######## csa_accumulator ########
csa_accumulator/final_clocks.png
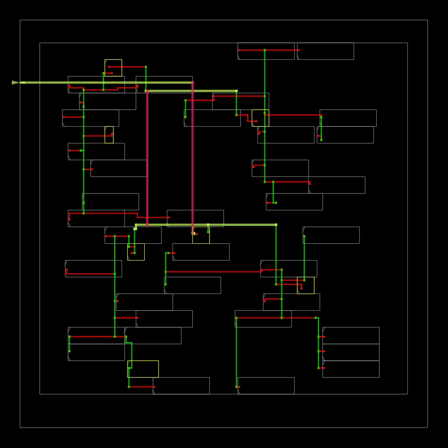

$ cat config.mk
export PLATFORM = sky130hd
export DESIGN_NAME = csa_accumulator
export DESIGN_NICKNAME = d
export VERILOG_FILES = /design/src/rtl/csa_pkg.sv /design/src/rtl/csa_row.sv /design/src/rtl/full_adder.sv /design/src/rtl/csa_accumulator.sv
export SDC_FILE = /design/constraint.sdc
export NUM_CORES = 1
export LEC_CHECK = 0
export ABC_CLOCK_PERIOD_IN_PS = 3400
export CORE_MARGIN = 3
export CORE_UTILIZATION = 54
export CTS_CLUSTER_SIZE = 24
export DETAILED_ROUTE_END_ITERATION = 7
export PLACE_DENSITY = 0.86
export SLEW_MARGIN = 20
export SYNTH_ARGS = -nofsm -noshare
export SYNTH_HDL_FRONTEND = slang
export SYNTH_SLANG_ARGS = --single-unit
$ cat constraint.sdc
create_clock -name clk -period 3.4 [get_ports clk]
set_clock_uncertainty 0.1 [all_clocks]
set_input_delay 0.34 -clock clk [delete_from_list [all_inputs] [get_ports clk]]
set_output_delay 0.34 -clock clk [all_outputs]
set_load 0.1 [all_outputs]
$ cat src/rtl/csa_pkg.sv
// Shared definitions for the carry-save accumulator: FSM state encoding and
// default widths used by csa_accumulator and its sub-blocks.
package csa_pkg;

  localparam int DEF_DATA_W = 4;
  localparam int DEF_ACC_W  = 8;
  localparam int DEF_CNT_W  = 8;

  typedef enum logic [1:0] {
    ST_IDLE    = 2'd0,
    ST_RESOLVE = 2'd1,
    ST_DONE    = 2'd2
  } state_t;

endpackage

$ cat src/rtl/csa_row.sv
// One WIDTH-bit carry-save adder row: compresses three vectors into a
// sum vector and a carry vector (carries kept at their own bit weight).
module csa_row #(
  parameter int WIDTH = 8
) (
  input  logic [WIDTH-1:0] i_s,
  input  logic [WIDTH-1:0] i_k,
  input  logic [WIDTH-1:0] i_x,
  output logic [WIDTH-1:0] o_s,
  output logic [WIDTH-1:0] o_c
);

  for (genvar g = 0; g < WIDTH; g++) begin : g_bit
    full_adder u_fa (
      .a   (i_s[g]),
      .b   (i_k[g]),
      .cin (i_x[g]),
      .sum (o_s[g]),
      .cout(o_c[g])
    );
  end

endmodule

$ cat src/rtl/full_adder.sv
// Single-bit full adder cell used by the CSA row and the serial resolver.
module full_adder (
  input  logic a,
  input  logic b,
  input  logic cin,
  output logic sum,
  output logic cout
);

  assign sum  = a ^ b ^ cin;
  assign cout = (a & b) | (a & cin) | (b & cin);

endmodule

$ cat src/rtl/csa_accumulator.sv
// Streaming accumulator holding its total in carry-save form, resolved
// bit-serially on the last operand. Optional macro: CSA_ACC_OVERFLOW_EN.
module csa_accumulator
  import csa_pkg::*;
#(
  parameter int DATA_W = DEF_DATA_W,
  parameter int ACC_W  = DEF_ACC_W,
  parameter int CNT_W  = DEF_CNT_W
) (
  input  logic              clk,
  input  logic              reset,
  input  logic              in_valid,
  output logic              in_ready,
  input  logic [DATA_W-1:0] in_data,
  input  logic              in_last,
  output logic              out_valid,
  input  logic              out_ready,
  output logic [ACC_W-1:0]  out_data,
  output logic [CNT_W-1:0]  out_count,
  output logic              busy
`ifdef CSA_ACC_OVERFLOW_EN
  ,
  output logic              overflow
`endif
);

  localparam int IDX_W = (ACC_W > 1) ? $clog2(ACC_W) : 1;
  localparam logic [IDX_W-1:0] LAST_IDX = IDX_W'(ACC_W - 1);

  state_t             r_state;
  state_t             w_next;
  logic [ACC_W-1:0]   r_s;
  logic [ACC_W-1:0]   r_c;
  logic [ACC_W-1:0]   r_result;
  logic [CNT_W-1:0]   r_count;
  logic [IDX_W-1:0]   r_idx;
  logic               r_k;
  logic [ACC_W-1:0]   w_k;
  logic [ACC_W-1:0]   w_x;
  logic [ACC_W-1:0]   w_row_s;
  logic [ACC_W-1:0]   w_row_c;
  logic               w_fa_sum;
  logic               w_fa_cout;
  logic               w_accept;
  logic               w_take;

  // Carries are stored at their own weight; shifting left drops C's MSB.
  assign w_k      = r_c << 1;
  assign w_x      = ACC_W'(in_data);
  assign w_accept = in_valid && (r_state == ST_IDLE);
  assign w_take   = (r_state == ST_DONE) && out_ready;

  csa_row #(.WIDTH(ACC_W)) u_row (
    .i_s(r_s),
    .i_k(w_k),
    .i_x(w_x),
    .o_s(w_row_s),
    .o_c(w_row_c)
  );

  full_adder u_serial_fa (
    .a   (r_s[r_idx]),
    .b   (w_k[r_idx]),
    .cin (r_k),
    .sum (w_fa_sum),
    .cout(w_fa_cout)
  );

  always_ff @(posedge clk or posedge reset) begin
    if (reset) r_state <= ST_IDLE;
    else       r_state <= w_next;
  end

  always_comb begin
    w_next = r_state;
    case (r_state)
      ST_IDLE:    if (w_accept && in_last) w_next = ST_RESOLVE;
      ST_RESOLVE: if (r_idx == LAST_IDX)   w_next = ST_DONE;
      ST_DONE:    if (out_ready)           w_next = ST_IDLE;
      default:                             w_next = ST_IDLE;
    endcase
  end

  always_ff @(posedge clk or posedge reset) begin
    if (reset) begin
      r_s      <= '0;
      r_c      <= '0;
      r_result <= '0;
      r_count  <= '0;
      r_idx    <= '0;
      r_k      <= 1'b0;
    end else begin
      case (r_state)
        ST_IDLE: begin
          if (w_accept) begin
            r_s     <= w_row_s;
            r_c     <= w_row_c;
            r_count <= r_count + 1'b1;
            r_idx   <= '0;
            r_k     <= 1'b0;
          end
        end
        ST_RESOLVE: begin
          r_result[r_idx] <= w_fa_sum;
          r_k             <= w_fa_cout;
          r_idx           <= r_idx + 1'b1;
        end
        ST_DONE: begin
          if (out_ready) begin
            r_s      <= '0;
            r_c      <= '0;
            r_count  <= '0;
            r_result <= '0;
          end
        end
        default: ;
      endcase
    end
  end

`ifdef CSA_ACC_OVERFLOW_EN
  logic r_ovf;

  // Sticky: any weight-2^ACC_W bit thrown away means the true sum wrapped.
  always_ff @(posedge clk or posedge reset) begin
    if (reset)
      r_ovf <= 1'b0;
    else if (w_accept && r_c[ACC_W-1])
      r_ovf <= 1'b1;
    else if ((r_state == ST_RESOLVE) && (r_idx == LAST_IDX) && w_fa_cout)
      r_ovf <= 1'b1;
    else if (w_take)
      r_ovf <= 1'b0;
  end

  assign overflow = (r_state == ST_DONE) && r_ovf;
`endif

  // The bit-serial result is only exposed once fully resolved.
  assign in_ready  = (r_state == ST_IDLE) && !reset;
  assign out_valid = (r_state == ST_DONE);
  assign busy      = (r_state != ST_IDLE);
  assign out_data  = out_valid ? r_result : '0;
  assign out_count = r_count;

endmodule

######## inst_fetch_unit ########
`src/rtl/inst_fetch_pkg.sv`:
```
// Shared fetch-stage constants, state encoding and PC helpers for inst_fetch_unit.
package inst_fetch_pkg;

  localparam int unsigned INST_W             = 32;
  localparam logic [31:0] PC_RESET_DEFAULT   = 32'h0000_3000;
  localparam logic [31:0] PC_STEP            = 32'd4;
  localparam int unsigned IBUF_DEPTH_DEFAULT = 4;

  typedef enum logic {
    ST_RUN  = 1'b0,
    ST_HALT = 1'b1
  } fetch_state_e;

  typedef struct packed {
    logic [31:0]       pc;
    logic [INST_W-1:0] instr;
  } fetch_entry_t;

  function automatic logic [31:0] pc_next(input logic [31:0] pc);
    return pc + PC_STEP;
  endfunction

  function automatic logic [31:0] pc_align(input logic [31:0] addr);
    return {addr[31:2], 2'b00};
  endfunction

endpackage

```
`src/rtl/inst_fetch_queue.sv`:
```
// In-order {pc, instr} buffer between instruction memory and decode; flush empties it.
module inst_fetch_queue
  import inst_fetch_pkg::*;
#(
  parameter int unsigned DEPTH = IBUF_DEPTH_DEFAULT,
  localparam int unsigned AW   = $clog2(DEPTH),
  localparam int unsigned CW   = AW + 1
) (
  input  logic         clk,
  input  logic         rst_n,
  input  logic         i_push,
  input  fetch_entry_t i_push_entry,
  input  logic         i_pop,
  input  logic         i_flush,
  output fetch_entry_t o_head,
  output logic         o_empty,
  output logic [CW-1:0] o_count
);

  fetch_entry_t  r_mem [DEPTH];
  logic [AW-1:0] r_wr_ptr;
  logic [AW-1:0] r_rd_ptr;
  logic [CW-1:0] r_count;
  logic          w_do_push;
  logic          w_do_pop;

  assign w_do_push = i_push && (r_count != CW'(DEPTH));
  assign w_do_pop  = i_pop && (r_count != '0);

  always_ff @(posedge clk or negedge rst_n) begin
    if (!rst_n) begin
      r_wr_ptr <= '0;
      r_rd_ptr <= '0;
      r_count  <= '0;
    end else if (i_flush) begin
      r_wr_ptr <= '0;
      r_rd_ptr <= '0;
      r_count  <= '0;
    end else begin
      if (w_do_push) r_wr_ptr <= r_wr_ptr + 1'b1;
      if (w_do_pop)  r_rd_ptr <= r_rd_ptr + 1'b1;
      r_count <= r_count + CW'(w_do_push) - CW'(w_do_pop);
    end
  end

  // Storage needs no reset: entries are only observed once counted as valid.
  always_ff @(posedge clk) begin
    if (w_do_push && !i_flush) r_mem[r_wr_ptr] <= i_push_entry;
  end

  assign o_head  = r_mem[r_rd_ptr];
  assign o_empty = (r_count == '0);
  assign o_count = r_count;

endmodule

```
`src/rtl/inst_fetch_unit.sv`:
```
// Fetch stage: owns the PC, issues credit-limited imem requests, buffers responses for decode.
// Optional FETCH_PERF_CNT_EN adds saturating fetch/bubble counters.
module inst_fetch_unit
  import inst_fetch_pkg::*;
#(
  parameter logic [31:0] PC_RESET   = PC_RESET_DEFAULT,
  parameter int unsigned IBUF_DEPTH = IBUF_DEPTH_DEFAULT
) (
  input  logic              clk,
  input  logic              rst_n,
  output logic              imem_req_valid,
  output logic [31:0]       imem_req_addr,
  input  logic              imem_req_ready,
  input  logic              imem_resp_valid,
  input  logic [INST_W-1:0] imem_resp_data,
  input  logic              redirect_valid,
  input  logic [31:0]       redirect_pc,
  input  logic              halt,
  output logic              inst_valid,
  input  logic              inst_ready,
  output logic [INST_W-1:0] inst_data,
  output logic [31:0]       inst_pc,
  output logic [31:0]       inst_pc4,
  output logic [31:0]       fetch_cnt,
  output logic [31:0]       bubble_cnt
);

  localparam int unsigned AW = $clog2(IBUF_DEPTH);
  localparam int unsigned CW = AW + 1;

  fetch_state_e  r_state;
  fetch_state_e  w_state_next;
  logic [31:0]   r_pc;
  logic [31:0]   w_pc_next;
  logic [CW-1:0] r_outstanding;
  logic [CW-1:0] r_drop_cnt;
  logic [CW-1:0] w_q_count;
  logic [CW:0]   w_inflight;
  logic [31:0]   r_pq [IBUF_DEPTH];
  logic [AW-1:0] r_pq_wr;
  logic [AW-1:0] r_pq_rd;
  logic          w_accept;
  logic          w_push;
  logic          w_pop;
  logic          w_q_empty;
  fetch_entry_t  w_head;
  fetch_entry_t  w_push_entry;

  // Credits cover both in-flight requests and buffered words, so the queue can never overflow.
  assign w_inflight     = {1'b0, r_outstanding} + {1'b0, w_q_count};
  assign imem_req_valid = rst_n && (r_state == ST_RUN) && !halt && !redirect_valid &&
                          (w_inflight < (CW+1)'(IBUF_DEPTH));
  assign imem_req_addr  = r_pc;
  assign w_accept       = imem_req_valid && imem_req_ready;
  assign w_push         = imem_resp_valid && !redirect_valid && (r_drop_cnt == '0);
  assign w_pop          = inst_valid && inst_ready;
  assign w_push_entry   = '{pc: r_pq[r_pq_rd], instr: imem_resp_data};

  always_comb begin
    w_state_next = r_state;
    w_pc_next    = r_pc;
    case (r_state)
      ST_RUN:  if (halt) w_state_next = ST_HALT;
      ST_HALT: if (!halt && redirect_valid) w_state_next = ST_RUN;
      default: w_state_next = ST_RUN;
    endcase
    if (redirect_valid)  w_pc_next = pc_align(redirect_pc);
    else if (w_accept)   w_pc_next = pc_next(r_pc);
  end

  always_ff @(posedge clk or negedge rst_n) begin
    if (!rst_n) begin
      r_state <= ST_RUN;
      r_pc    <= PC_RESET;
    end else begin
      r_state <= w_state_next;
      r_pc    <= w_pc_next;
    end
  end

  // Stale responses keep popping the PC queue so it stays aligned with the memory's order.
  always_ff @(posedge clk or negedge rst_n) begin
    if (!rst_n) begin
      r_outstanding <= '0;
      r_drop_cnt    <= '0;
      r_pq_wr       <= '0;
      r_pq_rd       <= '0;
    end else begin
      r_outstanding <= r_outstanding + CW'(w_accept) - CW'(imem_resp_valid);
      if (redirect_valid)
        r_drop_cnt <= r_outstanding - CW'(imem_resp_valid);
      else if (imem_resp_valid && (r_drop_cnt != '0))
        r_drop_cnt <= r_drop_cnt - 1'b1;
      if (w_accept)        r_pq_wr <= r_pq_wr + 1'b1;
      if (imem_resp_valid) r_pq_rd <= r_pq_rd + 1'b1;
    end
  end

  always_ff @(posedge clk) begin
    if (w_accept) r_pq[r_pq_wr] <= r_pc;
  end

  inst_fetch_queue #(.DEPTH(IBUF_DEPTH)) u_queue (
    .clk          (clk),
    .rst_n        (rst_n),
    .i_push       (w_push),
    .i_push_entry (w_push_entry),
    .i_pop        (w_pop),
    .i_flush      (redirect_valid),
    .o_head       (w_head),
    .o_empty      (w_q_empty),
    .o_count      (w_q_count)
  );

  assign inst_valid = !w_q_empty;
  assign inst_data  = inst_valid ? w_head.instr : '0;
  assign inst_pc    = inst_valid ? w_head.pc : '0;
  assign inst_pc4   = pc_next(inst_pc);

`ifdef FETCH_PERF_CNT_EN
  logic [31:0] r_fetch_cnt;
  logic [31:0] r_bubble_cnt;

  always_ff @(posedge clk or negedge rst_n) begin
    if (!rst_n) begin
      r_fetch_cnt  <= '0;
      r_bubble_cnt <= '0;
    end else begin
      if (w_pop && (r_fetch_cnt != '1)) r_fetch_cnt <= r_fetch_cnt + 1'b1;
      if (inst_ready && !inst_valid && (r_bubble_cnt != '1)) r_bubble_cnt <= r_bubble_cnt + 1'b1;
    end
  end

  assign fetch_cnt  = r_fetch_cnt;
  assign bubble_cnt = r_bubble_cnt;
`else
  assign fetch_cnt  = '0;
  assign bubble_cnt = '0;
`endif

  a_no_orphan_resp: assert property (@(posedge clk) disable iff (!rst_n)
    imem_resp_valid |-> (r_outstanding != '0));

endmodule

```
`config.mk`:
```
export PLATFORM = sky130hd
export DESIGN_NAME = inst_fetch_unit
export DESIGN_NICKNAME = d
export VERILOG_FILES = /design/src/rtl/inst_fetch_pkg.sv /design/src/rtl/inst_fetch_queue.sv /design/src/rtl/inst_fetch_unit.sv
export SDC_FILE = /design/constraint.sdc
export NUM_CORES = 1
export LEC_CHECK = 0
export CAP_MARGIN = 20
export CORE_UTILIZATION = 55
export CTS_CLUSTER_DIAMETER = 40
export DETAILED_ROUTE_END_ITERATION = 10
export PLACE_DENSITY_LB_ADDON = 0.12
export SYNTH_ARGS = -nofsm -noshare
export SYNTH_HDL_FRONTEND = slang
export SYNTH_SLANG_ARGS = --single-unit
```
`constraint.sdc`:
```
create_clock -name clk -period 4.7 [get_ports clk]
set_input_delay 0.94 -clock clk [delete_from_list [all_inputs] [get_ports clk]]
set_output_delay 0.94 -clock clk [all_outputs]
set_load 0.005 [all_outputs]
```
inst_fetch_unit/cell_classes.png
Drawn at 2 px/um. Fill, decap, tap and diode cells in grey.
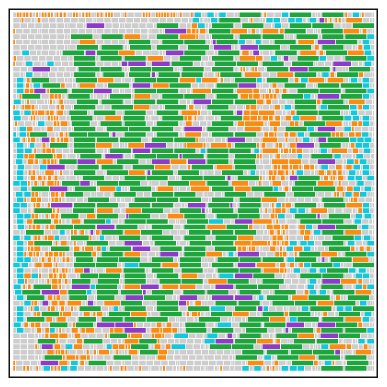
class	colour	cells	share of their area
flip-flops	green	416	57%
other buffers and delay cells	cyan	226	11%
clock drivers and dummy loads	purple	92	8.1%
all other logic	orange	621	25%
Rows: 66
core area: 0.0325 mm2
share of cell area taken by flip-flops and latches: 0.554
post-route design area: 0.0222 mm2
fraction of the core area covered by cells at the end of the flow: 0.683

==> run notes, inst_fetch_unit <==
Physical design

The run finished with clean final reports. The final critical-path setup slack stands at 218 ps. Looking at the reg2reg group, the worst path starts from u_queue.o_count[1]. The largest net degree at the start of global routing stands at 63.

The wire length of the first global-routing pass stands at 57,400 um. OpenSTA lists the critical path startpoint as u_queue.r_rd_ptr[0]. Each instance of the synthesized netlist takes up on average 16.7 um2.

The critical path required time stands at 3760 ps. The worst register-to-register path ends at r_outstanding[2]. The compound-cell area share of the yosys netlist stands at 0.0267. The sequential cell area in the final layout stands at 0.0123 mm2. The final hold violation count recorded for this run is 0.

Per the layout area report, the combinational gate area comes to 0.00521 mm2. The CTS sink count stands at 416. Of the total power, the clock network draws 0.325. The total number of multi-input combinational cells stands at 594. In the layout the commonest cells are sky130_fd_sc_hd__edfxtp_1 (368), sky130_fd_sc_hd__clkdlybuf4s50_1 (191), sky130_fd_sc_hd__mux4_2 (87). Looking at the clock tree report, the H-tree level count equals 2. Multi-input logic gates represent a cell area share of 0.235. The total number of warnings across the stage logs stands at 35.

Looking at the max-slew report, the worst-margin pin has a slew of 876 ps. The post-route clock skew stands at 15.6 ps. Cell internal power was estimated by the tool at 8.74 mW. The detailed router reported a total wirelength of 37,500 um. The timing report gives the biggest stage delay along the critical path as 590 ps.
-- inst_fetch_unit: critical path: cells and delay by family (launching register included) --
family | cells | cell delay (ps)
AND-OR/OR-AND | 1 | 230
XOR/XNOR | 1 | 160
buffers and inverters | 2 | 710
flip-flops | 1 | 590
multiplexers | 1 | 410
AND/OR/NAND/NOR | 3 | 870
-- inst_fetch_unit: Yosys cell counts, types with 19 or more instances --
library cell and count:
sky130_fd_sc_hd__and2_1 70, sky130_fd_sc_hd__buf_4 75, sky130_fd_sc_hd__clkbuf_1 19, sky130_fd_sc_hd__dfrtp_1 46
sky130_fd_sc_hd__edfxtp_1 368, sky130_fd_sc_hd__ha_1 20, sky130_fd_sc_hd__inv_1 26, sky130_fd_sc_hd__mux4_2 87
sky130_fd_sc_hd__nand2_1 84, sky130_fd_sc_hd__nor2_1 36, sky130_fd_sc_hd__o21ai_0 26, sky130_fd_sc_hd__xnor2_1 24
sky130_fd_sc_hd__xor2_1 20
-- inst_fetch_unit: what timing repair did --
item                       CTS  global route
setup endpoints to repair    0             4
hold buffers                 0             0
setup buffers                0             2
csa_accumulator/clock_map.png
Drawn at 8 px/um.
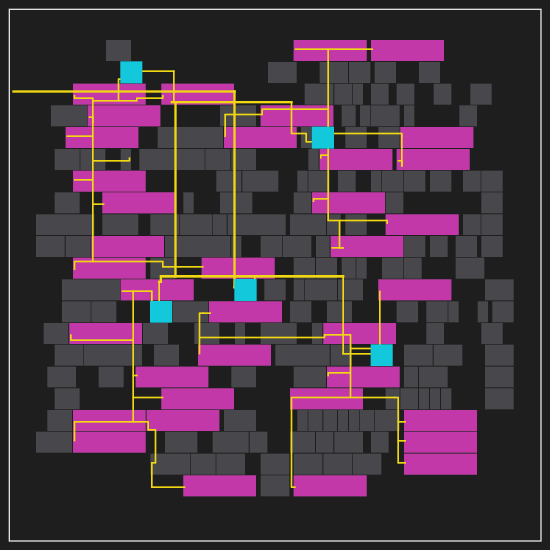
[cells driving clock nets] cyan | count: 5
[clock wires] yellow | length: 441 um
[flip-flops] magenta | count: 37
flops lie	all over the die

Notes on csa_accumulator/final_clocks.png above:
number of buffers added by the clock tree synthesis step: 5
Power Clock: 0.233 mW

==> run notes, csa_accumulator <==
Physical design

The via count normalized by instance count stands at 5.85. After detailed routing, the average wire length per cell comes to 15.7 um. After clock tree synthesis, the repair step resized 0 gates. The core utilization before placement stands at 0.574. The worst setup path is captured at a register.

The run finished with clean final reports. The via count of the first global-routing pass stands at 1,431. The number of setup buffers added after CTS is 0.

For this run, the chip area from Yosys synthesis comes to 0.00196 mm2. The most common logic cell in the final layout is sky130_fd_sc_hd__dfrtp_1. The cell total in the yosys stat output stands at 164. The worst setup path is launched from a register. The slowest stage of the critical path is the sky130_fd_sc_hd__dfrtp_1 cell. The synthesized design contains 37 register bits.

The detail route stage leaves a number of antenna-violating nets equal to 0. The post-synth count of flops with an enable pin is 0. The transition at the pin with the smallest max-transition slack stands at 969 ps. Looking at the reg2reg group, the worst path ends at r_result[7].

The number of antenna diodes in the final layout is 0. The first-iteration detailed-routing DRC count stands at 73. The number of nets at floorplan stands at 184. The final standard cell utilization of the core stands at 0.668. In the synthesized netlist, the cells that appear most often are sky130_fd_sc_hd__dfrtp_1 (37), sky130_fd_sc_hd__a22o_1 (19), sky130_fd_sc_hd__nand2_1 (13), sky130_fd_sc_hd__and2_1 (9), sky130_fd_sc_hd__mux2i_1 (8).

The STA report counts the stages on the worst setup path as 5. The Yosys step of the flow raised 0 warnings. The top achievable clock speed stands at 390 MHz. The most frequently used library cell after synthesis is sky130_fd_sc_hd__dfrtp_1. The mean cell area of the mapped netlist stands at 12.0 um2.
[csa_accumulator: power by group]
group,internal [mW],switching (mW)
combinational,0.392,0.577
sequential,0.593,0.208
clock,0.0976,0.135
[csa_accumulator: registers in the layout, summed over array words and instances (netlist names)]
register	flops
out_count	8
r_k	1
r_result	8
r_state	2
r_s	8
r_idx	3
r_c	7
[csa_accumulator: layout make-up]
class	count	area (um2)
tap	46	57.6
timing repair buffer	29	258
clock buffer	7	55.1
multi-input combinational	115	975
sequential	37	926
fill	266	1130
inverter	3	11.3
[csa_accumulator: per-stage QoR]
stage	instances	hold WS, ps
2_1_floorplan	164	375
3_3_place_gp	230	360
3_5_place_dp	230	396
4_1_cts	237	339
5_1_grt	237	380
6_report	237	334
[csa_accumulator: cell families after synthesis]
| family | synth area share |
|---|---|
| AOI/OAI and AO/OA | 0.138 |
| xor gates and xnor gates | 0.00893 |
| muxes | 0.0982 |
| adders and majority gates | 0.0855 |
| DFF | 0.472 |
| buffers and inverters | 0.0313 |
| and+or+nand+nor | 0.166 |
[csa_accumulator: per-layer routing]
metal,track usage,wire length (um),share of wire
met5,0,0,0
met4,0.0787,60,0.016
met3,0.0578,167,0.045
met2,0.340,1930,0.52
met1,0.239,1560,0.42

==> screenshots <==
A small window of the routed layout.
panel A
Region (21, 21) to (46, 46) um. Cells in grey, sequential cells in the stronger grey; small squares are vias.
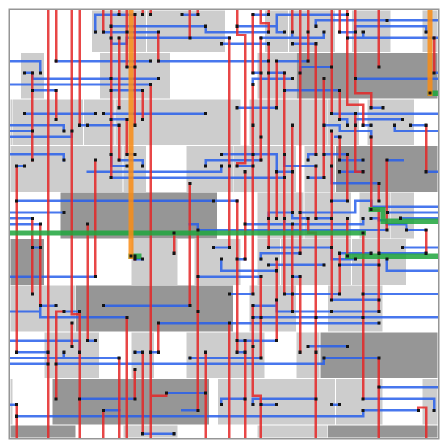
panel B
Region (79, 79) to (104, 104) um. Cells in grey, sequential cells in the stronger grey; small squares are vias.
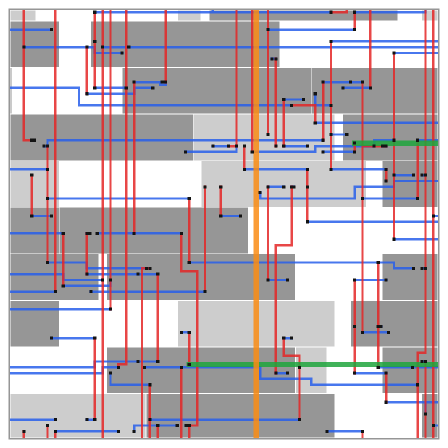
panel A: csa_accumulator
panel B: inst_fetch_unit


######## led_scan_sequencer ########
led_scan_sequencer/zoom.png
Region (29, 19) to (54, 44) um. Cells in grey, sequential cells in the stronger grey; small squares are vias.
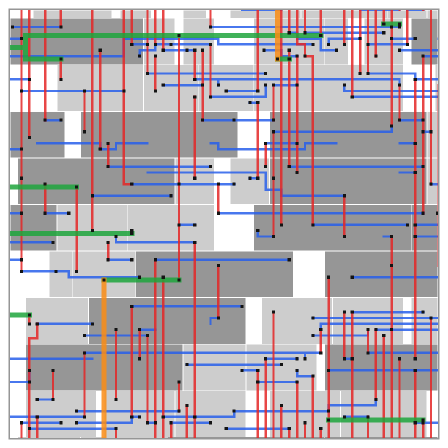

File: src/rtl/led_scan_sequencer.sv
// led_scan_sequencer: double-buffered column scan controller for the LED array.
// Define LED_SCAN_BLANK_EN to insert an anti-ghosting blank gap between columns.
module led_scan_sequencer #(
  parameter int N            = 5,
  parameter int DWELL_CYCLES = 1000,
  parameter int BLANK_CYCLES = 16
) (
  input  logic               clk,
  input  logic               rst,
  input  logic [N*N-1:0]     cells_in,
  input  logic               cells_valid,
  output logic               cells_ready,
  output logic               ena,
  output logic [$clog2(N):0] x,
  output logic [N*N-1:0]     cells,
  output logic               frame_start
);

  localparam int XW   = $clog2(N) + 1;
  localparam int CMAX = (DWELL_CYCLES > BLANK_CYCLES) ?
                        DWELL_CYCLES : BLANK_CYCLES;
  localparam int CW   = $clog2(CMAX) + 1;

  localparam logic [CW-1:0] DWELL_LAST = CW'(DWELL_CYCLES - 1);
  localparam logic [XW-1:0] X_LAST     = XW'(N - 1);

  if ((N < 1) || (N > 8) ||
      (DWELL_CYCLES < 1) || (BLANK_CYCLES < 1)) begin : g_param_err
    $error("led_scan_sequencer: illegal N/DWELL_CYCLES/BLANK_CYCLES");
  end

  logic [CW-1:0]  cnt_q, cnt_d;
  logic [XW-1:0]  x_q;
  logic [N*N-1:0] disp_q, pend_q;
  logic           pend_full_q;
  logic           col_end, fs_d;
  logic           wrap, accept, swap;

`ifdef LED_SCAN_BLANK_EN
  typedef enum logic {BLANK, DRIVE} state_t;

  localparam logic [CW-1:0] BLANK_LAST = CW'(BLANK_CYCLES - 1);

  state_t state_q, state_d;

  always_ff @(posedge clk or posedge rst) begin
    if (rst) state_q <= BLANK;
    else     state_q <= state_d;
  end

  always_comb begin
    state_d = state_q;
    cnt_d   = cnt_q + CW'(1);
    col_end = 1'b0;
    fs_d    = 1'b0;
    unique case (state_q)
      BLANK: begin
        if (cnt_q == BLANK_LAST) begin
          state_d = DRIVE;
          cnt_d   = '0;
          fs_d    = (x_q == '0);
        end
      end
      DRIVE: begin
        if (cnt_q == DWELL_LAST) begin
          state_d = BLANK;
          cnt_d   = '0;
          col_end = 1'b1;
        end
      end
    endcase
  end

  assign ena = (state_q == DRIVE);
`else
  // run_q marks the first edge out of reset; the scan is always driving after it
  logic run_q;

  always_ff @(posedge clk or posedge rst) begin
    if (rst) run_q <= 1'b0;
    else     run_q <= 1'b1;
  end

  always_comb begin
    cnt_d   = cnt_q + CW'(1);
    col_end = 1'b0;
    fs_d    = ~run_q;
    if (!run_q) begin
      cnt_d = '0;
    end else if (cnt_q == DWELL_LAST) begin
      cnt_d   = '0;
      col_end = 1'b1;
      fs_d    = (x_q == X_LAST);
    end
  end

  assign ena = run_q;
`endif

  assign wrap   = col_end && (x_q == X_LAST);
  assign accept = cells_valid && !pend_full_q;
  // accept needs an empty buffer, swap a full one, so they never coincide
  assign swap   = wrap && pend_full_q;

  always_ff @(posedge clk or posedge rst) begin
    if (rst) begin
      cnt_q       <= '0;
      x_q         <= '0;
      disp_q      <= '0;
      pend_q      <= '0;
      pend_full_q <= 1'b0;
      frame_start <= 1'b0;
    end else begin
      cnt_q       <= cnt_d;
      frame_start <= fs_d;
      if (col_end) x_q <= wrap ? '0 : x_q + XW'(1);
      if (accept) begin
        pend_q      <= cells_in;
        pend_full_q <= 1'b1;
      end else if (swap) begin
        disp_q      <= pend_q;
        pend_full_q <= 1'b0;
      end
    end
  end

  assign x           = x_q;
  assign cells       = disp_q;
  assign cells_ready = ~pend_full_q;

endmodule

File: config.mk
export PLATFORM = sky130hd
export DESIGN_NAME = led_scan_sequencer
export DESIGN_NICKNAME = d
export VERILOG_FILES = /design/src/rtl/led_scan_sequencer.sv
export SDC_FILE = /design/constraint.sdc
export NUM_CORES = 1
export LEC_CHECK = 0
export CORE_ASPECT_RATIO = 0.75
export CORE_UTILIZATION = 56
export CTS_BUF_LIST = sky130_fd_sc_hd__clkbuf_8
export DETAILED_ROUTE_END_ITERATION = 10
export PLACE_DENSITY = 0.94
export SLEW_MARGIN = 20
export SYNTH_ARGS = -nofsm -noshare
export SYNTH_HDL_FRONTEND = slang
export SYNTH_SLANG_ARGS = --single-unit
export TNS_END_PERCENT = 100
File: constraint.sdc
create_clock -name clk -period 3.14 [get_ports clk]
set_input_delay 0.628 -clock clk [delete_from_list [all_inputs] [get_ports clk]]
set_output_delay 0.628 -clock clk [all_outputs]
set_load 0.05 [all_outputs]
######## mips_exec_unit ########
## config.mk

```make
export PLATFORM = sky130hd
export DESIGN_NAME = mips_exec_unit
export DESIGN_NICKNAME = d
export VERILOG_FILES = /design/src/rtl/mips_exec_unit.sv
export SDC_FILE = /design/constraint.sdc
export NUM_CORES = 2
export LEC_CHECK = 0
export CAP_MARGIN = 15
export CELL_PAD_IN_SITES_DETAIL_PLACEMENT = 1
export CELL_PAD_IN_SITES_GLOBAL_PLACEMENT = 2
export CORE_MARGIN = 1.5
export CORE_UTILIZATION = 35
export DETAILED_ROUTE_END_ITERATION = 12
export PLACE_DENSITY = 0.79
export REMOVE_ABC_BUFFERS = 1
export SYNTH_ARGS = -nofsm -noshare
export SYNTH_HDL_FRONTEND = slang
export SYNTH_SLANG_ARGS = --single-unit
```

## constraint.sdc

```tcl
create_clock -name clk -period 5 [get_ports clk]
set_input_delay 1 -clock clk [delete_from_list [all_inputs] [get_ports clk]]
set_output_delay 1 -clock clk [all_outputs]
set_load 0.05 [all_outputs]
```

## src/rtl/mips_exec_unit.sv

```systemverilog
// Pipelined MIPS execute unit: single-cycle R-type ALU plus iterative mult/div
// with HI/LO, valid/ready on both sides.
module mips_exec_unit #(
    parameter int WIDTH = 32,
    parameter int SHW   = $clog2(WIDTH)
) (
    input  logic             clk,
    input  logic             rst_n,
    input  logic             in_valid,
    output logic             in_ready,
    input  logic [4:0]       op,
    input  logic [WIDTH-1:0] a,
    input  logic [WIDTH-1:0] b,
    input  logic [SHW-1:0]   shamt,
    output logic             out_valid,
    input  logic             out_ready,
    output logic [WIDTH-1:0] result,
    output logic             zero,
    output logic             overflow,
    output logic [WIDTH-1:0] hi,
    output logic [WIDTH-1:0] lo
);
    localparam logic [4:0] OP_ADD  = 5'b00000, OP_ADDU = 5'b00001, OP_SUB  = 5'b00010;
    localparam logic [4:0] OP_SUBU = 5'b00011, OP_AND  = 5'b00100, OP_OR   = 5'b00101;
    localparam logic [4:0] OP_XOR  = 5'b00110, OP_NOR  = 5'b00111, OP_SLT  = 5'b01000;
    localparam logic [4:0] OP_SLTU = 5'b01001, OP_SLL  = 5'b01010, OP_SRL  = 5'b01011;
    localparam logic [4:0] OP_SRA  = 5'b01100, OP_SLLV = 5'b01101, OP_SRLV = 5'b01110;
    localparam logic [4:0] OP_SRAV = 5'b01111, OP_MFHI = 5'b10100, OP_MFLO = 5'b10101;
    localparam logic [4:0] OP_MTHI = 5'b10110, OP_MTLO = 5'b10111;
    localparam logic [SHW:0] CNT_LAST = (SHW+1)'(WIDTH);

    typedef enum logic [1:0] {IDLE, MUL, DIV} state_t;
    state_t state_q, state_d;

    logic [WIDTH-1:0]   result_q, result_d, hi_q, hi_d, lo_q, lo_d;
    logic               ovf_q, ovf_d, out_valid_q, out_valid_d;
    logic [2*WIDTH-1:0] prod_q, prod_d;
    logic [WIDTH-1:0]   mag_q, mag_d, a_q, a_d;
    logic               neg_q, neg_d, negr_q, negr_d, divz_q, divz_d;
    logic [SHW:0]       cnt_q, cnt_d;

    logic               accept, is_mul, is_div, sa, sb, last;
    logic [WIDTH-1:0]   abs_a, abs_b, sum, diff, alu_res;
    logic               alu_ovf;
    logic [WIDTH:0]     mul_sum, div_shift;
    logic [WIDTH-1:0]   div_diff, quo_fix, rem_fix;
    logic               div_ge;
    logic [2*WIDTH-1:0] mul_next, div_next, prod_fix;

    assign accept = in_valid && in_ready;
    assign is_mul = (op[4:1] == 4'b1000);
    assign is_div = (op[4:1] == 4'b1001);
    assign sa     = !op[0] && a[WIDTH-1];
    assign sb     = !op[0] && b[WIDTH-1];
    assign abs_a  = sa ? -a : a;
    assign abs_b  = sb ? -b : b;
    assign last   = (cnt_q == CNT_LAST);

    always_comb begin
        sum     = a + b;
        diff    = a - b;
        alu_res = '0;
        alu_ovf = 1'b0;
        case (op)
            OP_ADD:  begin alu_res = sum;  alu_ovf = (a[WIDTH-1] == b[WIDTH-1]) && (sum[WIDTH-1] != a[WIDTH-1]); end
            OP_SUB:  begin alu_res = diff; alu_ovf = (a[WIDTH-1] != b[WIDTH-1]) && (diff[WIDTH-1] != a[WIDTH-1]); end
            OP_ADDU: alu_res = sum;
            OP_SUBU: alu_res = diff;
            OP_AND:  alu_res = a & b;
            OP_OR:   alu_res = a | b;
            OP_XOR:  alu_res = a ^ b;
            OP_NOR:  alu_res = ~(a | b);
            OP_SLT:  alu_res = {{(WIDTH-1){1'b0}}, ($signed(a) < $signed(b))};
            OP_SLTU: alu_res = {{(WIDTH-1){1'b0}}, (a < b)};
            OP_SLL:  alu_res = b << shamt;
            OP_SRL:  alu_res = b >> shamt;
            OP_SRA:  alu_res = $signed(b) >>> shamt;
            OP_SLLV: alu_res = b << a[SHW-1:0];
            OP_SRLV: alu_res = b >> a[SHW-1:0];
            OP_SRAV: alu_res = $signed(b) >>> a[SHW-1:0];
            OP_MFHI: alu_res = hi_q;
            OP_MFLO: alu_res = lo_q;
            OP_MTHI, OP_MTLO: alu_res = a;
            default: alu_res = '0;
        endcase
    end

    // One multiply step: conditional add into the high half, then shift the
    // whole product right; the multiplier drains out of the low half.
    assign mul_sum  = {1'b0, prod_q[2*WIDTH-1:WIDTH]} + (prod_q[0] ? {1'b0, mag_q} : '0);
    assign mul_next = {mul_sum, prod_q[WIDTH-1:1]};

    // Restoring divide: high half is the partial remainder, low half shifts the
    // dividend out and the quotient in. rem < divisor keeps div_diff in WIDTH bits.
    assign div_shift = {prod_q[2*WIDTH-1:WIDTH], prod_q[WIDTH-1]};
    assign div_ge    = (div_shift >= {1'b0, mag_q});
    assign div_diff  = div_shift[WIDTH-1:0] - mag_q;
    assign div_next  = div_ge ? {div_diff, prod_q[WIDTH-2:0], 1'b1}
                              : {div_shift[WIDTH-1:0], prod_q[WIDTH-2:0], 1'b0};

    assign prod_fix = neg_q  ? -prod_q : prod_q;
    assign quo_fix  = neg_q  ? -prod_q[WIDTH-1:0] : prod_q[WIDTH-1:0];
    assign rem_fix  = negr_q ? -prod_q[2*WIDTH-1:WIDTH] : prod_q[2*WIDTH-1:WIDTH];

    always_ff @(posedge clk or negedge rst_n) begin
        if (!rst_n) state_q <= IDLE;
        else        state_q <= state_d;
    end

    always_comb begin
        state_d = state_q;
        case (state_q)
            IDLE:     if (accept && is_mul) state_d = MUL;
                      else if (accept && is_div) state_d = DIV;
            MUL, DIV: if (last) state_d = IDLE;
            default:  state_d = IDLE;
        endcase
    end

    always_comb begin
        in_ready = (state_q == IDLE) && (!out_valid_q || out_ready);
    end

    always_comb begin
        result_d    = result_q;
        ovf_d       = ovf_q;
        out_valid_d = out_valid_q;
        hi_d        = hi_q;
        lo_d        = lo_q;
        prod_d      = prod_q;
        mag_d       = mag_q;
        a_d         = a_q;
        neg_d       = neg_q;
        negr_d      = negr_q;
        divz_d      = divz_q;
        cnt_d       = cnt_q;
        if (out_valid_q && out_ready) out_valid_d = 1'b0;
        if (accept) begin
            if (is_mul || is_div) begin
                out_valid_d = 1'b0;
                cnt_d       = '0;
                a_d         = a;
                neg_d       = sa ^ sb;
                negr_d      = sa;
                divz_d      = (b == '0);
                prod_d      = {{WIDTH{1'b0}}, (is_mul ? abs_b : abs_a)};
                mag_d       = is_mul ? abs_a : abs_b;
            end else begin
                result_d    = alu_res;
                ovf_d       = alu_ovf;
                out_valid_d = 1'b1;
                if (op == OP_MTHI) hi_d = a;
                if (op == OP_MTLO) lo_d = a;
            end
        end else if (state_q != IDLE) begin
            if (last) begin
                if (state_q == MUL) begin
                    hi_d = prod_fix[2*WIDTH-1:WIDTH];
                    lo_d = prod_fix[WIDTH-1:0];
                end else if (divz_q) begin
                    hi_d = a_q;
                    lo_d = '1;
                end else begin
                    hi_d = rem_fix;
                    lo_d = quo_fix;
                end
                result_d    = lo_d;
                ovf_d       = 1'b0;
                out_valid_d = 1'b1;
            end else begin
                prod_d = (state_q == MUL) ? mul_next : div_next;
                cnt_d  = cnt_q + 1'b1;
            end
        end
    end

    always_ff @(posedge clk or negedge rst_n) begin
        if (!rst_n) begin
            result_q    <= '0;
            ovf_q       <= 1'b0;
            out_valid_q <= 1'b0;
            hi_q        <= '0;
            lo_q        <= '0;
            prod_q      <= '0;
            mag_q       <= '0;
            a_q         <= '0;
            neg_q       <= 1'b0;
            negr_q      <= 1'b0;
            divz_q      <= 1'b0;
            cnt_q       <= '0;
        end else begin
            result_q    <= result_d;
            ovf_q       <= ovf_d;
            out_valid_q <= out_valid_d;
            hi_q        <= hi_d;
            lo_q        <= lo_d;
            prod_q      <= prod_d;
            mag_q       <= mag_d;
            a_q         <= a_d;
            neg_q       <= neg_d;
            negr_q      <= negr_d;
            divz_q      <= divz_d;
            cnt_q       <= cnt_d;
        end
    end

    assign out_valid = out_valid_q;
    assign result    = result_q;
    assign zero      = (result_q == '0);
    assign overflow  = ovf_q;
    assign hi        = hi_q;
    assign lo        = lo_q;
endmodule

```

######## hash_msg_streamer ########
## config.mk

```make
export PLATFORM = sky130hd
export DESIGN_NAME = hash_msg_streamer
export DESIGN_NICKNAME = d
export VERILOG_FILES = /design/src/rtl/hash_msg_streamer.sv
export SDC_FILE = /design/constraint.sdc
export NUM_CORES = 1
export LEC_CHECK = 0
export CORE_MARGIN = 4
export CORE_UTILIZATION = 30
export CTS_BUF_LIST = sky130_fd_sc_hd__clkbuf_4 sky130_fd_sc_hd__clkbuf_8
export CTS_CLUSTER_SIZE = 28
export DETAILED_ROUTE_END_ITERATION = 7
export SYNTH_ARGS = -nofsm -noshare
export SYNTH_HDL_FRONTEND = slang
export SYNTH_SLANG_ARGS = --single-unit
```

## constraint.sdc

```tcl
create_clock -name clk -period 2.2 [get_ports clk]
set_input_delay 0.22 -clock clk [delete_from_list [all_inputs] [get_ports clk]]
set_output_delay 0.22 -clock clk [all_outputs]
set_load 0.05 [all_outputs]
```

## src/rtl/hash_msg_streamer.sv

```systemverilog
// Host-side front end for the hash core: buffers one byte string, streams it
// to the core, then returns the digest with overflow/timeout flags.
module hash_msg_streamer #(
    parameter int DEPTH   = 64,
    parameter int LEN_W   = 64,
    parameter int TIMEOUT = 1024
) (
    input  logic                    clk,
    input  logic                    rst,
    input  logic                    in_valid,
    output logic                    in_ready,
    input  logic [7:0]              in_data,
    input  logic                    in_last,
    output logic [7:0]              M,
    output logic                    M_valid,
    output logic [LEN_W-1:0]        input_lenght,
    input  logic                    hash_ready,
    input  logic [31:0]             digest,
    output logic                    dig_valid,
    input  logic                    dig_ready,
    output logic [31:0]             dig_data,
    output logic [$clog2(DEPTH):0]  dig_len,
    output logic                    err_ovf,
    output logic                    err_timeout
);
    localparam int AW = $clog2(DEPTH);
    localparam int CW = AW + 1;
    localparam int TW = $clog2(TIMEOUT + 1);

    typedef enum logic [2:0] {
        LOAD,
        DISCARD,
        SEND,
        WAIT,
        RESULT
    } state_t;

    state_t         state, state_n;
    logic [CW-1:0]  count, count_n;
    logic [CW-1:0]  len, len_n;
    logic [CW-1:0]  k, k_n;
    logic [TW-1:0]  timer, timer_n;
    logic [7:0]     mem [DEPTH];
    logic           wr;
    logic           accept;
    logic           in_ready_n;
    logic [7:0]     m_n;
    logic           m_valid_n;
    logic           dig_valid_n;
    logic [31:0]    dig_data_n;
    logic           ovf_n;
    logic           to_n;

    assign accept       = in_valid && in_ready;
    assign input_lenght = LEN_W'(len);
    assign dig_len      = len;

    always_comb begin
        state_n     = state;
        count_n     = count;
        len_n       = len;
        k_n         = k;
        timer_n     = timer;
        m_n         = M;
        m_valid_n   = 1'b0;
        dig_valid_n = dig_valid;
        dig_data_n  = dig_data;
        ovf_n       = err_ovf;
        to_n        = err_timeout;
        wr          = 1'b0;
        case (state)
            LOAD: begin
                if (accept) begin
                    wr      = 1'b1;
                    count_n = count + CW'(1);
                    if (in_last) begin
                        len_n   = count + CW'(1);
                        state_n = SEND;
                    end else if (count == CW'(DEPTH - 1)) begin
                        len_n   = CW'(DEPTH);
                        ovf_n   = 1'b1;
                        state_n = DISCARD;
                    end
                end
            end
            DISCARD: begin
                if (accept && in_last) state_n = SEND;
            end
            SEND: begin
                if (k == len) begin
                    m_n     = 8'h00;
                    timer_n = '0;
                    state_n = WAIT;
                end else begin
                    m_n       = mem[k[AW-1:0]];
                    m_valid_n = 1'b1;
                    k_n       = k + CW'(1);
                end
            end
            WAIT: begin
                // A response on the timeout cycle still counts as success.
                if (hash_ready) begin
                    dig_data_n  = digest;
                    dig_valid_n = 1'b1;
                    state_n     = RESULT;
                end else if (timer == TW'(TIMEOUT - 1)) begin
                    dig_data_n  = 32'h0;
                    to_n        = 1'b1;
                    dig_valid_n = 1'b1;
                    state_n     = RESULT;
                end else begin
                    timer_n = timer + TW'(1);
                end
            end
            RESULT: begin
                if (dig_ready) begin
                    dig_valid_n = 1'b0;
                    ovf_n       = 1'b0;
                    to_n        = 1'b0;
                    count_n     = '0;
                    len_n       = '0;
                    state_n     = LOAD;
                end
            end
            default: state_n = LOAD;
        endcase
        // First byte goes out on the entry edge; a 1-byte string bypasses mem.
        if (state != SEND && state_n == SEND) begin
            m_n       = (state == LOAD && count == '0) ? in_data : mem[0];
            m_valid_n = 1'b1;
            k_n       = CW'(1);
        end
        in_ready_n = (state_n == LOAD && count_n < CW'(DEPTH))
                     || state_n == DISCARD;
    end

    always_ff @(posedge clk) begin
        if (wr) mem[count[AW-1:0]] <= in_data;
    end

    always_ff @(posedge clk or posedge rst) begin
        if (rst) begin
            state       <= LOAD;
            count       <= '0;
            len         <= '0;
            k           <= '0;
            timer       <= '0;
            in_ready    <= 1'b0;
            M           <= 8'h00;
            M_valid     <= 1'b0;
            dig_valid   <= 1'b0;
            dig_data    <= 32'h0;
            err_ovf     <= 1'b0;
            err_timeout <= 1'b0;
        end else begin
            state       <= state_n;
            count       <= count_n;
            len         <= len_n;
            k           <= k_n;
            timer       <= timer_n;
            in_ready    <= in_ready_n;
            M           <= m_n;
            M_valid     <= m_valid_n;
            dig_valid   <= dig_valid_n;
            dig_data    <= dig_data_n;
            err_ovf     <= ovf_n;
            err_timeout <= to_n;
        end
    end
endmodule

```

######## mr1_ibus_bridge ########
==> config.mk <==
export PLATFORM = sky130hd
export DESIGN_NAME = mr1_ibus_bridge
export DESIGN_NICKNAME = d
export VERILOG_FILES = /design/src/rtl/mr1_ibus_bridge.sv
export SDC_FILE = /design/constraint.sdc
export NUM_CORES = 1
export LEC_CHECK = 0
export ABC_AREA = 0
export CORE_MARGIN = 2
export CORE_UTILIZATION = 35
export DETAILED_ROUTE_END_ITERATION = 10
export GPL_TIMING_DRIVEN = 0
export PLACE_DENSITY = 0.78
export SLEW_MARGIN = 10
export SYNTH_ARGS = -nofsm -noshare
export SYNTH_HDL_FRONTEND = slang
export SYNTH_SLANG_ARGS = --single-unit
==> constraint.sdc <==
create_clock -name clk -period 3.15 [get_ports clk]
set_input_delay 0.945 -clock clk [delete_from_list [all_inputs] [get_ports clk]]
set_output_delay 0.945 -clock clk [all_outputs]
set_load 0.02 [all_outputs]
==> src/rtl/mr1_ibus_bridge.sv <==
// MR1 instruction-fetch bridge: in-order tag queue, local misalignment errors, flush with response drop.
// Optional response watchdog enabled by defining MR1_IBUS_TIMEOUT_EN.
module mr1_ibus_bridge #(
    parameter int unsigned DEPTH   = 2,
    parameter int unsigned TIMEOUT = 15
) (
    input  logic        clk,
    input  logic        reset_n,
    input  logic        flush,
    input  logic        instr_req_valid,
    output logic        instr_req_ready,
    input  logic [31:0] instr_req_addr,
    output logic        instr_rsp_valid,
    output logic [31:0] instr_rsp_data,
    output logic        instr_rsp_error,
    output logic        mem_cmd_valid,
    input  logic        mem_cmd_ready,
    output logic [31:0] mem_cmd_addr,
    input  logic        mem_rsp_valid,
    input  logic [31:0] mem_rsp_data,
    input  logic        mem_rsp_error
);

    localparam int unsigned PW = $clog2(DEPTH);
    localparam int unsigned CW = $clog2(DEPTH + 1);
    localparam int unsigned SW = CW + 1;

    if (DEPTH < 2 || DEPTH > 8 || (DEPTH & (DEPTH - 1)) != 0 || TIMEOUT < 1) begin : g_bad_param
        $error("mr1_ibus_bridge: DEPTH must be a power of two in 2..8 and TIMEOUT >= 1");
    end

    logic [DEPTH-1:0] tag_q, tag_d;
    logic [PW-1:0]    rd_ptr_q, rd_ptr_d, wr_ptr_q, wr_ptr_d;
    logic [CW-1:0]    count_q, count_d, drop_q, drop_d;
    logic             rsp_valid_q, rsp_valid_d;
    logic             rsp_error_q, rsp_error_d;
    logic [31:0]      rsp_data_q, rsp_data_d;

    logic             aligned, space, push, pop;
    logic             head_valid, head_tag;
    logic             drop_dec, drop_inc, tmo_fire, rsp_illegal;
    logic [CW-1:0]    mem_pending;

    assign aligned    = (instr_req_addr[1:0] == 2'b00);
    assign space      = (SW'(count_q) + SW'(drop_q)) < SW'(DEPTH);
    assign head_valid = (count_q != '0);
    assign head_tag   = tag_q[rd_ptr_q];

    assign mem_cmd_valid   = instr_req_valid & aligned & space & ~flush;
    assign mem_cmd_addr    = instr_req_addr;
    assign instr_req_ready = aligned ? (mem_cmd_valid & mem_cmd_ready) : (space & ~flush);
    assign push            = instr_req_valid & instr_req_ready;

    assign rsp_illegal = mem_rsp_valid & (drop_q == '0) & (~head_valid | head_tag);

    // Memory-bound entries still queued; these become drops on flush.
    always_comb begin
        mem_pending = '0;
        for (int unsigned i = 0; i < DEPTH; i++) begin
            if (CW'(i) < count_q && !tag_q[PW'(rd_ptr_q + PW'(i))]) begin
                mem_pending = mem_pending + CW'(1);
            end
        end
    end

`ifdef MR1_IBUS_TIMEOUT_EN
    localparam int unsigned TW = ($clog2(TIMEOUT + 1) > 4) ? $clog2(TIMEOUT + 1) : 4;

    logic [TW-1:0] tmo_q, tmo_d;
    logic          tmo_run;

    assign tmo_run  = head_valid & ~head_tag & (drop_q == '0) & ~mem_rsp_valid & ~flush;
    assign tmo_fire = tmo_run & (tmo_q == TW'(TIMEOUT - 1));

    always_comb begin
        tmo_d = tmo_q;
        if (flush || pop) begin
            tmo_d = '0;
        end else if (tmo_run) begin
            tmo_d = tmo_q + TW'(1);
        end
    end

    always_ff @(posedge clk) begin
        if (!reset_n) begin
            tmo_q <= '0;
        end else begin
            tmo_q <= tmo_d;
        end
    end
`else
    assign tmo_fire = 1'b0;
`endif

    // Response selection; drops are older than anything queued, so they win over the head.
    always_comb begin
        rsp_valid_d = 1'b0;
        rsp_data_d  = rsp_data_q;
        rsp_error_d = rsp_error_q;
        pop         = 1'b0;
        drop_dec    = 1'b0;
        drop_inc    = 1'b0;
        if (!flush) begin
            if (mem_rsp_valid && drop_q != '0) begin
                drop_dec = 1'b1;
            end else if (mem_rsp_valid && head_valid && !head_tag) begin
                rsp_valid_d = 1'b1;
                rsp_data_d  = mem_rsp_data;
                rsp_error_d = mem_rsp_error;
                pop         = 1'b1;
            end
            if (head_valid && head_tag) begin
                rsp_valid_d = 1'b1;
                rsp_data_d  = '0;
                rsp_error_d = 1'b1;
                pop         = 1'b1;
            end else if (tmo_fire) begin
                rsp_valid_d = 1'b1;
                rsp_data_d  = '0;
                rsp_error_d = 1'b1;
                pop         = 1'b1;
                drop_inc    = 1'b1;
            end
        end
    end

    // Queue and drop bookkeeping.
    always_comb begin
        tag_d    = tag_q;
        rd_ptr_d = rd_ptr_q;
        wr_ptr_d = wr_ptr_q;
        count_d  = count_q;
        drop_d   = drop_q;
        if (flush) begin
            rd_ptr_d = '0;
            wr_ptr_d = '0;
            count_d  = '0;
            drop_d   = drop_q + mem_pending
                     - CW'(mem_rsp_valid && (drop_q != '0 || mem_pending != '0));
        end else begin
            if (push) begin
                tag_d[wr_ptr_q] = ~aligned;
                wr_ptr_d        = wr_ptr_q + PW'(1);
            end
            if (pop) begin
                rd_ptr_d = rd_ptr_q + PW'(1);
            end
            count_d = count_q + CW'(push) - CW'(pop);
            if (drop_dec) begin
                drop_d = drop_q - CW'(1);
            end else if (drop_inc) begin
                drop_d = drop_q + CW'(1);
            end
        end
    end

    always_ff @(posedge clk) begin
        if (!reset_n) begin
            tag_q       <= '0;
            rd_ptr_q    <= '0;
            wr_ptr_q    <= '0;
            count_q     <= '0;
            drop_q      <= '0;
            rsp_valid_q <= 1'b0;
            rsp_data_q  <= '0;
            rsp_error_q <= 1'b0;
        end else begin
            tag_q       <= tag_d;
            rd_ptr_q    <= rd_ptr_d;
            wr_ptr_q    <= wr_ptr_d;
            count_q     <= count_d;
            drop_q      <= drop_d;
            rsp_valid_q <= rsp_valid_d;
            rsp_data_q  <= rsp_data_d;
            rsp_error_q <= rsp_error_d;
        end
    end

    assign instr_rsp_valid = rsp_valid_q;
    assign instr_rsp_data  = rsp_data_q;
    assign instr_rsp_error = rsp_error_q;

    // A memory response with nothing to match it is a protocol violation by the memory side.
    assert property (@(posedge clk) disable iff (!reset_n) !rsp_illegal);

endmodule
hash_msg_streamer/density.png
Drawn at 1 px/um. The die is cut into 29 by 29 equal tiles; black is low, pale yellow is high, 0 to 100% covered.
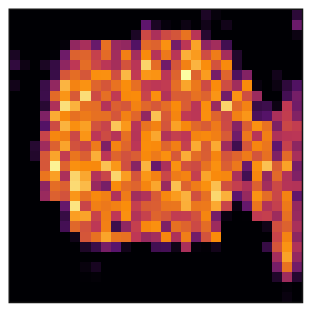
tiles over 75% full	11%
emptiest ninth of the die	south-west
densest ninth of the die	centre
mean over tiles	34%
fullest tile	99%
nearly empty tiles	39%

==> run notes, hash_msg_streamer <==
Physical design

The run finished, with violations left. The final reports fail on setup timing. The layout report lists the multi-input gate area as 0.00625 mm2. The synthesized netlist contains 64 unique library cells.

Based on the critical path, the design can be clocked at up to 424 MHz. Summing over every cut layer, the via total after detailed routing is 13,900. The number of antenna diodes in the final layout is 3.

The met2 wire length stands at 29,500 um. After synthesis, the share of flip-flops with an asynchronous set or reset is 0.135. The detailed placer reported the number of placed instances as 2,640.

The relative area change from synthesis to final layout stands at 24.8%. The count of port buffers added during placement stands at 104. For reference, the final report shows the hold violation count at 0. The fraction of area in registers stands at 0.577.

The routed design shows a via density per instance of 4.91. The mean cell area of the mapped netlist stands at 18.0 um2. The register share after synthesis stands at 0.719.

Final hold analysis gives a worst-case slack of 141 ps. The routing usage on met1 stands at 0.196. CTS built an H-tree with a depth of 3.

The detailed placement HPWL stands at 42,000 um. The layout summary lists the proportion of cells stronger than drive strength 1 as 0.330. The synthesized netlist was found by Yosys to have 1,342 cells. The power density relative to cell area stands at 1230 mW/mm2. In this design, the largest share of critical-path delay is due to buffers and inverters. The number of logic inverters in the finished layout stands at 13. Ranked by power, first place goes to combinational cells. The number of buffers on the longest clock path stands at 3. For this run, global-route usage on met3 was measured as 0.0323. Of the available clock period, the critical path in the final layout requires 1.07. The transition at the pin with the smallest max-transition slack stands at 725 ps. The detailed router reported a total wirelength of 62,900 um. 162 I/O pins were placed. The number of standard-cell rows in the floorplan stands at 103. The final-report setup violation count stands at 8. The number of DRC violations after detailed routing stands at 0. Of the total standard cell area in the layout, the multi-input combinational portion is 0.207. TritonCTS built the clock tree. The part of the power in the clock network stands at 0.255. The signal on the critical path passes through buf_6 > buf_12 > mux4_2 > mux2i_1 > buf_4 > a222oi_1 > buf_4 > nand4_1 > nand4_1. The final timing report gives a worst setup slack of -157 ps. The number of hold buffers added after CTS was 4. The synthesis warning total stands at 0.
## hash_msg_streamer: kinds of logic (layout without fill, tap and decap cells)
family | count (synthesis) | in the layout | share of synthesized area
and+or+nand+nor | 238 | 238 | 0.0458
other | 1 | 60 | 0.000155
buffers and inverters | 149 | 532 | 0.0367
DFF | 592 | 592 | 0.719
muxes | 190 | 190 | 0.144
xor gates and xnor gates | 15 | 15 | 0.00544
adders and majority gates | 4 | 4 | 0.00207
AOI/OAI and AO/OA | 153 | 153 | 0.0460
## hash_msg_streamer: final timing paths
kind,startpoint,endpoint,slack (ps),cells past startpoint
setup / recovery,k[1],M[6],-160,9
hold / removal,digest[7],dig_data[7],140,2
setup reg to reg,k[1],M[6],-160,9
hold reg to reg,dig_data[20],dig_data[20],500,1
max in group asynchronous,rst,k[1],1090,4
min in group asynchronous,rst,count[0],410,3
## hash_msg_streamer: through the flow
step / cell area (um2) / power [mW]
detailed placement: 27900 / 27.2
global route: 30200 / 38.8
CTS: 30000 / 37.0
global placement: 27900 / 27.1
floorplan: 24400 / 21.9
finish: 30200 / 37.1
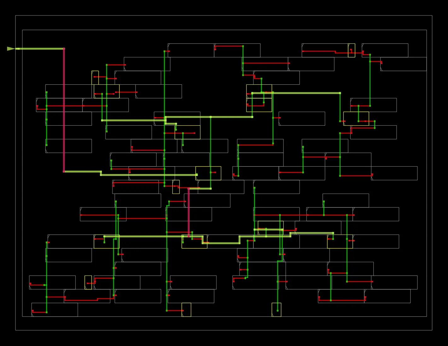
led_scan_sequencer/final_clocks.png
Power Clock: 0.589 mW
number of buffers added by the clock tree synthesis step: 9

## Picture notes: led_scan_sequencer/zoom.png
layer	colour
met4	orange
met3	green
met1	blue
met2	red
sequential cells in the window	11
netlist names of flops here include	pend_q (5), cells (3), cnt_q (3)
most frequent	dfrtp_1 (11), mux2_2 (9)
cells with their middle in the window	36

==> run notes, led_scan_sequencer <==
Physical design

Once synthesis finished, the tally of register bits stood at 68. The endpoint identified for the worst register-to-register timing path is cells[23]. The path with the worst hold slack has its endpoint at cells[0]. TritonCTS built the clock tree. The critical path's largest stage delay stands at 890 ps. Per the detail_route report, the via count comes to 1,773. The number of levels the H-tree was split into stands at 3.

In this run the cell area measured after placement is 0.00341 mm2. The critical path depth stands at 1. The number of nets at floorplan stands at 225. By instance count, the leading cell after synthesis is sky130_fd_sc_hd__dfrtp_1. The DRC violation total left in the routed layout is recorded as 0. The portion of netlist area occupied by mux cells stands at 0.209.

The count of library flops with an enable pin stands at 0. The run finished with clean final reports. On the critical path the largest part of the delay comes from buffers and inverters. In this run, post-CTS hold repair placed 0 buffers. Among the non-sequential cells, multiplexers take the most area. The count of port buffers added during placement stands at 59. The portion of the clock cycle consumed by the worst path in the final layout stands at 0.773.

The total power consumption of the routed design stands at 1.64 mW. The largest individual stage delay along the critical path comes from the cell sky130_fd_sc_hd__clkdlybuf4s50_1. The share of total power in sequential cells stands at 0.576. The synthesis warning total stands at 0. After filler insertion, the fill cell instance count of the layout stands at 270. By count the netlist is led by sky130_fd_sc_hd__dfrtp_1 (68), sky130_fd_sc_hd__mux2_2 (50), sky130_fd_sc_hd__nor2_1 (9), sky130_fd_sc_hd__nand3_1 (7), sky130_fd_sc_hd__nand2_1 (6). Looking at the clock tree report, the maximum root-to-sink buffer count equals 2.
[led_scan_sequencer: cell type report]
type / count / area, um2 / share of cell area
Sequential cell: 68 / 1700 / 0.476
Multi-Input combinational cell: 114 / 995 / 0.278
Timing Repair Buffer: 63 / 621 / 0.174
Clock buffer: 10 / 138 / 0.0385
Tap cell: 57 / 71.3 / 0.0200
Clock inverter: 6 / 25.0 / 0.00700
Inverter: 6 / 22.5 / 0.00630
[led_scan_sequencer: power groups by stage]
| stage | registers [mW] | logic [mW] | clock network, mW |
|---|---|---|---|
| 2_1_floorplan | 0.954 | 0.0556 | 0 |
| 3_3_place_gp | 0.956 | 0.104 | 0 |
| 3_5_place_dp | 0.959 | 0.109 | 0 |
| 4_1_cts | 0.944 | 0.109 | 0.601 |
| 5_1_grt | 0.950 | 0.118 | 0.641 |
| 6_report | 0.944 | 0.107 | 0.589 |
[led_scan_sequencer: routing by layer]
layer  vias to the layer above  share of wire  GRT usage
met3                         6          0.074      0.103
li1                        824              -          -
met5                         -              0          0
met2                        64           0.49      0.356
met1                       879           0.43      0.292
met4                         0         0.0087     0.0560
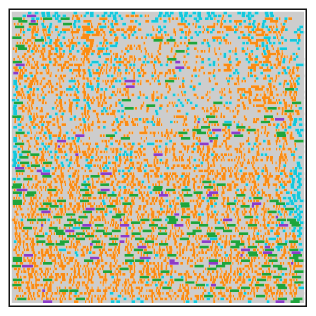
mips_exec_unit/cell_classes.png
Drawn at 1 px/um. Fill, decap, tap and diode cells in grey.
class	colour	cells	share of their area
clock drivers and dummy loads	purple	65	3.6%
flip-flops	green	237	16%
other buffers and delay cells	cyan	693	16%
all other logic	orange	3,473	63%
post-route design area: 0.0375 mm2
fraction of the core area covered by cells at the end of the flow: 0.441

==> run notes, mips_exec_unit <==
Physical design

The run finished with clean final reports. The via count normalized by instance count stands at 6.53. Total global-route track usage over all layers is 0.436. For this run, global-route usage on met1 was measured as 0.620. The length of routed wiring on met1 stands at 85,500 um. The cell area that synthesis handed to floorplanning was 0.0300 mm2. Once placement finished, the instance area stood at 0.0362 mm2. The clock-net power stands at 2.92 mW.

Of all power groups, the one with the highest power is combinational cells. In the post-route analysis, the smallest setup slack over all paths is 159 ps. The most common logic cells in the final layout are sky130_fd_sc_hd__buf_4 (493), sky130_fd_sc_hd__nand2_1 (483), sky130_fd_sc_hd__o21ai_0 (348). In this run the mean area of a mapped cell was 7.43 um2. Fill cells in the final layout number 10,400. The cell leakage power stands at 15.7 nW. Global routing put the most usage on met1. The length of routed met3 wiring stands at 21,000 um.

The launch point of the worst register-to-register path is recorded as prod_q[4]. The power of the combinational group stands at 14.4 mW. The area taken by multi-input combinational cells is reported as 0.0223 mm2. Hold-check failures listed in the final report amount to 0.
mips_exec_unit: Yosys cell counts (all sizes together) (19+ instances only):
cell type / number / area [um2]
nand2: 489 / 1840
o21ai: 366 / 1840
a21oi: 352 / 1770
nor2: 341 / 1290
clkbuf: 256 / 963
dfrtp: 237 / 5930
ha: 175 / 2190
inv: 149 / 559
xnor2: 148 / 1300
mux2i: 139 / 1410
xor2: 116 / 1020
nor3: 91 / 465
a211oi: 81 / 608
nand3: 77 / 385
a22oi: 67 / 503
buf: 66 / 334
o31ai: 53 / 403
mux4: 50 / 1130
a31oi: 48 / 300
a21o: 47 / 353
a221oi: 45 / 400
nor4: 43 / 282
o22ai: 41 / 257
nand2b: 39 / 244
o211ai: 36 / 270
or3: 33 / 211
nand4: 27 / 169
and3: 26 / 163
mux2: 26 / 293
o221ai: 25 / 219
a22o: 23 / 201
nor2b: 21 / 131
and2: 19 / 119
mips_exec_unit: cell families after synthesis:
kind of cell,Yosys count,synth area share
AOI/OAI and AO/OA,1398,0.301
and+or+nand+nor,1259,0.191
buffers and inverters,480,0.0631
xor gates and xnor gates,264,0.0772
DFF,237,0.198
muxes,215,0.0944
adders and majority gates,179,0.0757
mr1_ibus_bridge/cell_classes.png
Drawn at 4 px/um. Fill, decap, tap and diode cells in grey.
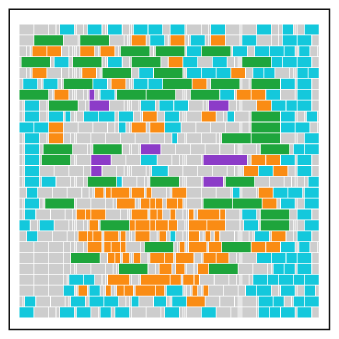
class	colour	cells	share of their area
all other logic	orange	105	26%
clock drivers and dummy loads	purple	8	3.4%
other buffers and delay cells	cyan	152	44%
flip-flops	green	42	26%

==> run notes, mr1_ibus_bridge <==
Physical design

The finished design was reported to have a net count of 385. The worst setup path is of the in2out kind. Per the cell usage report, the commonest logic cells after layout are sky130_fd_sc_hd__clkdlybuf4s50_1 (105), sky130_fd_sc_hd__dfxtp_1 (42), sky130_fd_sc_hd__buf_4 (33). The share of total power in sequential cells stands at 0.448.

The internal power of the cells totals 0.931 mW. The relative area change from synthesis to final layout stands at 64.0%. Per the post-CTS timing run, clock transition at the registers of the reported paths is 80 ps. Leaving out filler cells and counting taps, the final layout contains 379. For the worst reg-to-reg path, the endpoint reported by OpenROAD is count_q[1]. The top achievable clock speed stands at 321 MHz. The tightest hold path in the finished design has a slack of 464 ps. The area used by multi-input combinational logic stands at 810 um2.

Data arrives at the worst endpoint at 2170 ps. The flow ran to the end, and the final reports show no timing, DRC or antenna violations. The commonest cells after synthesis are sky130_fd_sc_hd__dfxtp_1 (42), sky130_fd_sc_hd__a32o_1 (32), sky130_fd_sc_hd__buf_4 (32), sky130_fd_sc_hd__inv_1 (10), sky130_fd_sc_hd__ha_1 (7).

The peak fanout along the critical path stands at 3. The post-route clock skew stands at 7.75 ps. The fraction of final layout cells with drive strength greater than 1 stands at 0.179. The total grt overflow stands at 0. The routed design shows a via density per instance of 4.75. The cell-mix breakdown from Yosys lists the adder-cell area share as 0.0537.

The mapped netlist covers 0.00200 mm2. The number of logic inverters in the finished layout stands at 10. The gate-level netlist out of Yosys references 36 unique cell types. By instance count after routing, the leading logic cell type is sky130_fd_sc_hd__clkdlybuf4s50_1.

Counting the buffers created by CTS gives 5. The count of library flops with an enable pin stands at 0. The count of port buffers added during placement stands at 108. TritonCTS built the clock tree.

The share of total power dissipated in the clock network is 0.339. The mean cell area of the mapped netlist stands at 10.5 um2. The CTS sink count stands at 42. Of the available clock period, the critical path in the final layout requires 0.990.

The critical path starts at instr_req_valid.
## mr1_ibus_bridge: cells by family after synthesis
group                    Yosys count
AND-OR/OR-AND                     47
XOR/XNOR                           5
adder cells (fa/ha/maj)            8
multiplexers                       5
buffers and inverters             54
flip-flops                        42
AND/OR/NAND/NOR                   30
## mr1_ibus_bridge: power groups by stage
| stage | logic (mW) | registers [mW] | clock network (mW) |
|---|---|---|---|
| floorplan | 0.139 | 0.566 | 0 |
| global placement | 0.260 | 0.563 | 0 |
| detailed placement | 0.263 | 0.564 | 0 |
| CTS | 0.264 | 0.551 | 0.430 |
| global route | 0.284 | 0.553 | 0.452 |
| finish | 0.262 | 0.551 | 0.417 |
## mr1_ibus_bridge: flip-flops by register name, indices dropped and copies added, names as in the netlist
signal	flops
wr_ptr_q	1
instr_rsp_data	32
drop_q	2
instr_rsp_error	1
tag_q	2
rd_ptr_q	1
count_q	2
instr_rsp_valid	1
## mr1_ibus_bridge: per-layer routing
layer	GRT usage	up-vias	wire length [um]
met5	0	-	0
met4	0.0466	0	35
met3	0.0419	5	452
met2	0.285	80	2580
met1	0.192	823	2090
li1	-	893	-

==> gallery <==
A small window of the routed layout.
(a)
Region (27, 27) to (52, 52) um. Cells in grey, sequential cells in the stronger grey; small squares are vias.
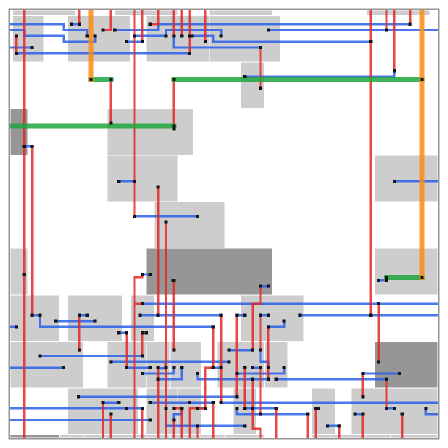
(b)
Region (133, 133) to (158, 158) um. Cells in grey, sequential cells in the stronger grey; small squares are vias.
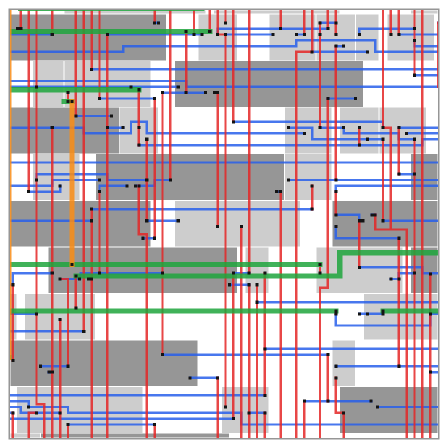
(c)
Region (135, 135) to (160, 160) um. Cells in grey, sequential cells in the stronger grey; small squares are vias.
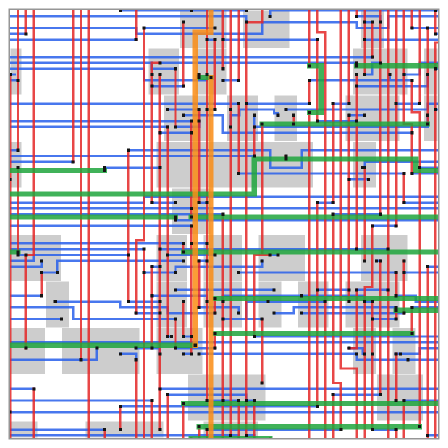
- (b) = hash_msg_streamer
- (c) = mips_exec_unit
- (a) = mr1_ibus_bridge


######## sensor_capture_ctrl_flat ########
sensor_capture_ctrl_flat/density.png
Drawn at 2 px/um. The die is cut into 11 by 11 equal tiles; black is low, pale yellow is high, 0 to 100% covered.
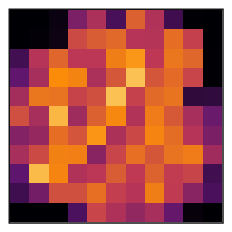

$ cat config.mk
export PLATFORM = sky130hd
export DESIGN_NAME = sensor_capture_ctrl_flat
export DESIGN_NICKNAME = d
export VERILOG_FILES = /design/src/rtl/sensor_ctrl_pkg.sv /design/src/rtl/sensor_capture_ctrl_if.sv /design/src/rtl/sensor_capture_ctrl_geom.sv /design/src/rtl/sensor_capture_ctrl.sv /design/src/flat_wrapper.sv
export SDC_FILE = /design/constraint.sdc
export NUM_CORES = 1
export LEC_CHECK = 0
export ABC_AREA = 1
export CORE_UTILIZATION = 40
export CTS_BUF_LIST = sky130_fd_sc_hd__clkbuf_16
export DETAILED_ROUTE_END_ITERATION = 12
export GPL_ROUTABILITY_DRIVEN = 1
export PLACE_DENSITY = 0.62
export SKIP_CTS_REPAIR_TIMING = 1
export SYNTH_ARGS = -nofsm -noshare
export SYNTH_HDL_FRONTEND = slang
export SYNTH_SLANG_ARGS = --single-unit
$ cat constraint.sdc
create_clock -name clk -period 2.71 [get_ports clk]
set_input_delay 0.4065 -clock clk [delete_from_list [all_inputs] [get_ports clk]]
set_output_delay 0.4065 -clock clk [all_outputs]
set_load 0.01 [all_outputs]
$ cat src/rtl/sensor_ctrl_pkg.sv
// Shared types and constants for the sensor capture controller.
// Latency: n/a (declarations only).
// Backpressure: n/a.
//   state_t       : capture FSM states
//   H/V_ACTIVE_DEF: default frame geometry
//   TO_W          : width of the frame-start timeout counter
package sensor_ctrl_pkg;

    localparam int H_ACTIVE_DEF = 640;
    localparam int V_ACTIVE_DEF = 480;
    localparam int TO_W         = 22;

    typedef enum logic [2:0] {
        S_IDLE    = 3'd0,
        S_ARM     = 3'd1,
        S_WAIT_VS = 3'd2,
        S_CAPTURE = 3'd3,
        S_DONE    = 3'd4
    } state_t;

endpackage

$ cat src/rtl/sensor_capture_ctrl_if.sv
// Captured pixel stream: strobe, frame/line markers and pixel byte.
// Latency: n/a (wiring only).
// Backpressure: none; the consumer must accept every pixel_valid cycle.
//   master: driven by the capture controller
//   slave : pixel consumer
interface sensor_capture_ctrl_if;

    logic       pix_valid;
    logic       pix_sof;
    logic       pix_eol;
    logic       pix_eof;
    logic [7:0] pix_data;

    modport master (output pix_valid, pix_sof, pix_eol, pix_eof, pix_data);
    modport slave  (input  pix_valid, pix_sof, pix_eol, pix_eof, pix_data);

endinterface

$ cat src/rtl/sensor_capture_ctrl_geom.sv
// Pixel/line counting, geometry error detection and end-of-line/frame markers.
// Latency: markers are combinational against the 1-cycle-delayed pixel strobe.
// Backpressure: none; follows the sensor syncs.
//   i_en        : capture active (counters held clear otherwise)
//   i_vsync/i_hsync, i_vs_q/i_hs_q : live syncs and their registered copies
//   i_pix_vld_q : registered pixel strobe; o_eol/o_eof align with it
//   i_clr_err   : clears the sticky o_err_geom at run start
//   o_first     : high while both frame counters are at zero
module capture_geom_check
    import sensor_ctrl_pkg::*;
#(
    parameter int H_ACTIVE = H_ACTIVE_DEF,
    parameter int V_ACTIVE = V_ACTIVE_DEF
) (
    input  logic clk,
    input  logic rst,
    input  logic i_en,
    input  logic i_clr_err,
    input  logic i_vsync,
    input  logic i_hsync,
    input  logic i_vs_q,
    input  logic i_hs_q,
    input  logic i_pix_vld_q,
    output logic o_first,
    output logic o_eol,
    output logic o_eof,
    output logic o_err_geom
);

    // One spare count above the nominal value so an over-long line or frame
    // is distinguishable from an exact one.
    localparam int PW = $clog2(H_ACTIVE + 2);
    localparam int LW = $clog2(V_ACTIVE + 3);

    logic [PW-1:0] r_pix_cnt;
    logic [LW-1:0] r_line_cnt;
    logic          r_err_geom;

    logic          w_pix;
    logic          w_hs_fall;
    logic          w_vs_fall;
    logic          w_h_bad;
    logic          w_v_bad;
    logic [LW-1:0] w_lines;

    assign w_pix     = i_en && i_vsync && i_hsync;
    assign w_hs_fall = i_en && i_hs_q && !i_hsync;
    assign w_vs_fall = i_en && i_vs_q && !i_vsync;
    // A line ending on the same cycle as the frame still counts toward it.
    assign w_lines   = r_line_cnt + LW'(w_hs_fall);
    assign w_h_bad   = w_hs_fall && (r_pix_cnt != PW'(H_ACTIVE));
    assign w_v_bad   = w_vs_fall && (w_lines != LW'(V_ACTIVE));

    always_ff @(posedge clk) begin
        if (rst) begin
            r_pix_cnt  <= '0;
            r_line_cnt <= '0;
            r_err_geom <= 1'b0;
        end else begin
            if (!i_en || w_vs_fall) begin
                r_pix_cnt  <= '0;
                r_line_cnt <= '0;
            end else if (w_hs_fall) begin
                r_pix_cnt <= '0;
                if (r_line_cnt != LW'(V_ACTIVE + 1))
                    r_line_cnt <= r_line_cnt + LW'(1);
            end else if (w_pix && (r_pix_cnt != PW'(H_ACTIVE + 1))) begin
                r_pix_cnt <= r_pix_cnt + PW'(1);
            end

            if (i_clr_err)
                r_err_geom <= 1'b0;
            else if (w_h_bad || w_v_bad)
                r_err_geom <= 1'b1;
        end
    end

    assign o_first    = (r_pix_cnt == '0) && (r_line_cnt == '0);
    // The pixel on the output is the last of its line when hsync has dropped now.
    assign o_eol      = i_pix_vld_q && !i_hsync;
    // Line counter has not yet advanced for the line that is ending.
    assign o_eof      = o_eol && (r_line_cnt == LW'(V_ACTIVE - 1));
    assign o_err_geom = r_err_geom;

endmodule

$ cat src/rtl/sensor_capture_ctrl.sv
// Sensor capture run controller: arms the sensor, captures N frames, flags timeouts/geometry errors.
// Latency: pixel in -> pix_valid/pix_data out is exactly 1 cycle.
// Backpressure: none; pixels are forwarded every cycle the sensor presents them.
//   cmd_start/cmd_stop/cfg_frames : run control; sensor_start : sensor run enable
//   p_vsync/p_hsync/p_data/sensor_img : sensor side
//   pix (master) : captured stream; busy/done/frame_cnt/last_img/err_* : status
module sensor_capture_ctrl
    import sensor_ctrl_pkg::*;
#(
    parameter int H_ACTIVE    = H_ACTIVE_DEF,
    parameter int V_ACTIVE    = V_ACTIVE_DEF,
    parameter int TIMEOUT_CYC = 4000000
) (
    input  logic                         clk,
    input  logic                         rst,
    input  logic                         cmd_start,
    input  logic                         cmd_stop,
    input  logic [7:0]                   cfg_frames,
    output logic                         sensor_start,
    input  logic                         p_vsync,
    input  logic                         p_hsync,
    input  logic [7:0]                   p_data,
    input  logic [3:0]                   sensor_img,
    sensor_capture_ctrl_if.master        pix,
    output logic                         busy,
    output logic                         done,
    output logic [7:0]                   frame_cnt,
    output logic [3:0]                   last_img,
    output logic                         err_timeout,
    output logic                         err_geom
);

    state_t          r_state;
    state_t          w_next;
    logic            r_vs_q;
    logic            r_hs_q;
    logic [TO_W-1:0] r_to_cnt;
    logic [7:0]      r_cfg;
    logic [7:0]      r_frame_cnt;
    logic [3:0]      r_last_img;
    logic            r_err_to;
    logic            r_stop_pend;
    logic            r_pix_vld;
    logic            r_pix_sof;
    logic [7:0]      r_pix_dat;

    logic            w_start_ok;
    logic            w_vs_rise;
    logic            w_vs_fall;
    logic            w_to_hit;
    logic            w_waiting;
    logic            w_capture;
    logic            w_pix_in;
    logic            w_last_frame;
    logic            w_first;

    assign w_start_ok = (r_state == S_IDLE) && cmd_start && !cmd_stop;
    assign w_vs_rise  = p_vsync && !r_vs_q;
    assign w_vs_fall  = !p_vsync && r_vs_q;
    assign w_to_hit   = (r_to_cnt == TO_W'(TIMEOUT_CYC - 1));
    assign w_waiting  = (r_state == S_ARM) || (r_state == S_WAIT_VS);
    assign w_capture  = (r_state == S_CAPTURE);
    assign w_pix_in   = w_capture && p_vsync && p_hsync;
    // A stop arriving on the frame's closing cycle still ends the run there.
    assign w_last_frame = ((r_cfg != 8'd0) && (({1'b0, r_frame_cnt} + 9'd1) == {1'b0, r_cfg}))
                        || r_stop_pend || cmd_stop;

    always_ff @(posedge clk) begin
        if (rst) r_state <= S_IDLE;
        else     r_state <= w_next;
    end

    always_comb begin
        w_next = r_state;
        case (r_state)
            S_IDLE:    if (w_start_ok) w_next = S_ARM;
            S_ARM:     if (cmd_stop || w_to_hit) w_next = S_DONE;
                       else if (!p_vsync)        w_next = S_WAIT_VS;
            S_WAIT_VS: if (cmd_stop || w_to_hit) w_next = S_DONE;
                       else if (w_vs_rise)       w_next = S_CAPTURE;
            S_CAPTURE: if (w_vs_fall) w_next = w_last_frame ? S_DONE : S_WAIT_VS;
            S_DONE:    w_next = S_IDLE;
            default:   w_next = S_IDLE;
        endcase
    end

    always_comb begin
        sensor_start = 1'b0;
        busy         = 1'b0;
        done         = 1'b0;
        case (r_state)
            S_ARM, S_WAIT_VS, S_CAPTURE: begin
                sensor_start = 1'b1;
                busy         = 1'b1;
            end
            S_DONE:  done = 1'b1;
            default: ;
        endcase
    end

    always_ff @(posedge clk) begin
        if (rst) begin
            r_vs_q      <= 1'b0;
            r_hs_q      <= 1'b0;
            r_to_cnt    <= '0;
            r_cfg       <= 8'd0;
            r_frame_cnt <= 8'd0;
            r_last_img  <= 4'd0;
            r_err_to    <= 1'b0;
            r_stop_pend <= 1'b0;
            r_pix_vld   <= 1'b0;
            r_pix_sof   <= 1'b0;
            r_pix_dat   <= 8'd0;
        end else begin
            r_vs_q <= p_vsync;
            r_hs_q <= p_hsync;

            // Every state change restarts the budget, so each ARM/WAIT_VS stay is timed on its own.
            if (w_next != r_state)
                r_to_cnt <= '0;
            else if (w_waiting)
                r_to_cnt <= r_to_cnt + TO_W'(1);

            if (w_start_ok) begin
                r_cfg       <= cfg_frames;
                r_frame_cnt <= 8'd0;
                r_err_to    <= 1'b0;
                r_stop_pend <= 1'b0;
            end else begin
                if (w_waiting && w_to_hit)
                    r_err_to <= 1'b1;
                if (w_capture && cmd_stop)
                    r_stop_pend <= 1'b1;
                if (w_capture && w_vs_fall && (r_frame_cnt != 8'hFF))
                    r_frame_cnt <= r_frame_cnt + 8'd1;
            end

            if ((r_state == S_WAIT_VS) && (w_next == S_CAPTURE))
                r_last_img <= sensor_img;

            r_pix_vld <= w_pix_in;
            r_pix_sof <= w_pix_in && w_first;
            if (w_pix_in)
                r_pix_dat <= p_data;
        end
    end

    capture_geom_check #(
        .H_ACTIVE (H_ACTIVE),
        .V_ACTIVE (V_ACTIVE)
    ) u_geom (
        .clk         (clk),
        .rst         (rst),
        .i_en        (w_capture),
        .i_clr_err   (w_start_ok),
        .i_vsync     (p_vsync),
        .i_hsync     (p_hsync),
        .i_vs_q      (r_vs_q),
        .i_hs_q      (r_hs_q),
        .i_pix_vld_q (r_pix_vld),
        .o_first     (w_first),
        .o_eol       (pix.pix_eol),
        .o_eof       (pix.pix_eof),
        .o_err_geom  (err_geom)
    );

    assign pix.pix_valid = r_pix_vld;
    assign pix.pix_sof   = r_pix_sof;
    assign pix.pix_data  = r_pix_dat;
    assign frame_cnt     = r_frame_cnt;
    assign last_img      = r_last_img;
    assign err_timeout   = r_err_to;

endmodule

$ cat src/flat_wrapper.sv
// flat-port wrapper written by rule: the top's interface ports become plain ports
module sensor_capture_ctrl_flat import sensor_ctrl_pkg::*;
#(
    parameter int H_ACTIVE    = H_ACTIVE_DEF,
    parameter int V_ACTIVE    = V_ACTIVE_DEF,
    parameter int TIMEOUT_CYC = 4000000
)
  (clk, rst, cmd_start, cmd_stop, cfg_frames, sensor_start, p_vsync, p_hsync, p_data, sensor_img, busy, done, frame_cnt, last_img, err_timeout, err_geom, pix_pix_valid, pix_pix_sof, pix_pix_eol, pix_pix_eof, pix_pix_data);
  sensor_capture_ctrl_if pix_i ();
  input  logic clk;
  input  logic rst;
  input  logic cmd_start;
  input  logic cmd_stop;
  input  logic [7:0] cfg_frames;
  output logic sensor_start;
  input  logic p_vsync;
  input  logic p_hsync;
  input  logic [7:0] p_data;
  input  logic [3:0] sensor_img;
  output logic busy;
  output logic done;
  output logic [7:0] frame_cnt;
  output logic [3:0] last_img;
  output logic err_timeout;
  output logic err_geom;
  output wire logic [$bits(pix_i.pix_valid)-1:0] pix_pix_valid;
  output wire logic [$bits(pix_i.pix_sof)-1:0] pix_pix_sof;
  output wire logic [$bits(pix_i.pix_eol)-1:0] pix_pix_eol;
  output wire logic [$bits(pix_i.pix_eof)-1:0] pix_pix_eof;
  output wire logic [$bits(pix_i.pix_data)-1:0] pix_pix_data;
  assign pix_pix_valid = pix_i.pix_valid;
  assign pix_pix_sof = pix_i.pix_sof;
  assign pix_pix_eol = pix_i.pix_eol;
  assign pix_pix_eof = pix_i.pix_eof;
  assign pix_pix_data = pix_i.pix_data;
  sensor_capture_ctrl #(.H_ACTIVE(H_ACTIVE), .V_ACTIVE(V_ACTIVE), .TIMEOUT_CYC(TIMEOUT_CYC)) u_core (.clk(clk), .rst(rst), .cmd_start(cmd_start), .cmd_stop(cmd_stop), .cfg_frames(cfg_frames), .sensor_start(sensor_start), .p_vsync(p_vsync), .p_hsync(p_hsync), .p_data(p_data), .sensor_img(sensor_img), .pix(pix_i), .busy(busy), .done(done), .frame_cnt(frame_cnt), .last_img(last_img), .err_timeout(err_timeout), .err_geom(err_geom));
endmodule
######## multi_channel_freq_divider ########
<file path="src/rtl/multi_channel_freq_divider.sv">
// Programmable clock-enable divider: NUM_CH channels, each with shadowed divisor and high-time.
// Latency: cfg_ack 1 cycle after a write; settings apply at period end, or next edge if off/resync.
// Backpressure: none; every in-range write is accepted and the last write to a channel wins.
module multi_channel_freq_divider #(
    parameter int CNT_W  = 16,
    parameter int NUM_CH = 4,
    parameter int CH_AW  = 2
) (
    input  logic              clk,
    input  logic              RST,
    input  logic              en,
    input  logic              resync,
    input  logic              cfg_wr,
    input  logic [CH_AW-1:0]  cfg_ch,
    input  logic [CNT_W-1:0]  cfg_div,
    input  logic [CNT_W-1:0]  cfg_high,
    output logic              cfg_ack,
    output logic [NUM_CH-1:0] pending,
    output logic [NUM_CH-1:0] fout,
    output logic [NUM_CH-1:0] tick
);
    localparam logic [CNT_W-1:0] ONE = CNT_W'(1);
    localparam logic [CNT_W-1:0] TWO = CNT_W'(2);

    logic [CNT_W-1:0]  d_q   [NUM_CH];
    logic [CNT_W-1:0]  h_q   [NUM_CH];
    logic [CNT_W-1:0]  cnt_q [NUM_CH];
    logic [CNT_W-1:0]  ds_q  [NUM_CH];
    logic [CNT_W-1:0]  hs_q  [NUM_CH];
    logic [CNT_W-1:0]  d_n   [NUM_CH];
    logic [CNT_W-1:0]  h_n   [NUM_CH];
    logic [CNT_W-1:0]  cnt_n [NUM_CH];
    logic [NUM_CH-1:0] pend_q, fout_q, tick_q;
    logic [NUM_CH-1:0] pend_n, fout_n, tick_n;
    logic [NUM_CH-1:0] sel, run, wrap, apply, frozen;
    logic              ack_q;
    logic              wr_ok;

    assign wr_ok = cfg_wr && (int'(cfg_ch) < NUM_CH);

    always_comb begin
        for (int i = 0; i < NUM_CH; i++) begin
            sel[i]    = wr_ok && (int'(cfg_ch) == i);
            run[i]    = d_q[i] >= TWO;
            wrap[i]   = run[i] && en && (cnt_q[i] == d_q[i] - ONE);
            apply[i]  = pend_q[i] && (resync || !run[i] || wrap[i]);
            frozen[i] = run[i] && !en && !resync;

            d_n[i] = apply[i] ? ds_q[i] : d_q[i];
            h_n[i] = apply[i] ? hs_q[i] : h_q[i];

            if (resync || !run[i] || wrap[i]) begin
                cnt_n[i] = '0;
            end else if (en) begin
                cnt_n[i] = cnt_q[i] + ONE;
            end else begin
                cnt_n[i] = cnt_q[i];
            end

            // A write in the apply cycle re-arms pending with the fresh shadow value.
            pend_n[i] = sel[i] | (pend_q[i] & ~apply[i]);

            // Outputs are derived from next-state so they line up with the cnt they describe.
            if (frozen[i]) begin
                fout_n[i] = fout_q[i];
                tick_n[i] = 1'b0;
            end else begin
                fout_n[i] = (d_n[i] >= TWO) && (cnt_n[i] < h_n[i]);
                tick_n[i] = (d_n[i] >= TWO) && (cnt_n[i] == d_n[i] - ONE);
            end
        end
    end

    always_ff @(posedge clk or negedge RST) begin
        if (!RST) begin
            for (int i = 0; i < NUM_CH; i++) begin
                d_q[i]   <= '0;
                h_q[i]   <= '0;
                cnt_q[i] <= '0;
                ds_q[i]  <= '0;
                hs_q[i]  <= '0;
            end
            pend_q <= '0;
            fout_q <= '0;
            tick_q <= '0;
            ack_q  <= 1'b0;
        end else begin
            for (int i = 0; i < NUM_CH; i++) begin
                d_q[i]   <= d_n[i];
                h_q[i]   <= h_n[i];
                cnt_q[i] <= cnt_n[i];
                if (sel[i]) begin
                    ds_q[i] <= cfg_div;
                    hs_q[i] <= cfg_high;
                end
            end
            pend_q <= pend_n;
            fout_q <= fout_n;
            tick_q <= tick_n;
            ack_q  <= wr_ok;
        end
    end

    assign cfg_ack = ack_q;
    assign pending = pend_q;
    assign fout    = fout_q;
    assign tick    = tick_q;

endmodule
</file>
<file path="config.mk">
export PLATFORM = sky130hd
export DESIGN_NAME = multi_channel_freq_divider
export DESIGN_NICKNAME = d
export VERILOG_FILES = /design/src/rtl/multi_channel_freq_divider.sv
export SDC_FILE = /design/constraint.sdc
export NUM_CORES = 1
export LEC_CHECK = 0
export CORE_MARGIN = 1
export CORE_UTILIZATION = 50
export CTS_CLUSTER_SIZE = 8
export DETAILED_ROUTE_END_ITERATION = 12
export DONT_BUFFER_PORTS = 1
export GPL_TIMING_DRIVEN = 0
export MAX_ROUTING_LAYER = met4
export PLACE_DENSITY = 0.62
export SLEW_MARGIN = 20
export SYNTH_ARGS = -nofsm -noshare
export SYNTH_HDL_FRONTEND = slang
export SYNTH_SLANG_ARGS = --single-unit
</file>
<file path="constraint.sdc">
create_clock -name clk -period 12.7 [get_ports clk]
set_input_delay 2.54 -clock clk [delete_from_list [all_inputs] [get_ports clk]]
set_output_delay 2.54 -clock clk [all_outputs]
set_load 0.02 [all_outputs]
</file>
######## datapath_mc ########
[src/rtl/project_pkg.sv]
// Shared types for the multicycle datapath: ALU opcodes, PC update modes, FSM states.
package project_pkg;

  typedef enum logic [3:0] {
    ALU_NOP   = 4'd0,
    ALU_ADD   = 4'd1,
    ALU_SUB   = 4'd2,
    ALU_AND   = 4'd3,
    ALU_OR    = 4'd4,
    ALU_XOR   = 4'd5,
    ALU_SHL   = 4'd6,
    ALU_SHR   = 4'd7,
    ALU_PASSB = 4'd8
  } e_alu_op;

  typedef enum logic [1:0] {
    PC_INC = 2'd0,
    PC_JMP = 2'd1,
    PC_BZ  = 2'd2,
    PC_BNZ = 2'd3
  } e_pc_src;

  typedef enum logic [1:0] {
    S_IDLE = 2'd0,
    S_EXEC = 2'd1,
    S_MEM  = 2'd2,
    S_WB   = 2'd3
  } e_dp_state;

endpackage

[src/rtl/alu_p.sv]
// Combinational ALU: result, zero flag, and carry/borrow for ADD/SUB only.
module alu_p
  import project_pkg::*;
#(
  parameter int unsigned WIDTH = 8
) (
  input  e_alu_op          op,
  input  logic [WIDTH-1:0] a,
  input  logic [WIDTH-1:0] b,
  output logic [WIDTH-1:0] result,
  output logic             zero,
  output logic             carry
);

  localparam int unsigned SH_W = (WIDTH > 1) ? $clog2(WIDTH) : 1;

  logic [WIDTH:0]  sum;
  logic [WIDTH:0]  diff;
  logic [SH_W-1:0] shamt;

  // Extra MSB of sum/diff carries the carry-out / borrow.
  always_comb begin
    sum    = {1'b0, a} + {1'b0, b};
    diff   = {1'b0, a} - {1'b0, b};
    shamt  = b[SH_W-1:0];
    result = a;
    carry  = 1'b0;
    case (op)
      ALU_NOP:   result = a;
      ALU_ADD: begin
        result = sum[WIDTH-1:0];
        carry  = sum[WIDTH];
      end
      ALU_SUB: begin
        result = diff[WIDTH-1:0];
        carry  = diff[WIDTH];
      end
      ALU_AND:   result = a & b;
      ALU_OR:    result = a | b;
      ALU_XOR:   result = a ^ b;
      ALU_SHL:   result = a << shamt;
      ALU_SHR:   result = a >> shamt;
      ALU_PASSB: result = b;
      default:   result = a;
    endcase
    zero = (result == '0);
  end

endmodule

[src/rtl/datapath_mc.sv]
// Multicycle datapath: accepts one decoded command per handshake and runs it
// through EXEC -> (MEM) -> WB, with a stall-tolerant req/ack memory port.
module datapath_mc
  import project_pkg::*;
#(
  parameter  int unsigned WIDTH = 8,
  parameter  int unsigned NREGS = 4,
  parameter  int unsigned PC_W  = 8,
  localparam int unsigned RA_W  = $clog2(NREGS)
) (
  input  logic             clk,
  input  logic             rst,
  input  logic             cmd_valid,
  output logic             cmd_ready,
  input  logic [RA_W-1:0]  rs,
  input  logic [RA_W-1:0]  rt,
  input  logic [RA_W-1:0]  rd,
  input  logic [WIDTH-1:0] imm,
  input  e_alu_op          alu_op,
  input  logic             alu_src,
  input  logic             reg_wr,
  input  logic             mem_rd,
  input  logic             mem_wr,
  input  e_pc_src          pc_src,
  output logic             mem_req,
  output logic             mem_we,
  output logic [WIDTH-1:0] mem_addr,
  output logic [WIDTH-1:0] mem_wdata,
  input  logic [WIDTH-1:0] mem_rdata,
  input  logic             mem_ack,
  output logic [PC_W-1:0]  pc,
  output logic [WIDTH-1:0] alu_out,
  output logic             alu_zero,
  output logic             alu_carry,
  output logic             done,
  input  logic [RA_W-1:0]  dbg_ra,
  output logic [WIDTH-1:0] dbg_rd
);

  e_dp_state state;
  e_dp_state state_nxt;

  logic [WIDTH-1:0] regs [NREGS];

  // Command fields captured at accept
  logic [RA_W-1:0]  rd_q;
  logic [WIDTH-1:0] imm_q;
  e_alu_op          op_q;
  e_pc_src          pc_src_q;
  logic             reg_wr_q;
  logic             mem_rd_q;
  logic             mem_wr_q;
  logic [WIDTH-1:0] a_q;
  logic [WIDTH-1:0] b_q;
  logic [WIDTH-1:0] st_q;
  logic [WIDTH-1:0] ld_q;

  logic [WIDTH-1:0] alu_res;
  logic             alu_z;
  logic             alu_c;
  logic [PC_W-1:0]  pc_inc;
  logic [PC_W-1:0]  pc_tgt;
  logic [PC_W-1:0]  pc_nxt;
  logic [WIDTH-1:0] wb_data;
  logic             accept;

  alu_p #(.WIDTH(WIDTH)) u_alu (
    .op     (op_q),
    .a      (a_q),
    .b      (b_q),
    .result (alu_res),
    .zero   (alu_z),
    .carry  (alu_c)
  );

  // State register
  always_ff @(posedge clk) begin
    if (rst) begin
      state <= S_IDLE;
    end else begin
      state <= state_nxt;
    end
  end

  // Next-state logic
  always_comb begin
    state_nxt = state;
    case (state)
      S_IDLE:  if (cmd_valid) state_nxt = S_EXEC;
      S_EXEC:  state_nxt = (mem_rd_q | mem_wr_q) ? S_MEM : S_WB;
      S_MEM:   if (mem_ack) state_nxt = S_WB;
      S_WB:    state_nxt = S_IDLE;
      default: state_nxt = S_IDLE;
    endcase
  end

  // Control outputs decoded from the state register
  always_comb begin
    cmd_ready = 1'b0;
    mem_req   = 1'b0;
    mem_we    = 1'b0;
    done      = 1'b0;
    case (state)
      S_IDLE: cmd_ready = 1'b1;
      S_MEM: begin
        mem_req = 1'b1;
        mem_we  = mem_wr_q;
      end
      S_WB:    done = 1'b1;
      default: ;
    endcase
  end

  assign accept    = (state == S_IDLE) && cmd_valid;
  assign mem_addr  = alu_out;
  assign mem_wdata = st_q;
  assign dbg_rd    = regs[dbg_ra];

  // A store wins over a load when both are set, so writeback then takes alu_out.
  assign wb_data = (mem_rd_q && !mem_wr_q) ? ld_q : alu_out;

  // PC update uses the flags registered in this command's EXEC.
  always_comb begin
    pc_inc = pc + PC_W'(1);
    pc_tgt = PC_W'(imm_q);
    case (pc_src_q)
      PC_INC:  pc_nxt = pc_inc;
      PC_JMP:  pc_nxt = pc_tgt;
      PC_BZ:   pc_nxt = alu_zero ? pc_tgt : pc_inc;
      PC_BNZ:  pc_nxt = alu_zero ? pc_inc : pc_tgt;
      default: pc_nxt = pc_inc;
    endcase
  end

  // Datapath registers and register file
  always_ff @(posedge clk) begin
    if (rst) begin
      regs      <= '{default: '0};
      pc        <= '0;
      alu_out   <= '0;
      alu_zero  <= 1'b0;
      alu_carry <= 1'b0;
      rd_q      <= '0;
      imm_q     <= '0;
      op_q      <= ALU_NOP;
      pc_src_q  <= PC_INC;
      reg_wr_q  <= 1'b0;
      mem_rd_q  <= 1'b0;
      mem_wr_q  <= 1'b0;
      a_q       <= '0;
      b_q       <= '0;
      st_q      <= '0;
      ld_q      <= '0;
    end else begin
      if (accept) begin
        rd_q     <= rd;
        imm_q    <= imm;
        op_q     <= alu_op;
        pc_src_q <= pc_src;
        reg_wr_q <= reg_wr;
        mem_rd_q <= mem_rd;
        mem_wr_q <= mem_wr;
        a_q      <= regs[rs];
        b_q      <= alu_src ? regs[rt] : imm;
        st_q     <= regs[rt];
      end
      if (state == S_EXEC) begin
        alu_out   <= alu_res;
        alu_zero  <= alu_z;
        alu_carry <= alu_c;
      end
      if (state == S_MEM && mem_ack) begin
        ld_q <= mem_rdata;
      end
      if (state == S_WB) begin
        if (reg_wr_q) begin
          regs[rd_q] <= wb_data;
        end
        pc <= pc_nxt;
      end
    end
  end

endmodule

[config.mk]
export PLATFORM = sky130hd
export DESIGN_NAME = datapath_mc
export DESIGN_NICKNAME = d
export VERILOG_FILES = /design/src/rtl/project_pkg.sv /design/src/rtl/alu_p.sv /design/src/rtl/datapath_mc.sv
export SDC_FILE = /design/constraint.sdc
export NUM_CORES = 1
export LEC_CHECK = 0
export ABC_CLOCK_PERIOD_IN_PS = 2650
export CAP_MARGIN = 0
export CELL_PAD_IN_SITES_DETAIL_PLACEMENT = 0
export CELL_PAD_IN_SITES_GLOBAL_PLACEMENT = 1
export CORE_MARGIN = 10
export CORE_UTILIZATION = 25
export CTS_BUF_LIST = sky130_fd_sc_hd__clkbuf_16
export DETAILED_ROUTE_END_ITERATION = 8
export HOLD_SLACK_MARGIN = 0.05
export PLACE_DENSITY = 0.6
export SLEW_MARGIN = 20
export SYNTH_ARGS = -nofsm -noshare
export SYNTH_HDL_FRONTEND = slang
export SYNTH_SLANG_ARGS = --single-unit
[constraint.sdc]
create_clock -name clk -period 2.65 [get_ports clk]
set_input_delay 0.3975 -clock clk [delete_from_list [all_inputs] [get_ports clk]]
set_output_delay 0.3975 -clock clk [all_outputs]
set_load 0.1 [all_outputs]

==> notes/layouts.md <==
Pictures saved along the way, in no particular order.

A small window of the routed layout.
picture 1
Region (79, 79) to (104, 104) um. Cells in grey, sequential cells in the stronger grey; small squares are vias.
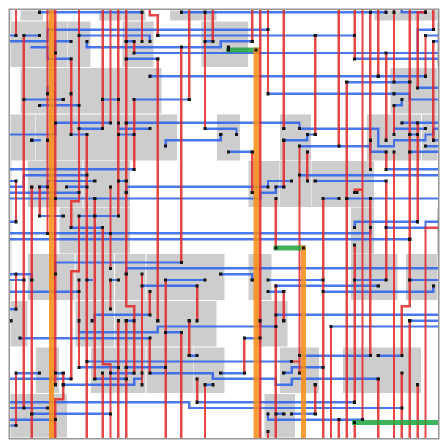
picture 2
Region (90, 90) to (115, 115) um. Cells in grey, sequential cells in the stronger grey; small squares are vias.
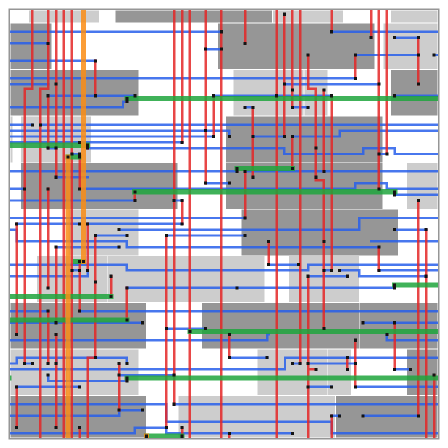
picture 3
Region (41, 41) to (66, 66) um. Cells in grey, sequential cells in the stronger grey; small squares are vias.
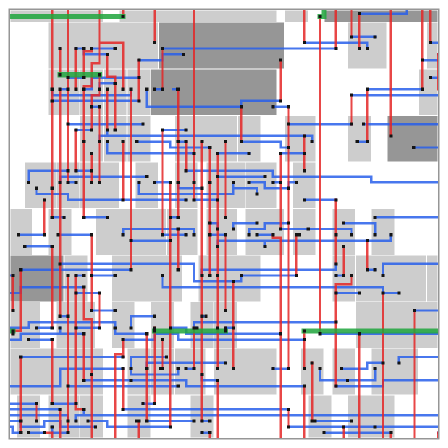
datapath_mc -> picture 1
multi_channel_freq_divider -> picture 2
sensor_capture_ctrl_flat -> picture 3

multi_channel_freq_divider/clock_map.png
Drawn at 3 px/um.
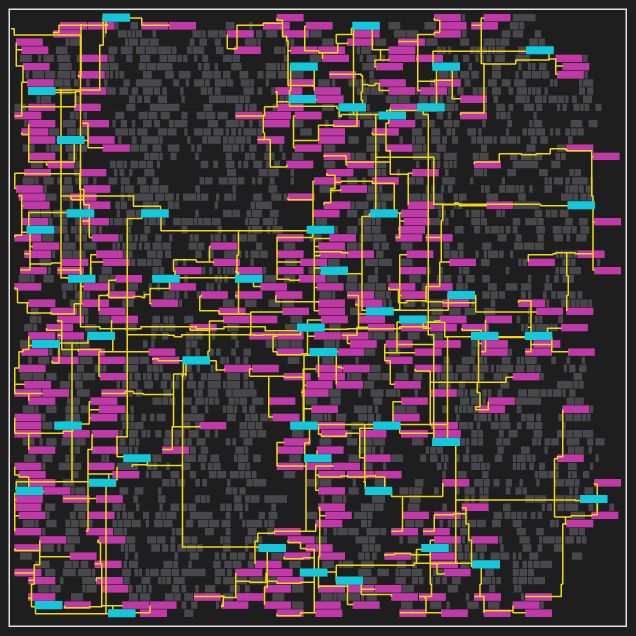
[flip-flops] magenta | count: 333
[cells driving clock nets] cyan | count: 48
[clock wires] yellow | length: 4,960 um
flops lie	all over the die
routed clock nets	49
clock network power share: 0.292
Power Clock: 1.18 mW

==> run notes, multi_channel_freq_divider <==
Physical design

The number of antenna violations at the first check in global routing stands at 5. The final timing report lists a max-slew violation count of 0. In this design, the largest share of critical-path delay is due to AND-OR/OR-AND gates. The number of buffers and inverters on the critical path is 3. The chip area stands at 0.0421 mm2.

The routed design uses 4370 um of met3 wire. The worst register-to-register path ends at tick[2]. The via count normalized by instance count stands at 6.19.

The peak fanout along the critical path stands at 10. The total net switching power stands at 1.45 mW. The share of total power dissipated in combinational logic is 0.333. For this run, global-route usage on met3 was measured as 0.0527.

The final-report setup violation count stands at 0. The biggest slice of the total power is consumed by sequential cells. The number of stages on the worst hold path stands at 2. Dividing the final minimum period by the clock period gives 0.575. The flow ran to the end, and the final reports show no timing, DRC or antenna violations. For met2 alone, demand over resource in global routing was 0.495.

Of the total power, the share spent switching nets is 0.361. Routability-driven placement finished with a final weighted congestion of 0.950. Overall routing resource usage recorded by global route was 0.325. By instance count, the leading cell after synthesis is sky130_fd_sc_hd__dfrtp_1. The setup check on the worst reg-to-reg path leaves a slack of 5810 ps. Dividing the synthesized area by the synthesized cell count gives 9.99 um2.

The max capacitance violation total stands at 0. The worst hold path begins at h_q[0]. The power density relative to cell area stands at 178 mW/mm2. The final timing report lists clock skew as 15.0 ps. Pin placement for this block handled 52 I/O pins. The critical path ends at tick[2]. Nets still carrying antenna violations after routing amount to 0.
-- multi_channel_freq_divider: logic make-up (layout without fill, tap and decap cells) --
group,after synthesis,in the layout,share of synthesized area
other,0,7,0
and+or+nand+nor,683,683,0.176
DFF,333,333,0.404
xor gates and xnor gates,189,189,0.0837
adders and majority gates,80,80,0.0485
muxes,248,248,0.129
AOI/OAI and AO/OA,326,326,0.117
buffers and inverters,208,266,0.0413
-- multi_channel_freq_divider: per-stage QoR --
stage	power [mW]	hold WS [ps]	instance area (um2)	worst slack (ps)
finish	4.02	473	22700	5390
global placement	2.81	456	21300	4870
floorplan	2.48	439	20600	6340
detailed placement	2.83	460	21300	4970
CTS	4.03	471	22600	5590
global route	4.25	489	22700	5210
-- multi_channel_freq_divider: final cells by class --
class | count | area [um2] | area share
Multi-Input combinational cell | 1526 | 11500 | 0.506
Sequential cell | 333 | 8330 | 0.368
Clock buffer | 56 | 1290 | 0.0570
Tap cell | 532 | 666 | 0.0294
Inverter | 117 | 439 | 0.0194
Buffer | 91 | 414 | 0.0183
Clock inverter | 2 | 40.0 | 0.00177
Antenna cell | 7 | 17.5 | 0.000773
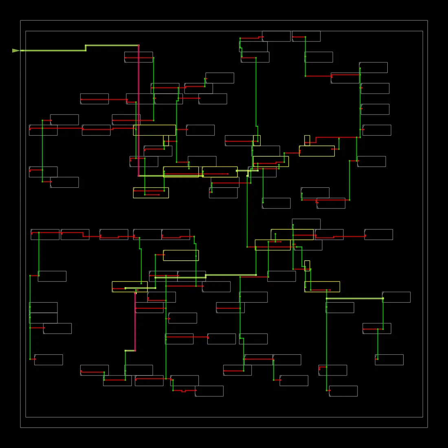
sensor_capture_ctrl_flat/final_clocks.png
worst skew pair latency: 330 ps
Power Clock: 1.24 mW
number of buffers added by the clock tree synthesis step: 9
clkbuf count: 9

Notes on sensor_capture_ctrl_flat/density.png above:
fullest tile	87%
densest ninth of the die	centre
nearly empty tiles	12%
tiles over 75% full	5.0%
emptiest ninth of the die	north-west
core area: 0.0104 mm2
starting density of the core: 0.416
fraction of the core area covered by cells at the end of the flow: 0.511

==> run notes, sensor_capture_ctrl_flat <==
Physical design

The power report lists cell-internal power as 2.04 mW. The final layout contains routed wiring with a total length of 10,400 um. The worst setup timing slack at the placement stage stands at 196 ps. The post-route non-filler standard cell count stands at 827. The layout summary lists the proportion of cells stronger than drive strength 1 as 0.107. For this run, the number of Yosys warnings is 0. The critical path crosses 4 cells after its start point. The combinational share of power stands at 0.064.

The die is 106 um tall. Per the hold report, the tightest min-delay path originates at u_core.last_img[1]. Counting every net in the synthesized netlist gives 663. The total net switching power stands at 0.554 mW.

Per the synthesis report, the dominant area consumer among library cells is sky130_fd_sc_hd__dfxtp_1. The setup slack on the worst flop-to-flop path stands at 470 ps. The run finished with clean final reports. The length of routed met3 wiring stands at 428 um. Warnings raised by the tools during the run amount to 30.

The max capacitance violation total stands at 0. The critical path data arrival time stands at 1880 ps. The CTS sink count stands at 79. In this design, the largest share of critical-path delay is due to buffers and inverters. The most critical min-delay path falls under reg2reg. On met1, the global router reports a usage of 0.236. The via count normalized by instance count stands at 4.95. The report lists the number of standard-cell rows as 37. Adding up every negative setup slack in the final design gives 0 ps. The hold violation total from the final report stands at 0. Synthesis instantiated 34 different standard cells from the library. Total power for the finished layout comes to 2.59 mW. For the pin with the worst max-slew slack, the measured transition is 410 ps. Per the final report, max-transition violations number 0.

Once routing completed, OpenROAD measured the worst setup slack at 421 ps. The top achievable clock speed stands at 437 MHz.
==> sensor_capture_ctrl_flat: worst min-delay path: stages, from the launching register on <==
cell and delay [ps]:
sky130_fd_sc_hd__dfxtp_1 310, sky130_fd_sc_hd__nand2_1 60, sky130_fd_sc_hd__a21oi_1 50
==> sensor_capture_ctrl_flat: state kept, by name, summed over array words and instances (netlist names), 3 cells and up <==
register                  flops
u_core.frame_cnt              8
u_core.last_img               4
u_core.pix.pix_data           8
u_core.r_cfg                  8
u_core.r_state                3
u_core.r_to_cnt              22
u_core.u_geom.r_line_cnt      9
u_core.u_geom.r_pix_cnt      10
==> sensor_capture_ctrl_flat: cells by family after synthesis <==
logic type | synth area share
compound gates | 0.104
xor+xnor | 0.0485
fa+ha+maj | 0.0288
buf+inv | 0.0946
flops | 0.365
mux | 0.00231
simple gates | 0.357
==> sensor_capture_ctrl_flat: power groups by stage <==
stage | Combinational, mW | Clock [mW] | Sequential (mW)
final | 0.166 | 1.24 | 1.19
after global routing | 0.185 | 1.32 | 1.19
after CTS | 0.168 | 1.27 | 1.19
after detailed placement | 0.167 | 0 | 1.21
after global placement | 0.164 | 0 | 1.21
after floorplan | 0.103 | 0 | 1.21
datapath_mc/density.png
Drawn at 1.5 px/um. The die is cut into 18 by 18 equal tiles; black is low, pale yellow is high, 0 to 100% covered.
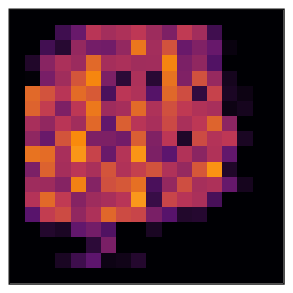
mean over tiles	24%
densest ninth of the die	centre
emptiest ninth of the die	south-east
tiles over 75% full	1.2%
starting density of the core: 0.253
fraction of the core area covered by cells at the end of the flow: 0.323

==> run notes, datapath_mc <==
Physical design

The global route stage reports its total congestion overflow as 0. The report lists the cells along the critical path as inv_2 > ha_2 > inv_1 > fa_2 > nor3b_2 > o31ai_2 > a21oi_1 > or4_4 > a41oi_2 > nor2_1 > a31o_1. The final-report setup violation count stands at 0. In the Yosys report the total cell count is 784. The max capacitance violation total stands at 0.

The floorplan has 59 rows. The number of CTS-inserted buffers stands at 9. The mapped netlist covers 0.00657 mm2.

In this run the standard cell core region covers 0.0260 mm2. The peak fanout along the critical path stands at 2. The capture point of the worst register-to-register path is recorded as alu_zero. The flow ran to the end, and the final reports show no timing, DRC or antenna violations. In the synthesized netlist the async set-or-reset flop fraction comes to 0. The length of routed wiring on met1 stands at 10,300 um. The post-cts hold-fix buffer tally stands at 0. The number of nets at floorplan stands at 854.

The fraction of cell area in sequential cells is reported as 0.246. The total I/O pin count stands at 84. The final-layout worst hold slack stands at 457 ps. The number of levels the H-tree was split into stands at 3. Wire segments on met2 add up to 10,600 um in the final route. Per the slew report, the remaining headroom to the max-slew limit stands at 0.549.

The layout sequential cell count stands at 103. The highest ir drop seen on vdd stands at 0.558 mV. The main area contributors are sky130_fd_sc_hd__dfxtp_1 (31%), sky130_fd_sc_hd__mux4_2 (11%), sky130_fd_sc_hd__nand2_1 (6.5%), sky130_fd_sc_hd__ha_1 (5.7%), sky130_fd_sc_hd__a211oi_1 (5.1%).
datapath_mc: worst max-delay path by stage:
stage,start,end,slack (ps),cells past startpoint
final,a_q[0],alu_zero,140,11
after global routing,a_q[0],alu_zero,1,11
after CTS,a_q[0],alu_zero,20,11
after detailed placement,a_q[0],alu_zero,0.01,11
after global placement,a_q[0],alu_zero,-8,11
after floorplan,b_q[1],alu_zero,-80,11
datapath_mc: per-layer routing:
metal	vias up	global-route usage
met2	127	0.214
met5	-	0
met3	21	0.0255
met4	0	0.0397
met1	2828	0.174
li1	2998	-
datapath_mc: power breakdown:
part / switching (mW) / internal (mW)
registers: 0.211 / 1.73
logic: 2.24 / 1.16
clock network: 0.622 / 0.632
total: 3.07 / 3.52
datapath_mc: worst max-delay path: cells and delay by family, from the launching register on:
family          cells  cell delay (ps)
simple gates        3              680
flops               1              320
compound gates      4              760
buf+inv             2              110
fa+ha+maj           2              540
datapath_mc: synth_stat cells, drive strengths merged, types with 10 or more instances:
cell type  count
buf           25
clkbuf        49
ha            30
nor3          12
inv           35
mux2i         30
a21oi         64
o21ai         19
nand2        114
dfxtp        103
mux4          33
a22oi         10
nand3         18
nor2          84
a211oi        45


## Gallery

Cell classes on the final placement.
Plate I
Drawn at 6 px/um. Fill, decap, tap and diode cells in grey.
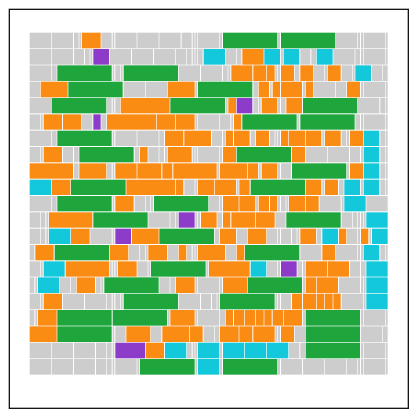
Plate II
Drawn at 1 px/um. Fill, decap, tap and diode cells in grey.
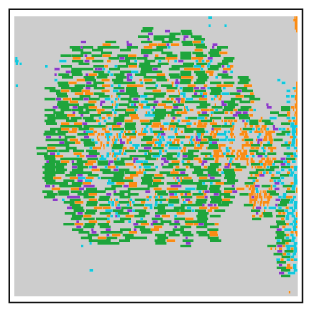
Plate III
Drawn at 2 px/um. Fill, decap, tap and diode cells in grey.
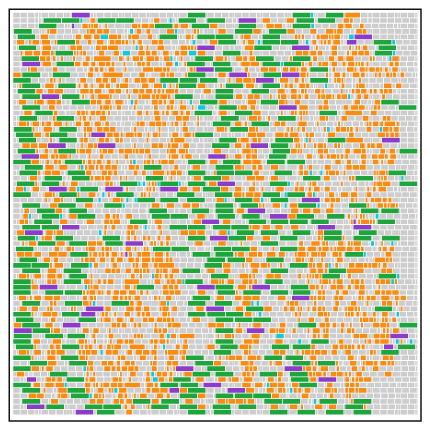
Plate IV
Drawn at 4 px/um. Fill, decap, tap and diode cells in grey.
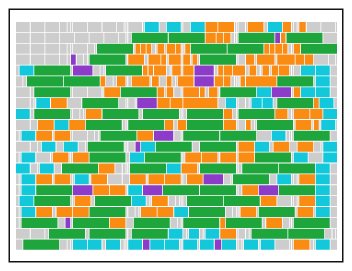
Plate V
Drawn at 4 px/um. Fill, decap, tap and diode cells in grey.
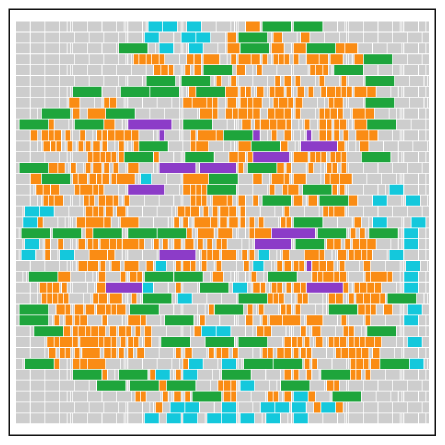
Plate VI
Drawn at 2 px/um. Fill, decap, tap and diode cells in grey.
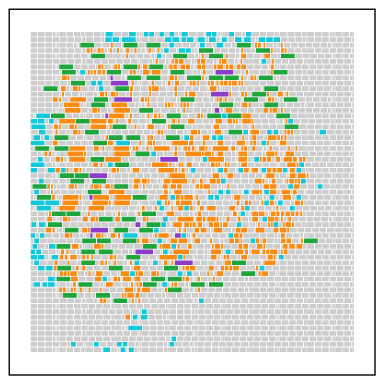
Of these, largest die: Plate II
csa_accumulator is Plate I.
multi_channel_freq_divider is Plate III.
hash_msg_streamer is Plate II.
datapath_mc is Plate VI.
led_scan_sequencer is Plate IV.
sensor_capture_ctrl_flat is Plate V.

Key to Plate V:
class	colour	cells	share of their area
all other logic	orange	538	52%
other buffers and delay cells	cyan	59	11%
clock drivers and dummy loads	purple	15	5.8%
flip-flops	green	79	31%


## Gallery

Local utilization.
image #1
Drawn at 1.5 px/um. The die is cut into 21 by 21 equal tiles; black is low, pale yellow is high, 0 to 100% covered.
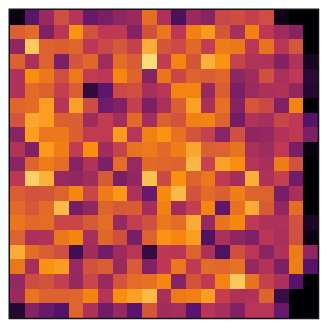
image #2
Drawn at 4 px/um. The die is cut into 7 by 7 equal tiles; black is low, pale yellow is high, 0 to 100% covered.
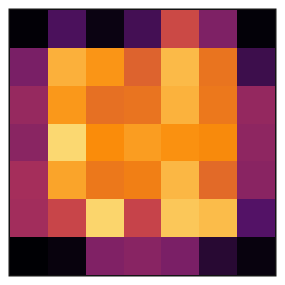
image #3
Drawn at 1 px/um. The die is cut into 30 by 30 equal tiles; black is low, pale yellow is high, 0 to 100% covered.
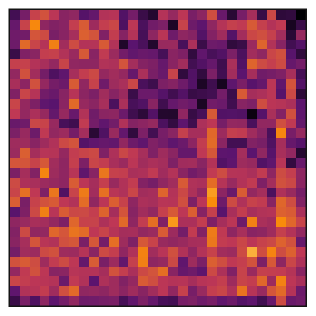
image #4
Drawn at 3 px/um. The die is cut into 8 by 6 equal tiles; black is low, pale yellow is high, 0 to 100% covered.
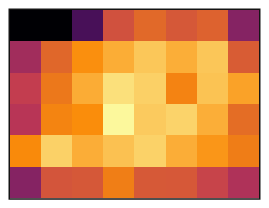
image #5
Drawn at 1.5 px/um. The die is cut into 18 by 18 equal tiles; black is low, pale yellow is high, 0 to 100% covered.
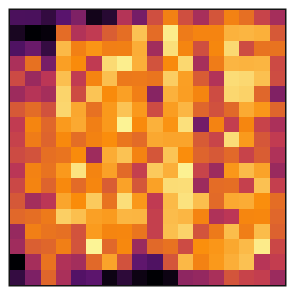
image #6
Drawn at 3 px/um. The die is cut into 8 by 8 equal tiles; black is low, pale yellow is high, 0 to 100% covered.
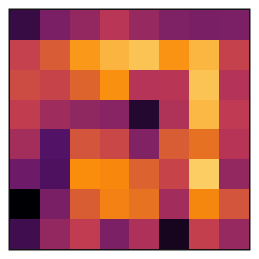
image #1: multi_channel_freq_divider
image #5: inst_fetch_unit
image #2: csa_accumulator
image #4: led_scan_sequencer
image #3: mips_exec_unit
image #6: mr1_ibus_bridge

Power figures rest on the tool's default switching activity, not on a simulated workload.
